# alu_cmd_ctrl

Fig. 1: alu_cmd_ctrl, clock nets
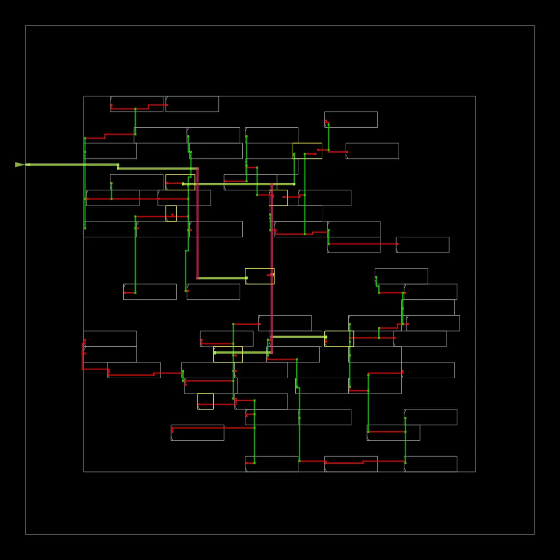

$ cat config.mk
export PLATFORM = sky130hd
export DESIGN_NAME = alu_cmd_ctrl
export DESIGN_NICKNAME = d
export VERILOG_FILES = /design/src/rtl/alu_cmd_ctrl.sv
export SDC_FILE = /design/constraint.sdc
export NUM_CORES = 1
export LEC_CHECK = 0
export CORE_MARGIN = 10
export CORE_UTILIZATION = 48
export DETAILED_ROUTE_END_ITERATION = 6
export GPL_TIMING_DRIVEN = 0
export HOLD_SLACK_MARGIN = 0.15
export PLACE_DENSITY = 0.91
export SLEW_MARGIN = 20
export SYNTH_ARGS = -nofsm -noshare
export SYNTH_HDL_FRONTEND = slang
export SYNTH_SLANG_ARGS = --single-unit
export TNS_END_PERCENT = 1
$ cat constraint.sdc
create_clock -name clk -period 2.9 [get_ports clk]
set_clock_uncertainty 0.1 [all_clocks]
set_input_delay 0.29 -clock clk [delete_from_list [all_inputs] [get_ports clk]]
set_output_delay 0.29 -clock clk [all_outputs]
set_load 0.03 [all_outputs]
$ cat src/rtl/alu_cmd_ctrl.sv
// UART command frame (CC, A, B, FUN) to ALU request, result returned as two tx bytes, low byte first.
// Latency: last frame byte to alu_en 1 cycle; alu_valid to tx_valid 1 cycle.
// Backpressure: tx_valid/tx_data held until tx_ready; rx bytes outside framing states are dropped.
module alu_cmd_ctrl #(
  parameter int DATA_WIDTH = 8,
  parameter int OUT_WIDTH  = 2*DATA_WIDTH,
  parameter int TIMEOUT    = 16
) (
  input  logic                  clk,
  input  logic                  rst,
  input  logic [DATA_WIDTH-1:0] rx_data,
  input  logic                  rx_valid,
  output logic                  alu_en,
  output logic [DATA_WIDTH-1:0] alu_a,
  output logic [DATA_WIDTH-1:0] alu_b,
  output logic [3:0]            alu_fun,
  input  logic [OUT_WIDTH-1:0]  alu_out,
  input  logic                  alu_valid,
  output logic [DATA_WIDTH-1:0] tx_data,
  output logic                  tx_valid,
  input  logic                  tx_ready,
  output logic                  busy,
  output logic                  err
);

  localparam int CNT_W = $clog2(TIMEOUT + 1);
  localparam logic [DATA_WIDTH-1:0] CMD_BYTE = DATA_WIDTH'(8'hCC);
  localparam logic [CNT_W-1:0] CNT_LAST = CNT_W'(TIMEOUT - 1);

  typedef enum logic [2:0] {
    IDLE, GET_A, GET_B, GET_FUN, ALU_REQ, ALU_WAIT, TX_LO, TX_HI
  } state_t;

  state_t                  state, state_nxt;
  logic [OUT_WIDTH-1:0]    result, result_nxt;
  logic [CNT_W-1:0]        cnt, cnt_nxt;
  logic                    timeout_hit;
  logic [DATA_WIDTH-1:0]   tx_data_nxt;
  logic                    tx_fire;

  assign tx_fire = tx_valid && tx_ready;
  assign alu_en  = (state == ALU_REQ);
  assign busy    = (state != IDLE);

  always_comb begin
    state_nxt   = state;
    result_nxt  = result;
    cnt_nxt     = cnt;
    timeout_hit = 1'b0;
    tx_data_nxt = '0;
    case (state)
      IDLE:     if (rx_valid && rx_data == CMD_BYTE) state_nxt = GET_A;
      GET_A:    if (rx_valid) state_nxt = GET_B;
      GET_B:    if (rx_valid) state_nxt = GET_FUN;
      GET_FUN:  if (rx_valid) state_nxt = ALU_REQ;
      ALU_REQ: begin
        cnt_nxt   = '0;
        state_nxt = ALU_WAIT;
      end
      ALU_WAIT: begin
        // a result arriving on the last allowed cycle still wins over the timeout
        if (alu_valid) begin
          result_nxt = alu_out;
          state_nxt  = TX_LO;
        end else if (cnt == CNT_LAST) begin
          result_nxt  = '1;
          timeout_hit = 1'b1;
          state_nxt   = TX_LO;
        end else begin
          cnt_nxt = cnt + 1'b1;
        end
      end
      TX_LO:    if (tx_fire) state_nxt = TX_HI;
      TX_HI:    if (tx_fire) state_nxt = IDLE;
      default:  state_nxt = IDLE;
    endcase
    // tx_data is registered from the next state so it lines up with tx_valid
    if (state_nxt == TX_LO)
      tx_data_nxt = result_nxt[DATA_WIDTH-1:0];
    else if (state_nxt == TX_HI)
      tx_data_nxt = DATA_WIDTH'(result_nxt >> DATA_WIDTH);
  end

  always_ff @(posedge clk or negedge rst) begin
    if (!rst) begin
      state    <= IDLE;
      result   <= '0;
      cnt      <= '0;
      alu_a    <= '0;
      alu_b    <= '0;
      alu_fun  <= 4'h0;
      tx_data  <= '0;
      tx_valid <= 1'b0;
      err      <= 1'b0;
    end else begin
      state    <= state_nxt;
      result   <= result_nxt;
      cnt      <= cnt_nxt;
      tx_data  <= tx_data_nxt;
      tx_valid <= (state_nxt == TX_LO) || (state_nxt == TX_HI);
      err      <= timeout_hit;
      if (state == GET_A && rx_valid)   alu_a   <= rx_data;
      if (state == GET_B && rx_valid)   alu_b   <= rx_data;
      if (state == GET_FUN && rx_valid) alu_fun <= rx_data[3:0];
    end
  end

endmodule

# nor_arbiter

## src/rtl/nor_arb_pkg.sv

```systemverilog
// Shared types and defaults for the round-robin NOR arbiter.
// The FSM state encoding is kept as plain constants for legacy compatibility.
package nor_arb_pkg;

  localparam int unsigned NREQ_DEF = 4;
  localparam int unsigned CW_DEF   = 8;

  typedef logic [0:0] state_t;

  localparam state_t IDLE = 1'b0;
  localparam state_t BUSY = 1'b1;

  // True when at most one bit of a grant vector is set.
  function automatic logic grant_ok(input logic [31:0] vec);
    return (vec & (vec - 32'd1)) == 32'd0;
  endfunction

endpackage

```

## src/rtl/nor_struct.sv

```systemverilog
// Two-input NOR datapath shared by all arbiter requesters.
// Built as an explicit OR stage followed by an inverter.
module nor_struct (
  input  logic a,
  input  logic b,
  output logic y
);

  logic or_ab;

  assign or_ab = a | b;
  assign y     = ~or_ab;

endmodule

```

## src/rtl/nor_arbiter.sv

```systemverilog
// Round-robin arbiter time-sharing one NOR datapath among NREQ requesters.
// Each operation takes a grant cycle (IDLE->BUSY) and a compute cycle (BUSY->IDLE).
module nor_arbiter
  import nor_arb_pkg::*;
#(
  parameter int unsigned NREQ = NREQ_DEF,
  parameter int unsigned CW   = CW_DEF
) (
  input  logic                     clk,
  input  logic                     rst,
  input  logic [NREQ-1:0]          req,
  input  logic [NREQ-1:0]          a,
  input  logic [NREQ-1:0]          b,
  output logic [NREQ-1:0]          gnt,
  output logic                     busy,
  output logic                     vld,
  output logic                     res,
  output logic [$clog2(NREQ)-1:0]  id,
  output logic [CW-1:0]            cnt
);

  localparam int unsigned IW = $clog2(NREQ);

  state_t          state_q, state_d;
  logic [IW-1:0]   ptr_q, ptr_d;
  logic            a_q, a_d;
  logic            b_q, b_d;
  logic [IW-1:0]   id_q, id_d;
  logic [NREQ-1:0] gnt_q, gnt_d;
  logic            vld_q, vld_d;
  logic            res_q, res_d;
  logic [IW-1:0]   res_id_q, res_id_d;
  logic [CW-1:0]   cnt_q, cnt_d;

  logic            win_vld;
  logic [IW-1:0]   win_idx;
  logic [IW-1:0]   cand;
  logic            nor_y;

  // Search ptr, ptr+1, ... wrapping; IW-bit addition wraps since NREQ is a power of two.
  always_comb begin
    win_vld = 1'b0;
    win_idx = '0;
    cand    = '0;
    for (int unsigned i = 0; i < NREQ; i++) begin
      cand = ptr_q + IW'(i);
      if (!win_vld && req[cand]) begin
        win_vld = 1'b1;
        win_idx = cand;
      end
    end
  end

  nor_struct u_nor (
    .a (a_q),
    .b (b_q),
    .y (nor_y)
  );

  always_comb begin
    state_d  = state_q;
    ptr_d    = ptr_q;
    a_d      = a_q;
    b_d      = b_q;
    id_d     = id_q;
    gnt_d    = gnt_q;
    vld_d    = 1'b0;
    res_d    = res_q;
    res_id_d = res_id_q;
    cnt_d    = cnt_q;
    unique case (state_q)
      IDLE: begin
        gnt_d = '0;
        if (win_vld) begin
          a_d     = a[win_idx];
          b_d     = b[win_idx];
          id_d    = win_idx;
          gnt_d   = NREQ'(1) << win_idx;
          state_d = BUSY;
        end
      end
      BUSY: begin
        res_d    = nor_y;
        vld_d    = 1'b1;
        res_id_d = id_q;
        gnt_d    = '0;
        ptr_d    = id_q + IW'(1);
        cnt_d    = cnt_q + CW'(1);
        state_d  = IDLE;
      end
      default: state_d = IDLE;
    endcase
  end

  always_ff @(posedge clk) begin
    if (rst) begin
      state_q  <= IDLE;
      ptr_q    <= '0;
      a_q      <= 1'b0;
      b_q      <= 1'b0;
      id_q     <= '0;
      gnt_q    <= '0;
      vld_q    <= 1'b0;
      res_q    <= 1'b0;
      res_id_q <= '0;
      cnt_q    <= '0;
    end else begin
      state_q  <= state_d;
      ptr_q    <= ptr_d;
      a_q      <= a_d;
      b_q      <= b_d;
      id_q     <= id_d;
      gnt_q    <= gnt_d;
      vld_q    <= vld_d;
      res_q    <= res_d;
      res_id_q <= res_id_d;
      cnt_q    <= cnt_d;
    end
  end

  assign gnt  = gnt_q;
  assign busy = (state_q == BUSY);
  assign vld  = vld_q;
  assign res  = res_q;
  assign id   = res_id_q;
  assign cnt  = cnt_q;

  gnt_onehot: assert property (@(posedge clk) disable iff (rst) grant_ok(32'(gnt_q)));

endmodule
```

## config.mk

```make
export PLATFORM = sky130hd
export DESIGN_NAME = nor_arbiter
export DESIGN_NICKNAME = d
export VERILOG_FILES = /design/src/rtl/nor_arb_pkg.sv /design/src/rtl/nor_struct.sv /design/src/rtl/nor_arbiter.sv
export SDC_FILE = /design/constraint.sdc
export NUM_CORES = 1
export LEC_CHECK = 0
export CAP_MARGIN = 10
export CORE_MARGIN = 8
export CORE_UTILIZATION = 47
export CTS_CLUSTER_DIAMETER = 120
export DETAILED_ROUTE_END_ITERATION = 8
export GPL_TIMING_DRIVEN = 1
export PLACE_DENSITY = 0.81
export SYNTH_ARGS = -nofsm -noshare
export SYNTH_HDL_FRONTEND = slang
export SYNTH_SLANG_ARGS = --single-unit
export TNS_END_PERCENT = 10
```

## constraint.sdc

```tcl
create_clock -name clk -period 3.2 [get_ports clk]
set_clock_uncertainty 0.05 [all_clocks]
set_input_delay 0.48 -clock clk [delete_from_list [all_inputs] [get_ports clk]]
set_output_delay 0.48 -clock clk [all_outputs]
set_load 0.005 [all_outputs]
```

# dmem_dump_reader

==> src/rtl/dmem_dump_reader.sv <==
// Streams a contiguous word range out of the data BRAM debug read port onto a valid/ready
// interface. The core stays stalled for the whole dump so the memory contents cannot change.
module dmem_dump_reader #(
    parameter int ADDR_WIDTH = 10,
    parameter int DATA_WIDTH = 32,
    parameter int CNT_WIDTH  = 9
) (
    input  logic                  clk,
    input  logic                  rst,
    input  logic                  start,
    input  logic [ADDR_WIDTH-1:0] base_addr,
    input  logic [CNT_WIDTH-1:0]  word_count,
    output logic                  busy,
    output logic                  done,
    output logic                  err,
    output logic                  cpu_stall,
    output logic [ADDR_WIDTH-1:0] dbg_addr,
    input  logic [DATA_WIDTH-1:0] dbg_data,
    output logic                  m_valid,
    input  logic                  m_ready,
    output logic [DATA_WIDTH-1:0] m_data,
    output logic [ADDR_WIDTH-1:0] m_addr,
    output logic                  m_last
);

    localparam int SUM_W = ADDR_WIDTH + CNT_WIDTH + 1;

    typedef enum logic [2:0] {
        S_IDLE  = 3'd0,
        S_CHECK = 3'd1,
        S_STALL = 3'd2,
        S_ADDR  = 3'd3,
        S_CAPT  = 3'd4,
        S_SEND  = 3'd5,
        S_DONE  = 3'd6
    } state_t;

    state_t                state_q, state_d;
    logic [ADDR_WIDTH-1:0] cur_addr_q, cur_addr_d;
    logic [CNT_WIDTH-1:0]  remaining_q, remaining_d;
    logic                  busy_q, busy_d;
    logic                  done_q, done_d;
    logic                  err_q, err_d;
    logic                  cpu_stall_q, cpu_stall_d;
    logic [ADDR_WIDTH-1:0] dbg_addr_q, dbg_addr_d;
    logic                  m_valid_q, m_valid_d;
    logic [DATA_WIDTH-1:0] m_data_q, m_data_d;
    logic [ADDR_WIDTH-1:0] m_addr_q, m_addr_d;
    logic                  m_last_q, m_last_d;

    logic [SUM_W-1:0]      end_addr_s;
    logic                  req_bad_s;

    // End address is computed wide enough that a huge count can never wrap into range.
    assign end_addr_s = SUM_W'(cur_addr_q) + (SUM_W'(remaining_q) << 2);
    assign req_bad_s  = (cur_addr_q[1:0] != 2'b00) || (end_addr_s > (SUM_W'(1) << ADDR_WIDTH));

    // Next-state and next-output computation for the dump sequencer.
    always_comb begin
        state_d     = state_q;
        cur_addr_d  = cur_addr_q;
        remaining_d = remaining_q;
        err_d       = 1'b0;
        dbg_addr_d  = dbg_addr_q;
        m_valid_d   = m_valid_q;
        m_data_d    = m_data_q;
        m_addr_d    = m_addr_q;
        m_last_d    = m_last_q;
        case (state_q)
            S_IDLE: begin
                if (start) begin
                    cur_addr_d  = base_addr;
                    remaining_d = word_count;
                    state_d     = S_CHECK;
                end else begin
                    state_d = S_IDLE;
                end
            end
            S_CHECK: begin
                if (req_bad_s) begin
                    err_d   = 1'b1;
                    state_d = S_IDLE;
                end else if (remaining_q == {CNT_WIDTH{1'b0}}) begin
                    state_d = S_DONE;
                end else begin
                    state_d = S_STALL;
                end
            end
            S_STALL: state_d = S_ADDR;
            S_ADDR: begin
                dbg_addr_d = cur_addr_q;
                state_d    = S_CAPT;
            end
            S_CAPT: begin
                m_data_d  = dbg_data;
                m_addr_d  = cur_addr_q;
                m_last_d  = (remaining_q == CNT_WIDTH'(1));
                m_valid_d = 1'b1;
                state_d   = S_SEND;
            end
            S_SEND: begin
                if (m_ready) begin
                    m_valid_d   = 1'b0;
                    m_last_d    = 1'b0;
                    cur_addr_d  = cur_addr_q + ADDR_WIDTH'(4);
                    remaining_d = remaining_q - CNT_WIDTH'(1);
                    state_d     = (remaining_q == CNT_WIDTH'(1)) ? S_DONE : S_ADDR;
                end else begin
                    state_d = S_SEND;
                end
            end
            S_DONE:  state_d = S_IDLE;
            default: state_d = S_IDLE;
        endcase
        done_d      = (state_d == S_DONE);
        busy_d      = (state_d != S_IDLE);
        cpu_stall_d = (state_d != S_IDLE) && (state_d != S_CHECK);
    end

    // State and registered outputs; reset clears everything, so no done pulse follows an abort.
    always_ff @(posedge clk or negedge rst) begin
        if (!rst) begin
            state_q     <= S_IDLE;
            cur_addr_q  <= {ADDR_WIDTH{1'b0}};
            remaining_q <= {CNT_WIDTH{1'b0}};
            busy_q      <= 1'b0;
            done_q      <= 1'b0;
            err_q       <= 1'b0;
            cpu_stall_q <= 1'b0;
            dbg_addr_q  <= {ADDR_WIDTH{1'b0}};
            m_valid_q   <= 1'b0;
            m_data_q    <= {DATA_WIDTH{1'b0}};
            m_addr_q    <= {ADDR_WIDTH{1'b0}};
            m_last_q    <= 1'b0;
        end else begin
            state_q     <= state_d;
            cur_addr_q  <= cur_addr_d;
            remaining_q <= remaining_d;
            busy_q      <= busy_d;
            done_q      <= done_d;
            err_q       <= err_d;
            cpu_stall_q <= cpu_stall_d;
            dbg_addr_q  <= dbg_addr_d;
            m_valid_q   <= m_valid_d;
            m_data_q    <= m_data_d;
            m_addr_q    <= m_addr_d;
            m_last_q    <= m_last_d;
        end
    end

    assign busy      = busy_q;
    assign done      = done_q;
    assign err       = err_q;
    assign cpu_stall = cpu_stall_q;
    assign dbg_addr  = dbg_addr_q;
    assign m_valid   = m_valid_q;
    assign m_data    = m_data_q;
    assign m_addr    = m_addr_q;
    assign m_last    = m_last_q;

endmodule

==> config.mk <==
export PLATFORM = sky130hd
export DESIGN_NAME = dmem_dump_reader
export DESIGN_NICKNAME = d
export VERILOG_FILES = /design/src/rtl/dmem_dump_reader.sv
export SDC_FILE = /design/constraint.sdc
export NUM_CORES = 1
export LEC_CHECK = 0
export CAP_MARGIN = 20
export CELL_PAD_IN_SITES_DETAIL_PLACEMENT = 0
export CELL_PAD_IN_SITES_GLOBAL_PLACEMENT = 2
export CORE_UTILIZATION = 30
export DETAILED_ROUTE_END_ITERATION = 10
export PLACE_DENSITY = 0.81
export SLEW_MARGIN = 20
export SYNTH_ARGS = -nofsm -noshare
export SYNTH_HDL_FRONTEND = slang
export SYNTH_SLANG_ARGS = --single-unit
==> constraint.sdc <==
create_clock -name clk -period 2.9 [get_ports clk]
set_input_delay 0.435 -clock clk [delete_from_list [all_inputs] [get_ports clk]]
set_output_delay 0.435 -clock clk [all_outputs]
set_load 0.005 [all_outputs]
# uart_boot_loader

==> config.mk <==
export PLATFORM = sky130hd
export DESIGN_NAME = uart_boot_loader
export DESIGN_NICKNAME = d
export VERILOG_FILES = /design/src/rtl/boot_pkg.sv /design/src/rtl/boot_byte_fetch.sv /design/src/rtl/uart_boot_loader.sv
export SDC_FILE = /design/constraint.sdc
export NUM_CORES = 1
export LEC_CHECK = 0
export CORE_ASPECT_RATIO = 1.25
export CORE_MARGIN = 2
export CORE_UTILIZATION = 45
export DETAILED_ROUTE_END_ITERATION = 10
export SLEW_MARGIN = 20
export SYNTH_ARGS = -nofsm -noshare
export SYNTH_HDL_FRONTEND = slang
export SYNTH_SLANG_ARGS = --single-unit
==> constraint.sdc <==
create_clock -name clk -period 5.2 [get_ports clk]
set_input_delay 0.52 -clock clk [delete_from_list [all_inputs] [get_ports clk]]
set_output_delay 0.52 -clock clk [all_outputs]
set_load 0.01 [all_outputs]
==> src/rtl/boot_pkg.sv <==
// Shared types and constants for the UART boot loader.
package boot_pkg;

    // Loader sequencing states
    typedef enum logic [3:0] {
        SYNC_WAIT,
        LEN_HI,
        LEN_LO,
        W0,
        W1,
        W2,
        WRITE,
        CSUM,
        ERR,
        RUN
    } boot_state_e;

    localparam logic [7:0]  SYNC_BYTE_DEF = 8'hA5;
    localparam int unsigned CSUM_W        = 8;

endpackage

==> src/rtl/boot_byte_fetch.sv <==
// Pops one byte at a time from the show-ahead UART RX FIFO.
// The pop strobe is combinational so the head byte is consumed in the cycle it is popped.
module boot_byte_fetch (
    input  logic       clk,
    input  logic       rst_n,
    input  logic       en,
    input  logic       rx_d_valid,
    input  logic [7:0] rx_rdata,
    output logic       rx_rd,
    output logic       byte_valid,
    output logic [7:0] byte_data
);

    logic armed;
    logic rd_prev;

    // Pop only when enabled, a byte is waiting and no pop happened last cycle.
    // armed keeps rx_rd low while reset is held.
    assign rx_rd      = armed & en & rx_d_valid & ~rd_prev;
    assign byte_valid = rx_rd;
    assign byte_data  = rx_rdata;

    // Remember last cycle's pop so two pops are never back to back
    always_ff @(posedge clk or negedge rst_n) begin
        if (!rst_n) begin
            armed   <= 1'b0;
            rd_prev <= 1'b0;
        end else begin
            armed   <= 1'b1;
            rd_prev <= rx_rd;
        end
    end

endmodule

==> src/rtl/uart_boot_loader.sv <==
// Power-up loader: owns SRAM port A, writes a framed image from the UART,
// verifies its checksum, then hands the port back and releases the J1.
module uart_boot_loader
    import boot_pkg::*;
#(
    parameter int unsigned WIDTH          = 18,
    parameter int unsigned ADDR_W         = 13,
    parameter logic [7:0]  SYNC_BYTE      = SYNC_BYTE_DEF,
    parameter int unsigned TIMEOUT_CYCLES = 50_000_000
) (
    input  logic              clk,
    input  logic              rst_n,
    input  logic              rx_d_valid,
    input  logic [7:0]        rx_rdata,
    output logic              rx_rd,
    output logic              mem_own,
    output logic [ADDR_W-1:0] mem_addr,
    output logic [WIDTH-1:0]  mem_wdata,
    output logic              mem_wr,
    output logic              cpu_resetq,
    output logic              boot_busy,
    output logic              boot_done,
    output logic              boot_timeout,
    output logic              boot_err
);

    localparam int unsigned IDX_W = ADDR_W + 1;
    localparam int unsigned DEPTH = 32'd1 << ADDR_W;

    boot_state_e       state, state_d;
    logic              fetch_en;
    logic              byte_valid;
    logic [7:0]        byte_data;
    logic [31:0]       tcnt;
    logic              tmo_armed;
    logic [7:0]        len_hi;
    logic [15:0]       len;
    logic [15:0]       len_rx;
    logic [IDX_W-1:0]  idx;
    logic [CSUM_W-1:0] sum;
    logic [7:0]        b0;
    logic [7:0]        b1;
    logic              sync_hit;

    assign fetch_en = state inside {SYNC_WAIT, LEN_HI, LEN_LO, W0, W1, W2, CSUM};
    assign sync_hit = (state == SYNC_WAIT) && byte_valid && (byte_data == SYNC_BYTE);
    assign len_rx   = {len_hi, byte_data};

    boot_byte_fetch u_fetch (
        .clk        (clk),
        .rst_n      (rst_n),
        .en         (fetch_en),
        .rx_d_valid (rx_d_valid),
        .rx_rdata   (rx_rdata),
        .rx_rd      (rx_rd),
        .byte_valid (byte_valid),
        .byte_data  (byte_data)
    );

    // State register
    always_ff @(posedge clk or negedge rst_n) begin
        if (!rst_n) state <= SYNC_WAIT;
        else        state <= state_d;
    end

    // Next-state logic; a sync byte beats a same-cycle timeout
    always_comb begin
        state_d = state;
        case (state)
            SYNC_WAIT: begin
                if (sync_hit)
                    state_d = LEN_HI;
                else if (tmo_armed && (tcnt == 32'(TIMEOUT_CYCLES - 1)))
                    state_d = RUN;
            end
            LEN_HI: if (byte_valid) state_d = LEN_LO;
            LEN_LO: begin
                if (byte_valid) begin
                    if (len_rx == 16'd0)            state_d = CSUM;
                    else if (32'(len_rx) > DEPTH)   state_d = ERR;
                    else                            state_d = W0;
                end
            end
            W0:     if (byte_valid) state_d = W1;
            W1:     if (byte_valid) state_d = W2;
            W2:     if (byte_valid) state_d = WRITE;
            WRITE:  state_d = (32'(idx) + 32'd1 == 32'(len)) ? CSUM : W0;
            CSUM:   if (byte_valid) state_d = (byte_data == sum) ? RUN : ERR;
            ERR:    state_d = SYNC_WAIT;
            RUN:    state_d = RUN;
            default: state_d = SYNC_WAIT;
        endcase
    end

    // Datapath: timeout, length, word assembly, checksum and registered outputs
    always_ff @(posedge clk or negedge rst_n) begin
        if (!rst_n) begin
            tcnt         <= '0;
            tmo_armed    <= 1'b1;
            len_hi       <= '0;
            len          <= '0;
            idx          <= '0;
            sum          <= '0;
            b0           <= '0;
            b1           <= '0;
            mem_own      <= 1'b1;
            mem_addr     <= '0;
            mem_wdata    <= '0;
            mem_wr       <= 1'b0;
            cpu_resetq   <= 1'b0;
            boot_busy    <= 1'b0;
            boot_done    <= 1'b0;
            boot_timeout <= 1'b0;
            boot_err     <= 1'b0;
        end else begin
            mem_wr <= 1'b0;

            if (sync_hit) begin
                tcnt      <= '0;
                tmo_armed <= 1'b0;
                boot_err  <= 1'b0;
                boot_busy <= 1'b1;
                sum       <= '0;
            end else if ((state == SYNC_WAIT) && tmo_armed) begin
                tcnt <= tcnt + 32'd1;
            end

            if (byte_valid) begin
                case (state)
                    LEN_HI: begin
                        len_hi <= byte_data;
                        sum    <= sum + byte_data;
                    end
                    LEN_LO: begin
                        len <= len_rx;
                        idx <= '0;
                        sum <= sum + byte_data;
                    end
                    W0: begin
                        b0  <= byte_data;
                        sum <= sum + byte_data;
                    end
                    W1: begin
                        b1  <= byte_data;
                        sum <= sum + byte_data;
                    end
                    W2: begin
                        mem_wr    <= 1'b1;
                        mem_addr  <= ADDR_W'(idx);
                        mem_wdata <= WIDTH'({b0, b1, byte_data});
                        sum       <= sum + byte_data;
                    end
                    default: ;
                endcase
            end

            if (state == WRITE) idx <= idx + IDX_W'(1);

            if ((state_d == ERR) && (state != ERR)) begin
                boot_err  <= 1'b1;
                boot_busy <= 1'b0;
            end

            if ((state_d == RUN) && (state != RUN)) begin
                mem_own      <= 1'b0;
                boot_busy    <= 1'b0;
                boot_done    <= (state == CSUM);
                boot_timeout <= (state == SYNC_WAIT);
            end

            // CPU leaves reset one cycle after the SRAM port is handed back
            if ((state == RUN) && !mem_own) cpu_resetq <= 1'b1;
        end
    end

endmodule

Fig. 2: nor_arbiter, cell classes on the final placement
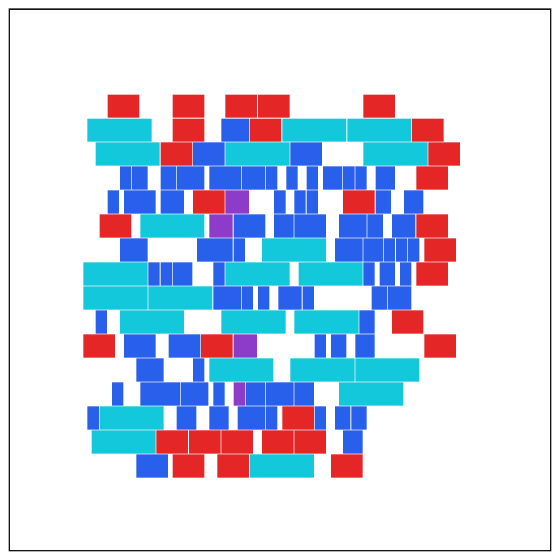
- cyan: flip-flops (cells 23; share of their area 36%)
- red: other buffers and delay cells (cells 30; share of their area 24%)
- purple: clock drivers and dummy loads (cells 4; share of their area 2.1%)
- blue: all other logic (cells 78; share of their area 38%)
Core Rows: 16
sequential fraction of total cell area: 35.5%
Design Area, Final: 1300 µm²
CORE AREA: 1940 µm²
final core occ: 66.8%

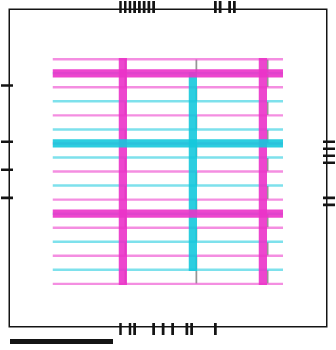
Fig. 3. Supply network (nor_arbiter).
Bar = 20 µm. Pins as bars on the die edge. Tap cells in grey.
- magenta: VSS
- cyan: VDD
- rows: 16
- signal pins: 31
- tap cells: 27
- met1 rails: 17
- met5 straps: 3
height of the die: 61.2 µm
peak ir drop on the vdd network: 0.331 mV
horizontal die size: 61.2 µm

==> PnR_summary.wiki, nor_arbiter <==
=== Physical design figures ===
{| class="wikitable"
! Metric !! Value
|-
| Run status || complete, no violations
|-
| Count of hold-fix buffers inserted at cts || 0
|-
| Cell type group with the largest total delay on the critical path || flip-flops
|-
| Power Dens Cells || 427 nW/µm²
|-
| Number of library cell types mapped by synthesis || 29
|-
| Register area share after synthesis || between 40% and 50%
|-
| Met2 routed WL || approximately 1100 µm
|-
| Longest Clk Path Bufs || 2
|-
| Simple-Gate Fraction of Synth Area || 21.1%
|-
| Sum of internal, switching and leakage power || roughly 550 µW
|-
| Total setup violations reported at the end of the flow || 0
|-
| Critical Path Sink Type || output port
|-
| Highest-count cells in the layout ignoring fill and taps || sky130_fd_sc_hd__clkdlybuf4s50_1, sky130_fd_sc_hd__dfxtp_1, sky130_fd_sc_hd__nor2_1
|-
| Synthesized area || roughly 960 µm²
|-
| Max Cap Viol || 0
|-
| GRT met2 Usage || 22.2%
|-
| Yosys adder share || ~1.3%
|-
| Global Route met1 Usage || 15.1%
|-
| Critical path startpoint category || flop
|-
| First-pass GRT wire length || 3680 µm
|-
| Comb/total area || 35.3%
|-
| GRT Residual Overflow || 0
|-
| Total number of vias || between 800 and 900
|-
| Largest fanout on the critical path || 13
|-
| Clock-net power || 130 µW
|-
| Largest logic family || simple AND/OR/NAND/NOR gates
|-
| Drt first-iter violations || 17
|-
| Lkg Pwr || about 0.51 nW
|-
| Htree depth || 1
|-
| Number of clock sinks || 23
|-
| Routing layer with the top usage in global route || met2
|-
| Slew margin rel. || between 50 and 60%
|-
| Signal buffers || 30
|-
| Fillers || about 170
|-
| CTS tree || done
|-
| Drt drc || 0
|-
| Clock insertion delay at the later pin of the skew report || roughly 300 ps
|-
| Net count of the finished layout || ~150
|-
| Setup repair bufs after CTS || 0
|-
| Number of gates resized after cts || 0
|-
| Number of buffers and inverters on the critical path || 1
|-
| Initial cell density of the core || between 40% and 50%
|}
[nor_arbiter: flip-flops by register name, summed over array words and instances (netlist names)]
name / cells
a_q: 1
b_q: 1
busy: 1
cnt: 8
gnt: 4
id: 2
id_q: 2
ptr_q: 2
res: 1
vld: 1
[nor_arbiter: stage by stage]
step,setup WS (ps),cells,cell area [µm²]
2_1_floorplan,1680,105,961
3_3_place_gp,1070,158,1270
3_5_place_dp,1010,158,1270
4_1_cts,1080,162,1300
5_1_grt,1030,162,1300
6_report,1090,162,1300
[nor_arbiter: path summary, 6_finish.rpt]
| path | startpoint | end | slack (ps) | cells past startpoint |
|---|---|---|---|---|
| worst max-delay path | busy$_SDFF_PP0_ | busy | 1090 | 1 |
| worst min-delay path | cnt[7]$_SDFFE_PP0P_ | cnt[7]$_SDFFE_PP0P_ | 450 | 2 |
| worst max register to register | busy$_SDFF_PP0_ | cnt[7]$_SDFFE_PP0P_ | 1500 | 3 |
| worst min register to register | cnt[7]$_SDFFE_PP0P_ | cnt[7]$_SDFFE_PP0P_ | 450 | 2 |
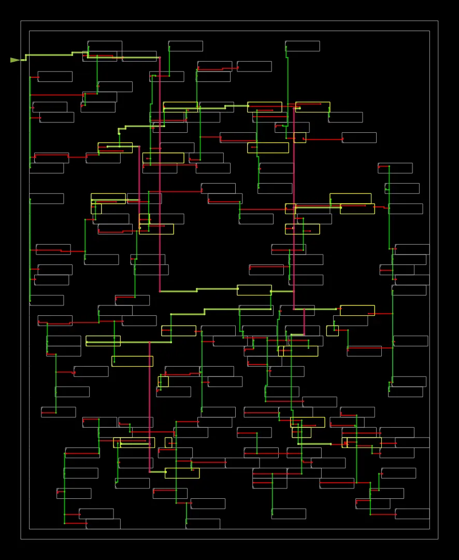
Fig. 4. Clock nets (uart_boot_loader).
flip-flops: 133
TritonCTS buffer count: 17

==> PnR_summary.wiki, uart_boot_loader <==
=== Physical design figures ===
{| class="wikitable"
! Metric !! Value
|-
| Share of the synthesized area in the top cell type || between 50% and 60%
|-
| Fraction of cell area in non-clock buffers || 6.96%
|-
| Longest Clk Path Bufs || 2
|-
| Routed wire length per instance || between 15 and 20 µm
|-
| Register-to-register setup slack || 2410 ps
|-
| Data required time of the critical path || around 5500 ps
|-
| Slew margin rel. || roughly a third
|-
| Largest area class, layout || flip-flops and latches
|-
| Register area share after synthesis || between 50% and 60%
|-
| Height of the die || approximately 140 µm
|-
| Setup TNS after final layout || 0 ps
|-
| Switching Share || roughly a third
|-
| Group with the largest share of power || registers
|-
| Routability congestion estimate from global placement || around 0.9
|-
| Combinational logic power || 1.25 mW
|-
| Top flip-flop cell by instance count after synthesis || sky130_fd_sc_hd__dfrtp_1
|-
| M1 WL || between 6000 and 7000 µm
|-
| Drt drc || 0
|-
| Clock-net power || 1.26 mW
|-
| N_taps || around 180
|-
| Worst-Margin Slew || between 1000 and 1500 ps
|-
| Minimum clock period after layout || 2790 ps
|-
| Run status || complete, no violations
|-
| Total setup violations reported at the end of the flow || 0
|-
| Sum of internal, switching and leakage power || roughly 4.2 mW
|-
| Endpoint, Worst Hold || mem_wdata[11]$_DFFE_PN0P_
|-
| Setup repair after global routing missed its margin || no
|}
## uart_boot_loader: cell families (layout without fill, tap and decap cells)
kind of cell / count (synthesis) / count (layout) / synth area share [%]
adder cells (fa/ha/maj): 10 / 10 / 2.03
other: 1 / 1 / 0.0574
AND-OR/OR-AND: 89 / 89 / 8.48
AND/OR/NAND/NOR: 347 / 347 / 24.9
flip-flops: 133 / 133 / 51.0
XOR/XNOR: 49 / 49 / 6.57
multiplexers: 25 / 25 / 4.25
buffers and inverters: 46 / 102 / 2.70
## uart_boot_loader: sequential cells by signal, indices dropped and copies added, names as in the netlist
name,flops
cpu_resetq,1
u_fetch.rd_prev,1
boot_timeout,1
tcnt,32
tmo_armed,1
b0,2
boot_done,1
mem_own,1
boot_err,1
u_fetch.armed,1
b1,8
boot_busy,1
mem_wdata,18
state,4
mem_addr,13
idx,14
len_hi,8
sum,8
mem_wr,1
len,16
## uart_boot_loader: worst min-delay path, cell delays in order (launching register included)
cell and delay [ps]:
sky130_fd_sc_hd__dfrtp_1 330, sky130_fd_sc_hd__nand2_1 50, sky130_fd_sc_hd__nand2_1 50
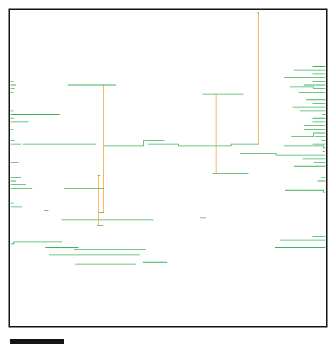
Fig. 5. Signal wires by layer (dmem_dump_reader).
Bar = 20 µm. Only two layers are drawn.
- green: met3 (wire length 653 µm)
- orange: met4 (wire length 143 µm)
total number of vias: 3138
total routing usage reported by global routing: 15.5%
routed wire length per instance: 16.1 µm
total length of routed wires: 10300 µm

==> PnR_summary.wiki, dmem_dump_reader <==
=== Physical design figures ===
{| class="wikitable"
! Metric !! Value
|-
| Mean instance size in the synthesized netlist || ~11 µm²
|-
| Number of warnings issued by yosys || 0
|-
| Fin. max-slew vios || 0
|-
| Largest fanout on the critical path || 8
|-
| Comb/total area || around a third
|-
| Combined flip-flop and latch cell area || around 2000 µm²
|-
| Routing layer with the top usage in global route || met2
|-
| Critical Path Slowest Stage Cell || sky130_fd_sc_hd__dfrtp_1
|-
| Area overhead of the layout relative to synthesis || 40.3%
|-
| Setup repair after global routing missed its margin || no
|-
| Antenna diodes || 0
|-
| Top Layer Used || met4
|-
| Critical Path Sink Type || flop
|-
| Peak ir drop on the vdd network || between 0.4 and 0.5 mV
|-
| Top cell type by total area after synthesis || sky130_fd_sc_hd__dfrtp_1
|-
| Depth of the most critical reg-to-reg path || 9
|-
| Class of the tightest hold or removal check || input pin to async pin
|-
| Slew margin rel. || 47.4%
|-
| Signal buffers || 117
|-
| Run status || complete, no violations
|-
| Root cell of the clock tree || sky130_fd_sc_hd__clkbuf_16
|-
| Largest logic family || multiplexers
|-
| Part of the power in combinational logic || a little under 50%
|-
| Clock share of power || ~17%
|-
| Worst Hold Margin || between 100 and 150 ps
|-
| Largest area class, layout || flip-flops and latches
|}
dmem_dump_reader: per-stage QoR:
step | total power, mW | utilization [%] | area [µm²] | worst slack [ps]
after floorplan | 3.71 | - | 3920 | 596
after global placement | 5.04 | 41.3 | 5240 | 430
after detailed placement | 5.09 | 41.3 | 5240 | 315
after CTS | 6.15 | 43.4 | 5500 | 301
after global routing | 6.54 | 43.4 | 5500 | 66.1
final | 6.08 | 43.4 | 5500 | 293
dmem_dump_reader: cell usage in the layout, fill, tap and decap left out, drive strengths merged, types with 3 or more instances in the layout:
master,n
nor2,21
nor3,7
clkdlybuf4s50,111
buf,6
clkbuf,11
nand2b,4
mux2,53
o22ai,3
inv,8
a31oi,3
a21oi,27
nand2,22
nand3,16
dfrtp,80
clkinv,3
a21o,3
o211ai,5
ha,11
nand4,3
nor2b,3
o21ai,26
a211oi,3
dmem_dump_reader: registers in the layout, indices dropped and copies added, names as in the netlist:
signal,flops
remaining_q,9
cur_addr_q,10
m_last,1
m_valid,1
cpu_stall,1
err,1
m_data,32
state_q,3
m_addr,10
dbg_addr,10
busy,1
done,1
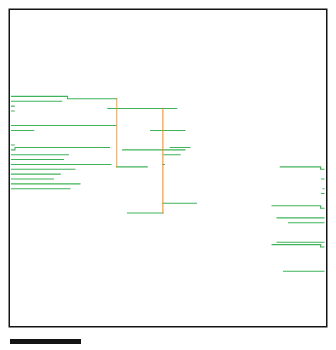
Fig. 6. Signal wires by layer (alu_cmd_ctrl).
Bar = 20 µm. Only two layers are drawn.
- orange: met4 (wire length 48.3 µm)
- green: met3 (wire length 423 µm)
total number of vias: 1538
total length of routed wires: 5230 µm
total routing usage reported by global routing: 14.2%
routed wire length per instance: 18.6 µm

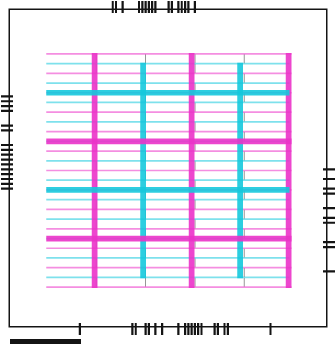
Fig. 7. Supply network (alu_cmd_ctrl).
Bar = 20 µm. Pins as bars on the die edge. Tap cells in grey.
- magenta: VSS
- cyan: VDD
- met5 straps: 4
- tap cells: 52
- met4 straps: 5
- signal pins: 61
- met1 rails: 25
peak ir drop on the vdd network: 0.631 mV
height of the die: 88.4 µm
CORE AREA: 4440 µm²
horizontal die size: 88.4 µm

## Picture notes: Fig. 1
number of clock sinks: 54
Layout clock buffers: 5
TritonCTS buffer count: 5

==> PnR_summary.wiki, alu_cmd_ctrl <==
=== Physical design figures ===
{| class="wikitable"
! Metric !! Value
|-
| Top cells by area, synth || sky130_fd_sc_hd__dfrtp_1, sky130_fd_sc_hd__mux2_2, sky130_fd_sc_hd__o22a_2
|-
| Highest-count cells in the layout ignoring fill and taps || sky130_fd_sc_hd__clkdlybuf4s50_1, sky130_fd_sc_hd__dfrtp_1, sky130_fd_sc_hd__mux2_2
|-
| Layout Cells excl Fill || ~280
|-
| Instance tally after logic synthesis || between 150 and 200
|-
| Top flip-flop cell by instance count after synthesis || sky130_fd_sc_hd__dfrtp_1
|-
| Hold Crit Start || cnt[3]$_DFFE_PN0P_
|-
| Run status || complete, no violations
|-
| Slew margin rel. || 55.5%
|-
| Post-synth regs || ~54
|-
| Yosys adder share || ~1.1%
|-
| Max Cap Viol || 0
|-
| Number of buffers and inverters on the critical path || 4
|-
| I/O Buffers || 60
|-
| Class of the tightest hold or removal check || flop to flop
|-
| Share of async-settable or async-resettable flops after synthesis || 100%
|-
| Top cells by count, synth || sky130_fd_sc_hd__dfrtp_1, sky130_fd_sc_hd__mux2_2, sky130_fd_sc_hd__nand2_1
|-
| CP peak stage delay || around 700 ps
|-
| CTS tree || done
|-
| Top cell type by total area after synthesis || sky130_fd_sc_hd__dfrtp_1
|-
| Number of cells after detailed placement || between 200 and 300
|-
| Largest fanout on the critical path || 10
|-
| Arrival time worst endpoint || roughly 2000 ps
|-
| Vias per cell || ~5.5
|-
| Count of hold-fix buffers inserted at cts || 1
|-
| Met3 Track Usage GR || about 6%
|-
| Critical Path Sink Type || output port
|-
| Setup repair bufs after CTS || 0
|}
==> alu_cmd_ctrl: worst register-to-register path: stages (launching register included) <==
cell                      delay [ps]
sky130_fd_sc_hd__dfrtp_1         420
sky130_fd_sc_hd__ha_1            220
sky130_fd_sc_hd__and3_1          190
sky130_fd_sc_hd__ha_1            220
sky130_fd_sc_hd__nor2_1          240
sky130_fd_sc_hd__nor2_4          110
sky130_fd_sc_hd__buf_6           160
sky130_fd_sc_hd__o22a_4          220
sky130_fd_sc_hd__a22o_1          220
==> alu_cmd_ctrl: layout make-up <==
type                       count  area [µm²]
tap                           52        65.1
timing repair buffer          61         608
clock inverter                 3        21.3
multi-input combinational     97         835
clock buffer                   5        68.8
buffer                         8        55.1
fill                         316        1430
sequential                    54        1350
inverter                       2        7.51
==> alu_cmd_ctrl: metrics by stage <==
step,utilization [%],cell area [µm²],setup slack [ps]
after global routing,67.8,3010,335
final,67.8,3010,488
after global placement,65.6,2910,-136
after floorplan,-,2250,876
after CTS,67.8,3010,467
after detailed placement,65.5,2910,711
==> alu_cmd_ctrl: registers in the layout, indices dropped and copies added, names as in the netlist <==
register and cells:
cnt 5, alu_a 8, tx_valid 1, result 16, tx_data 8, state 3, err 1, alu_b 8
alu_fun 4

# fetch_sequencer

File: src/rtl/fetch_sequencer.sv
// fetch_sequencer: drives the registered-read instruction memory, tags each
// returned word with its PC and a valid flag, and handles stalls and
// redirects (JMP/branch, CALL, RET). Optional return-address stack is
// enabled by defining FETCH_RAS_EN; the default build has no RAS storage.
module fetch_sequencer #(
  parameter int unsigned           ADDR_W    = 16,
  parameter int unsigned           INSTR_W   = 16,
  parameter logic [ADDR_W-1:0]     RESET_PC  = 16'h0000,
  parameter int unsigned           MEM_WORDS = 64,
  parameter logic [INSTR_W-1:0]    NOP_WORD  = 16'hF000,
  parameter int unsigned           RAS_DEPTH = 4
) (
  input  logic               clk,
  input  logic               reset,
  input  logic               stall,
  input  logic               redirect_valid,
  input  logic [1:0]         redirect_kind,
  input  logic [ADDR_W-1:0]  redirect_target,
  input  logic [ADDR_W-1:0]  redirect_link,
  output logic [ADDR_W-1:0]  imem_addr,
  input  logic [INSTR_W-1:0] imem_instr,
  output logic [INSTR_W-1:0] if_instr,
  output logic [ADDR_W-1:0]  if_pc,
  output logic               if_valid,
  output logic               fault,
  output logic [2:0]         ras_depth
);

  typedef enum logic {ST_RUN, ST_FAULT} state_t;

  localparam logic [ADDR_W:0] MEM_LIMIT = (ADDR_W+1)'(MEM_WORDS);

  state_t              r_state;
  logic [ADDR_W-1:0]   r_pc;
  logic                r_fault;

  logic                w_is_ret;
  logic                w_is_call;
  logic [ADDR_W-1:0]   w_ret_target;
  logic                w_ret_fault;
  logic [ADDR_W-1:0]   w_next_addr;
  logic                w_addr_oob;

  // Kind 11 is reserved and falls through to plain JMP handling.
  assign w_is_ret  = redirect_valid && (redirect_kind == 2'b10);
  assign w_is_call = redirect_valid && (redirect_kind == 2'b01);

`ifdef FETCH_RAS_EN
  localparam int unsigned PTR_W = $clog2(RAS_DEPTH);
  localparam int unsigned CNT_W = PTR_W + 1;

  logic [ADDR_W-1:0] r_ras [RAS_DEPTH];
  logic [PTR_W-1:0]  r_sp;
  logic [CNT_W-1:0]  r_cnt;
  logic              w_ras_empty;
  logic              w_push;
  logic              w_pop;

  assign w_ras_empty = (r_cnt == '0);
  assign w_push      = (r_state == ST_RUN) && w_is_call;
  assign w_pop       = (r_state == ST_RUN) && w_is_ret && !w_ras_empty;
  // An empty-stack RET holds the address; the fetch faults on this edge anyway.
  assign w_ret_target = w_ras_empty ? r_pc : r_ras[r_sp - PTR_W'(1)];
  assign w_ret_fault  = w_ras_empty;
  assign ras_depth    = 3'(r_cnt);

  // Circular return stack: r_sp is the next write slot, a full push
  // overwrites the oldest entry while the occupancy count saturates.
  always_ff @(posedge clk) begin
    if (reset) begin
      r_sp  <= '0;
      r_cnt <= '0;
      for (int unsigned i = 0; i < RAS_DEPTH; i++) begin
        r_ras[i] <= '0;
      end
    end else if (w_push) begin
      r_ras[r_sp] <= redirect_link;
      r_sp        <= r_sp + PTR_W'(1);
      if (r_cnt != CNT_W'(RAS_DEPTH)) begin
        r_cnt <= r_cnt + CNT_W'(1);
      end
    end else if (w_pop) begin
      r_sp  <= r_sp - PTR_W'(1);
      r_cnt <= r_cnt - CNT_W'(1);
    end
  end
`else
  logic w_unused_link;

  assign w_unused_link = ^redirect_link;
  assign w_ret_target  = redirect_target;
  assign w_ret_fault   = 1'b0;
  assign ras_depth     = '0;
`endif

  // Next fetch address: reset > fault freeze > redirect > stall > sequential.
  always_comb begin
    w_next_addr = r_pc;
    if (reset) begin
      w_next_addr = RESET_PC;
    end else if (r_state == ST_FAULT) begin
      w_next_addr = r_pc;
    end else if (redirect_valid) begin
      w_next_addr = w_is_ret ? w_ret_target : redirect_target;
    end else if (stall) begin
      w_next_addr = r_pc;
    end else begin
      w_next_addr = r_pc + ADDR_W'(1);
    end
  end

  assign w_addr_oob = ({1'b0, w_next_addr} >= MEM_LIMIT);
  assign imem_addr  = w_next_addr;

  // RUN/FAULT state machine; pc_q tracks the address whose data imem returns.
  always_ff @(posedge clk) begin
    if (reset) begin
      r_state <= ST_RUN;
      r_pc    <= RESET_PC;
      r_fault <= 1'b0;
    end else if (r_state == ST_RUN) begin
      r_pc <= w_next_addr;
      if (w_addr_oob || (w_is_ret && w_ret_fault)) begin
        r_state <= ST_FAULT;
        r_fault <= 1'b1;
      end
    end
  end

  assign if_valid = (r_state == ST_RUN) && !redirect_valid;
  assign if_instr = if_valid ? imem_instr : NOP_WORD;
  assign if_pc    = r_pc;
  assign fault    = r_fault;

endmodule

File: config.mk
export PLATFORM = sky130hd
export DESIGN_NAME = fetch_sequencer
export DESIGN_NICKNAME = d
export VERILOG_FILES = /design/src/rtl/fetch_sequencer.sv
export SDC_FILE = /design/constraint.sdc
export NUM_CORES = 1
export LEC_CHECK = 0
export CAP_MARGIN = 20
export CORE_MARGIN = 2
export CORE_UTILIZATION = 34
export DETAILED_ROUTE_END_ITERATION = 10
export PLACE_DENSITY = 0.91
export SLEW_MARGIN = 5
export SYNTH_ARGS = -nofsm -noshare
export SYNTH_HDL_FRONTEND = slang
export SYNTH_SLANG_ARGS = --single-unit
export TNS_END_PERCENT = 5
File: constraint.sdc
create_clock -name clk -period 3.8 [get_ports clk]
set_input_delay 1.14 -clock clk [delete_from_list [all_inputs] [get_ports clk]]
set_output_delay 1.14 -clock clk [all_outputs]
set_load 0.005 [all_outputs]
# wb_calc_e_master

<file path="src/rtl/wb_calc_e_master.sv">
// wb_calc_e_master: Wishbone classic initiator for the calc_e register slave.
// Takes a sequence word on a valid/ready stream and returns E on an output stream.
module wb_calc_e_master #(
    parameter logic [31:0] BASE_ADR    = 32'h3000_0000,
    parameter int          SEQ_WIDTH   = 8,
    parameter int          E_WIDTH     = 16,
    parameter int          ACK_TIMEOUT = 255
) (
    input  logic                 wb_clk_i,
    input  logic                 wb_rst_n,
    input  logic                 i_cfg,
    input  logic [6:0]           i_offset,
    input  logic                 i_soft_rst,
    input  logic [SEQ_WIDTH-1:0] i_seq,
    input  logic                 i_valid,
    output logic                 o_ready,
    output logic [E_WIDTH-1:0]   o_e,
    output logic                 o_valid,
    input  logic                 i_ready,
    output logic                 o_busy,
    output logic                 o_err,
    output logic                 wbm_cyc_o,
    output logic                 wbm_stb_o,
    output logic                 wbm_we_o,
    output logic [3:0]           wbm_sel_o,
    output logic [31:0]          wbm_adr_o,
    output logic [31:0]          wbm_dat_o,
    input  logic [31:0]          wbm_dat_i,
    input  logic                 wbm_ack_i
);

    localparam int CW = (ACK_TIMEOUT < 2) ? 1 : $clog2(ACK_TIMEOUT);
    localparam logic [CW-1:0] CNT_LAST = CW'(ACK_TIMEOUT - 1);

    localparam logic [31:0] ADR_CTRL   = BASE_ADR;
    localparam logic [31:0] ADR_STATUS = BASE_ADR + 32'h4;
    localparam logic [31:0] ADR_SEQ    = BASE_ADR + 32'h8;
    localparam logic [31:0] ADR_E      = BASE_ADR + 32'hC;

    typedef enum logic [2:0] {
        IDLE,
        CFG,
        POLL_IN,
        WR_SEQ,
        POLL_OUT,
        RD_E,
        OUT
    } state_t;

    state_t               state_q, state_d;
    logic                 cyc_q, cyc_d;
    logic                 stb_q, stb_d;
    logic                 we_q, we_d;
    logic [31:0]          adr_q, adr_d;
    logic [31:0]          dat_q, dat_d;
    logic [CW-1:0]        cnt_q, cnt_d;
    logic                 pass_q, pass_d;
    logic [E_WIDTH-1:0]   e_q, e_d;
    logic                 err_q, err_d;
    logic [SEQ_WIDTH-1:0] seq_q, seq_d;
    logic                 launch;
    logic                 dat_unused;

    assign dat_unused = &{1'b0, wbm_dat_i};

    always_comb begin
        state_d = state_q;
        cyc_d   = cyc_q;
        stb_d   = stb_q;
        we_d    = we_q;
        adr_d   = adr_q;
        dat_d   = dat_q;
        cnt_d   = cnt_q;
        pass_d  = pass_q;
        e_d     = e_q;
        err_d   = err_q;
        seq_d   = seq_q;
        launch  = 1'b0;

        unique case (state_q)
            IDLE: begin
                if (i_cfg) begin
                    err_d   = 1'b0;
                    state_d = CFG;
                    launch  = 1'b1;
                end else if (i_valid) begin
                    seq_d   = i_seq;
                    state_d = POLL_IN;
                    launch  = 1'b1;
                end
            end
            OUT: begin
                if (i_ready) state_d = IDLE;
            end
            default: begin
                if (stb_q) begin
                    if (wbm_ack_i) begin
                        cyc_d = 1'b0;
                        stb_d = 1'b0;
                        case (state_q)
                            CFG:      state_d = IDLE;
                            POLL_IN:  pass_d  = wbm_dat_i[0];
                            POLL_OUT: pass_d  = wbm_dat_i[1];
                            RD_E: begin
                                e_d     = wbm_dat_i[E_WIDTH-1:0];
                                state_d = OUT;
                            end
                            default: pass_d = 1'b1;
                        endcase
                    end else if (cnt_q == CNT_LAST) begin
                        // slave never answered: abandon this run
                        cyc_d   = 1'b0;
                        stb_d   = 1'b0;
                        err_d   = 1'b1;
                        seq_d   = '0;
                        state_d = IDLE;
                    end else begin
                        cnt_d = cnt_q + 1'b1;
                    end
                end else begin
                    // idle bus gap after ack; pick the next transaction
                    case (state_q)
                        POLL_IN:  state_d = pass_q ? WR_SEQ : POLL_IN;
                        WR_SEQ:   state_d = POLL_OUT;
                        POLL_OUT: state_d = pass_q ? RD_E : POLL_OUT;
                        default:  state_d = IDLE;
                    endcase
                    launch = (state_d != IDLE);
                end
            end
        endcase

        if (launch) begin
            cyc_d = 1'b1;
            stb_d = 1'b1;
            cnt_d = '0;
            we_d  = 1'b0;
            dat_d = '0;
            case (state_d)
                CFG: begin
                    adr_d       = ADR_CTRL;
                    we_d        = 1'b1;
                    dat_d[14:8] = i_offset;
                    dat_d[0]    = i_soft_rst;
                end
                WR_SEQ: begin
                    adr_d                  = ADR_SEQ;
                    we_d                   = 1'b1;
                    dat_d[SEQ_WIDTH-1:0]   = seq_q;
                end
                RD_E:    adr_d = ADR_E;
                default: adr_d = ADR_STATUS;
            endcase
        end
    end

    always_ff @(posedge wb_clk_i or negedge wb_rst_n) begin
        if (!wb_rst_n) begin
            state_q <= IDLE;
            cyc_q   <= 1'b0;
            stb_q   <= 1'b0;
            we_q    <= 1'b0;
            adr_q   <= '0;
            dat_q   <= '0;
            cnt_q   <= '0;
            pass_q  <= 1'b0;
            e_q     <= '0;
            err_q   <= 1'b0;
            seq_q   <= '0;
        end else begin
            state_q <= state_d;
            cyc_q   <= cyc_d;
            stb_q   <= stb_d;
            we_q    <= we_d;
            adr_q   <= adr_d;
            dat_q   <= dat_d;
            cnt_q   <= cnt_d;
            pass_q  <= pass_d;
            e_q     <= e_d;
            err_q   <= err_d;
            seq_q   <= seq_d;
        end
    end

    assign wbm_cyc_o = cyc_q;
    assign wbm_stb_o = stb_q;
    assign wbm_we_o  = we_q;
    assign wbm_sel_o = {4{stb_q}};
    assign wbm_adr_o = adr_q;
    assign wbm_dat_o = dat_q;
    assign o_ready   = (state_q == IDLE);
    assign o_busy    = (state_q != IDLE);
    assign o_valid   = (state_q == OUT);
    assign o_e       = e_q;
    assign o_err     = err_q;

endmodule

</file>
<file path="config.mk">
export PLATFORM = sky130hd
export DESIGN_NAME = wb_calc_e_master
export DESIGN_NICKNAME = d
export VERILOG_FILES = /design/src/rtl/wb_calc_e_master.sv
export SDC_FILE = /design/constraint.sdc
export NUM_CORES = 1
export LEC_CHECK = 0
export CAP_MARGIN = 20
export CORE_AREA = 2 2 85 87
export CTS_CLUSTER_SIZE = 12
export DETAILED_ROUTE_END_ITERATION = 16
export DIE_AREA = 0 0 87 89
export MAX_ROUTING_LAYER = met4
export PLACE_DENSITY = 0.85
export SETUP_SLACK_MARGIN = 0.1
export SLEW_MARGIN = 20
export SYNTH_ARGS = -nofsm -noshare
export SYNTH_HDL_FRONTEND = slang
export SYNTH_SLANG_ARGS = --single-unit
</file>
<file path="constraint.sdc">
create_clock -name wb_clk_i -period 3.3 [get_ports wb_clk_i]
set_clock_uncertainty 0.15 [all_clocks]
set_input_delay 0.99 -clock wb_clk_i [delete_from_list [all_inputs] [get_ports wb_clk_i]]
set_output_delay 0.99 -clock wb_clk_i [all_outputs]
set_load 0.1 [all_outputs]
</file>
# instr_fetch_unit

### src/rtl/instr_fetch_unit.sv
`default_nettype none
// ============================================================================
// Module      : instr_fetch_unit
// Description : Instruction fetch front end. Requests one word at a time from
//               instruction memory (req/ack), holds the fetched word with its
//               opcode and PC for the decode stage (valid/ready), and restarts
//               fetching from a new PC when a redirect is signalled.
// Revision    : 1.0 - initial release
// ----------------------------------------------------------------------------
// Ports
//   clk          in   rising-edge clock
//   rst_n        in   asynchronous active-low reset
//   imem_req     out  fetch request, held high until imem_ack
//   imem_addr    out  word address of the fetch (always the current PC)
//   imem_ack     in   one-cycle pulse, imem_rdata valid in the same cycle
//   imem_rdata   in   instruction word
//   redirect     in   one-cycle pulse, taken jump/branch
//   redirect_pc  in   new PC, valid with redirect
//   out_valid    out  instruction held for decode
//   out_ready    in   decode accepts this cycle
//   out_instr    out  held instruction word
//   out_opcode   out  top four bits of out_instr
//   out_pc       out  address out_instr was fetched from
// ============================================================================
module instr_fetch_unit #(
    parameter int                 ADDR_W   = 32,
    parameter int                 DATA_W   = 32,
    parameter logic [ADDR_W-1:0]  RESET_PC = '0
) (
    input  logic              clk,
    input  logic              rst_n,
    output logic              imem_req,
    output logic [ADDR_W-1:0] imem_addr,
    input  logic              imem_ack,
    input  logic [DATA_W-1:0] imem_rdata,
    input  logic              redirect,
    input  logic [ADDR_W-1:0] redirect_pc,
    output logic              out_valid,
    input  logic              out_ready,
    output logic [DATA_W-1:0] out_instr,
    output logic [3:0]        out_opcode,
    output logic [ADDR_W-1:0] out_pc
);

    typedef enum logic [1:0] {
        S_IDLE = 2'd0,
        S_REQ  = 2'd1,
        S_FULL = 2'd2
    } state_t;

    localparam logic [ADDR_W-1:0] PC_ONE = {{(ADDR_W-1){1'b0}}, 1'b1};

    state_t            state_q;
    logic [ADDR_W-1:0] pc_q;
    logic              out_valid_q;
    logic [DATA_W-1:0] out_instr_q;
    logic [ADDR_W-1:0] out_pc_q;

    always_ff @(posedge clk or negedge rst_n) begin
        if (!rst_n) begin
            state_q     <= S_IDLE;
            pc_q        <= RESET_PC;
            out_valid_q <= 1'b0;
            out_instr_q <= '0;
            out_pc_q    <= '0;
        end else begin
            case (state_q)
                // Single dead cycle after reset; redirects are ignored here.
                S_IDLE: begin
                    state_q <= S_REQ;
                end

                S_REQ: begin
                    if (redirect) begin
                        // A word acked in this same cycle belongs to the
                        // wrong path and is dropped.
                        pc_q    <= redirect_pc;
                        state_q <= S_REQ;
                    end else if (imem_ack) begin
                        out_instr_q <= imem_rdata;
                        out_pc_q    <= pc_q;
                        pc_q        <= pc_q + PC_ONE;  // wraps modulo 2^ADDR_W
                        out_valid_q <= 1'b1;
                        state_q     <= S_FULL;
                    end
                end

                S_FULL: begin
                    // A coincident out_ready still counts as consumed; the
                    // redirect only decides where fetching resumes.
                    if (redirect) begin
                        pc_q        <= redirect_pc;
                        out_valid_q <= 1'b0;
                        state_q     <= S_REQ;
                    end else if (out_ready) begin
                        out_valid_q <= 1'b0;
                        state_q     <= S_REQ;
                    end
                end

                default: begin
                    out_valid_q <= 1'b0;
                    state_q     <= S_IDLE;
                end
            endcase
        end
    end

    // All outputs come from state or registers only.
    assign imem_req   = (state_q == S_REQ);
    assign imem_addr  = pc_q;
    assign out_valid  = out_valid_q;
    assign out_instr  = out_instr_q;
    assign out_opcode = out_instr_q[DATA_W-1 -: 4];
    assign out_pc     = out_pc_q;

endmodule
`default_nettype wire
### config.mk
export PLATFORM = sky130hd
export DESIGN_NAME = instr_fetch_unit
export DESIGN_NICKNAME = d
export VERILOG_FILES = /design/src/rtl/instr_fetch_unit.sv
export SDC_FILE = /design/constraint.sdc
export NUM_CORES = 1
export LEC_CHECK = 0
export CORE_ASPECT_RATIO = 0.5
export CORE_UTILIZATION = 40
export DETAILED_ROUTE_END_ITERATION = 10
export HOLD_SLACK_MARGIN = 0.15
export PLACE_DENSITY_LB_ADDON = 0.15
export SETUP_SLACK_MARGIN = 0.5
export SLEW_MARGIN = 20
export SYNTH_ARGS = -nofsm -noshare
export SYNTH_HDL_FRONTEND = slang
export SYNTH_SLANG_ARGS = --single-unit
### constraint.sdc
create_clock -name clk -period 1.85 [get_ports clk]
set_input_delay 0.2775 -clock clk [delete_from_list [all_inputs] [get_ports clk]]
set_output_delay 0.2775 -clock clk [all_outputs]
set_load 0.02 [all_outputs]

==> layout pictures side by side <==
Supply network.
(a)
Bar = 20 µm. Pins as bars on the die edge. Tap cells in grey.
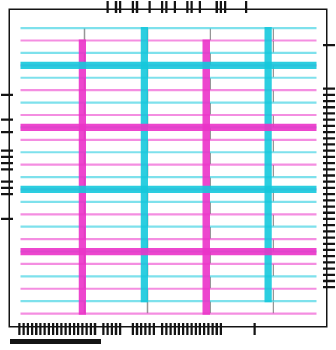
(b)
Bar = 50 µm. Pins as bars on the die edge. Tap cells in grey.
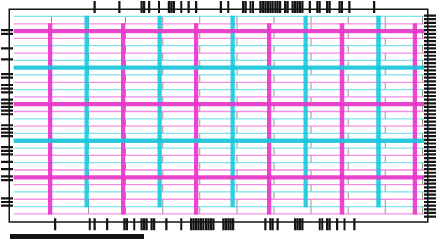
(c)
Bar = 20 µm. Pins as bars on the die edge. Tap cells in grey.
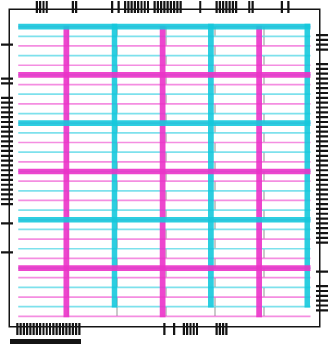
- fetch_sequencer = (a)
- instr_fetch_unit = (b)
- wb_calc_e_master = (c)
Of these, smallest die: (a)

Fig. 8: instr_fetch_unit, clock nets
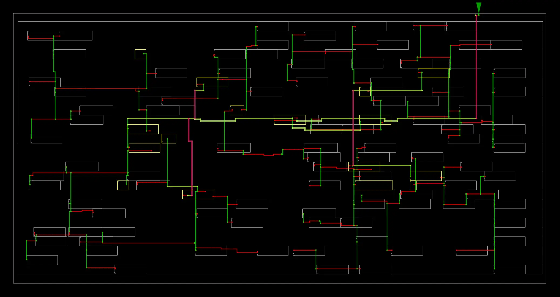
clock insertion delay at the later pin of the skew report: 350 ps
number of clock sinks: 99
final clock skew: 6.30 ps
Layout clock buffers: 9
flip-flops: 99

==> PnR_summary.wiki, instr_fetch_unit <==
=== Physical design figures ===
{| class="wikitable"
! Metric !! Value
|-
| Cell count listed in synth_stat.txt || about 550
|-
| Synthesized chip area reported by yosys || roughly 4700 µm²
|-
| Layout Cells excl Fill || 1023
|-
| Proportion of layout cells with a drive suffix above 1 || 51.2%
|-
| GRT Residual Overflow || 0
|-
| Drt drc || 0
|-
| Horizontal die size || between 150 and 200 µm
|-
| Share of the synthesized area in the top cell type || ~53%
|-
| Worst Hold Margin || 438 ps
|-
| Top cell type by total area after synthesis || sky130_fd_sc_hd__dfrtp_1
|-
| Failing checks || setup timing
|-
| Register area share after synthesis || a little over half
|-
| Number of buffers and inverters on the critical path || 4
|-
| Clock Pin Slew Worst Setup and Hold Paths || around 70 ps
|-
| Net count of the finished layout || 929
|-
| Total setup violations reported at the end of the flow || 10
|-
| Max Cap Viol || 0
|-
| Count of TritonRoute iterations in the first routing pass || 6
|-
| Number of warnings issued by yosys || 0
|-
| Critical Path Sink Type || flop
|-
| Post-route setup slack || -143 ps
|-
| Most frequent logic cell in the layout || sky130_fd_sc_hd__nand2_1
|-
| Simple-Gate Fraction of Synth Area || between 30% and 40%
|-
| Share of async-settable or async-resettable flops after synthesis || 100%
|-
| Class of the tightest hold or removal check || input pin to async pin
|-
| Run status || complete, but fails checks
|-
| Total number of vias || ~5900
|-
| Fillers || 583
|-
| Register-to-register setup slack || -140 ps
|-
| Area overhead of the layout relative to synthesis || 104%
|-
| Design Area, Final || 9570 µm²
|-
| Routed wire length per instance || roughly 21 µm
|-
| Data required time of the critical path || approximately 2100 ps
|}
## instr_fetch_unit: per-layer routing
layer  global-route usage [%]  up-vias  routed length [µm]
li1                         -     2519                   -
met1                     40.0     2806                8620
met2                     49.6      424                9930
met3                     6.13      123                1870
met4                     6.63        0                 942
met5                        0        -                   0
## instr_fetch_unit: state kept, by name, summed over array words and instances, names as in the netlist
register   count
out_instr     32
state_q        2
out_pc        32
imem_addr     32
out_valid      1
## instr_fetch_unit: worst max-delay path by stage
stage	endpoint	slack (ps)	depth (start not counted)
finish	imem_addr[10]$_DFFE_PN0P_	-140	10
global route	imem_addr[24]$_DFFE_PN0P_	-160	5
CTS	imem_addr[24]$_DFFE_PN0P_	2	6
detailed placement	imem_addr[19]$_DFFE_PN0P_	-240	7
global placement	imem_addr[19]$_DFFE_PN0P_	-220	7
floorplan	imem_addr[24]$_DFFE_PN0P_	-80	6
## instr_fetch_unit: final cells by class
type / count / share of cell area, %
clock buffers: 9 / 2.35
clock inverters: 7 / 0.876
inverters: 2 / 0.0784
multi-input cells: 415 / 32.0
flip-flops and latches: 99 / 26.2
well taps: 159 / 2.08
repair buffers: 332 / 36.4
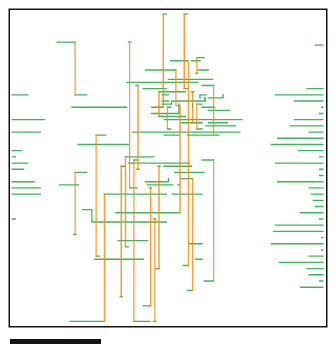
Fig. 9. Signal wires by layer (fetch_sequencer).
Bar = 20 µm. Only two layers are drawn.
- orange: met4 (wire length 485 µm)
- green: met3 (wire length 561 µm)
total number of vias: 2223
total length of routed wires: 7180 µm
total routing usage reported by global routing: 28.8%
routed wire length per instance: 19.0 µm

==> PnR_summary.wiki, fetch_sequencer <==
=== Physical design figures ===
{| class="wikitable"
! Metric !! Value
|-
| Run status || complete, but fails checks
|-
| Failing checks || setup timing
|-
| Post-route setup slack || -83.0 ps
|-
| Cell type group with the largest total delay on the critical path || simple AND/OR/NAND/NOR gates
|-
| Final core occ || ~73%
|-
| Top cell type by total area after synthesis || sky130_fd_sc_hd__dfxtp_1
|-
| Total setup violations reported at the end of the flow || 2
|-
| Setup repair bufs after CTS || 21
|-
| Critical Path Sink Type || output port
|-
| GRT met2 Usage || between 50% and 60%
|-
| Vias in the first global route || roughly 2200
|-
| TritonCTS buffer count || 3
|-
| Critical path startpoint category || input pin
|-
| Top flip-flop cell by instance count after synthesis || sky130_fd_sc_hd__dfxtp_1
|-
| Worst hold path stage count || 1
|-
| First-pass GRT wire length || roughly 11000 µm
|-
| Area share of xor/xnor cells in the synthesized design || 0%
|-
| Pin count of the biggest net entering global routing || 29
|-
| Largest fanout on the critical path || 4
|-
| CORE AREA || 4060 µm²
|-
| Share of async-settable or async-resettable flops after synthesis || 0%
|-
| Number of antenna violations at the first check in global routing || 0
|}
==> fetch_sequencer: layout by cell type (no fill, tap or decap), drive strengths merged, types with 2 or more instances in the layout <==
cell	netlist	routed
nor2b	4	4
clkinvlp	0	2
nand3	3	3
o221a	2	2
nor2	24	24
nand4	3	3
nand2	5	5
nor4	6	6
a22oi	4	4
or2	3	3
o211ai	3	3
nor3	8	8
or3	5	5
a21oi	14	14
o22a	2	2
o41a	2	2
dfxtp	18	18
mux2i	6	6
a41oi	2	2
o21ai	6	6
inv	11	9
clkbuf	7	4
and2	17	17
a211oi	5	5
clkdlybuf4s50	0	61
dlygate4sd2	0	12
buf	7	64
a31o	2	2
and3	2	2
dlymetal6s2s	0	2
clkdlybuf4s15	0	4
a21o	5	5
conb	1	3
==> fetch_sequencer: area by class of cell <==
type | count | area (µm²)
timing repair buffer | 143 | 1290
clock buffer | 4 | 55.1
inverter | 11 | 48.8
fill | 281 | 1100
multi-input combinational | 152 | 1140
tap | 50 | 62.6
sequential | 18 | 360
==> fetch_sequencer: sequential cells by signal, summed over array words and instances (netlist names) <==
register	flops
if_pc	16
r_state	1
fault	1
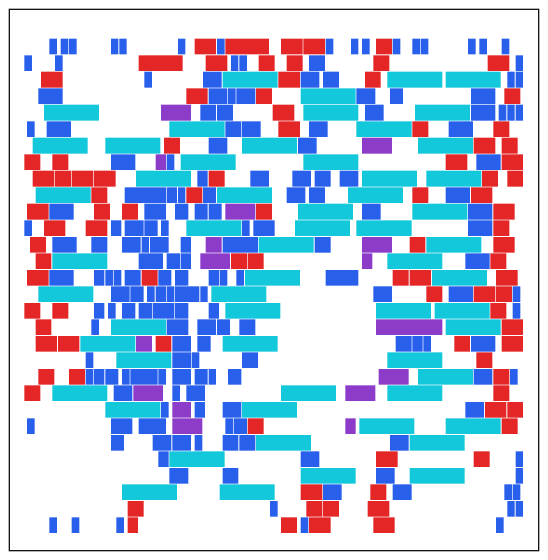
Fig. 10. Cell classes on the final placement (wb_calc_e_master).
- red: other buffers and delay cells (cells 94; share of their area 22%)
- blue: all other logic (cells 186; share of their area 33%)
- purple: clock drivers and dummy loads (cells 16; share of their area 5.2%)
- cyan: flip-flops (cells 58; share of their area 39%)
final core occ: 56.5%
sequential fraction of total cell area: 38.2%
CORE AREA: 6720 µm²
Design Area, Final: 3800 µm²

==> PnR_summary.wiki, wb_calc_e_master <==
=== Physical design figures ===
{| class="wikitable"
! Metric !! Value
|-
| Crit Reg-Reg Endpoint || cnt_q[5]$_DFFE_PN0P_
|-
| Most frequent logic cell in the layout || sky130_fd_sc_hd__dfrtp_1
|-
| Depth of the most critical reg-to-reg path || 7
|-
| I/O Buffers || 83
|-
| Global Route met1 Usage || 21.9%
|-
| Largest logic family || buffers and inverters
|-
| Routability congestion estimate from global placement || around 0.85
|-
| Synthesized chip area reported by yosys || 2950 µm²
|-
| First-pass GRT wire length || slightly below 10000 µm
|-
| Critical Path Sink Type || output port
|-
| Post-synth regs || a little under 60
|-
| Share of the synthesized area in the top cell type || between 40% and 50%
|-
| Met3 Track Usage GR || under 10%
|-
| Run status || complete, no violations
|-
| Crit share post-route || approximately nine tenths
|-
| Core Rows || 30
|-
| Met2 routed WL || 2980 µm
|-
| Slew margin rel. || approximately half
|-
| Share of async-settable or async-resettable flops after synthesis || 100%
|-
| Number of warnings issued by yosys || 0
|-
| Peak clock frequency supported by timing || between 300 and 400 MHz
|}
[wb_calc_e_master: cell type report]
cell class,count,area [µm²]
clock inverter,7,68.8
fill,593,2920
tap,80,100
sequential,58,1450
multi-input combinational,178,1200
timing repair buffer,94,818
inverter,8,32.5
clock buffer,9,124
[wb_calc_e_master: registers in the layout (all words and copies together), names as in the netlist, 3 cells and up]
name,count
o_e,16
wbm_dat_o,15
cnt_q,8
seq_q,8
state_q,3
wbm_adr_o,3
[wb_calc_e_master: cell usage after synthesis, drive strengths merged, types with 3 or more instances]
library cell  count
nand3             5
and2              5
nand2b            5
nor2              9
buf              59
o21ai             5
inv               8
a31oi             3
a22o             15
xnor2             3
mux2             18
a21oi             4
nand2            10
and4              9
a21o             10
clkbuf            3
dfrtp            58
nor3              4
[wb_calc_e_master: metrics by stage]
| stage | worst slack [ps] | instances | cell area [µm²] |
|---|---|---|---|
| floorplan | 730 | 306 | 3120 |
| global placement | 352 | 418 | 3600 |
| detailed placement | 303 | 418 | 3600 |
| CTS | 394 | 434 | 3800 |
| global route | 267 | 434 | 3800 |
| finish | 380 | 434 | 3800 |


==> screenshots <==
Routed clock nets over the placement.
Plate I
Bar = 20 µm.
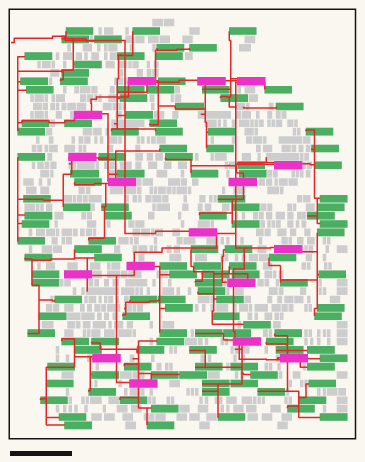
Plate II
Bar = 20 µm.
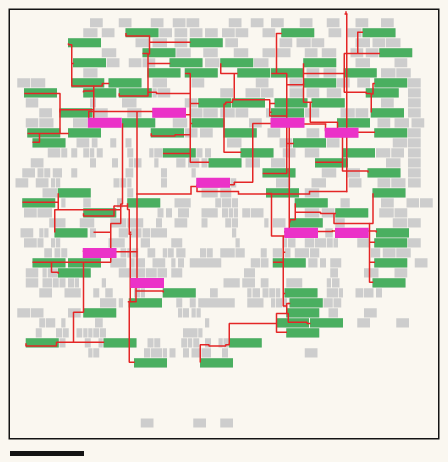
Plate III
Bar = 20 µm.
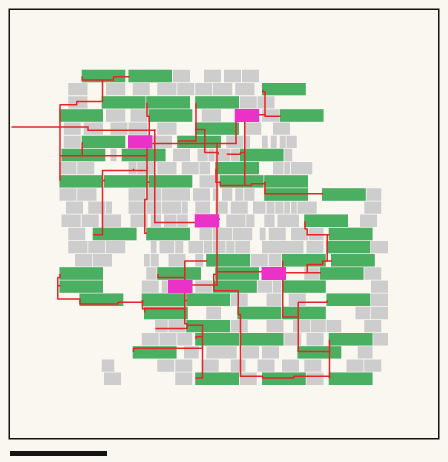
Plate IV
Bar = 20 µm.
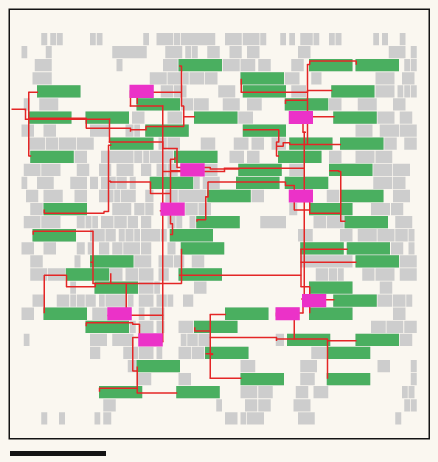
Plate V
Bar = 50 µm.
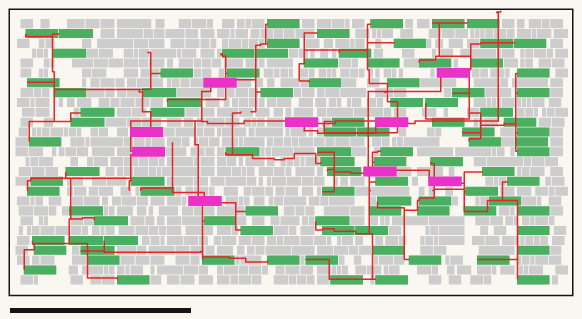
Plate VI
Bar = 20 µm.
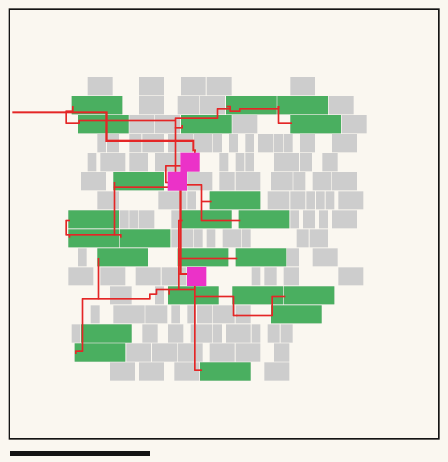
The one with the smallest die is Plate VI.
The one with the most sequential cells is Plate I.
alu_cmd_ctrl: Plate III
instr_fetch_unit: Plate V
wb_calc_e_master: Plate IV
dmem_dump_reader: Plate II
uart_boot_loader: Plate I
nor_arbiter: Plate VI

Key to Plate I:
- red: clock wires (length 1720 µm)
- magenta: cells driving clock nets (count 17)
- green: flip-flops (count 133)
- routed clock nets: 18
- flops lie: all over the die


## Gallery

Signal wires by layer.
panel A
Bar = 20 µm. Only two layers are drawn.
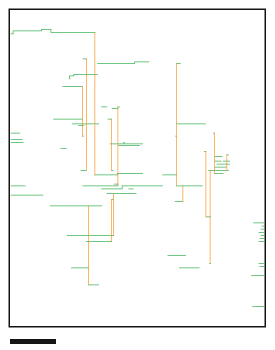
panel B
Bar = 20 µm. Only two layers are drawn.
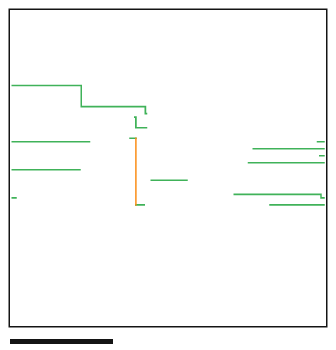
panel C
Bar = 20 µm. Only two layers are drawn.
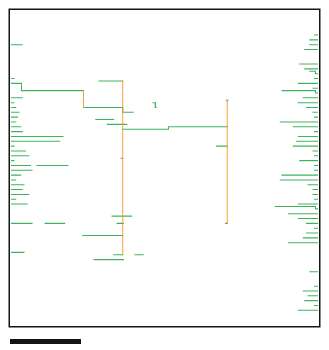
panel D
Bar = 50 µm. Only two layers are drawn.
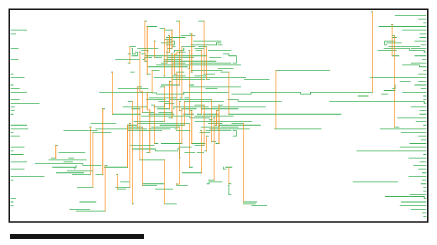
uart_boot_loader: panel A
wb_calc_e_master: panel C
instr_fetch_unit: panel D
nor_arbiter: panel B

Power figures rest on the tool's default switching activity, not on a simulated workload.
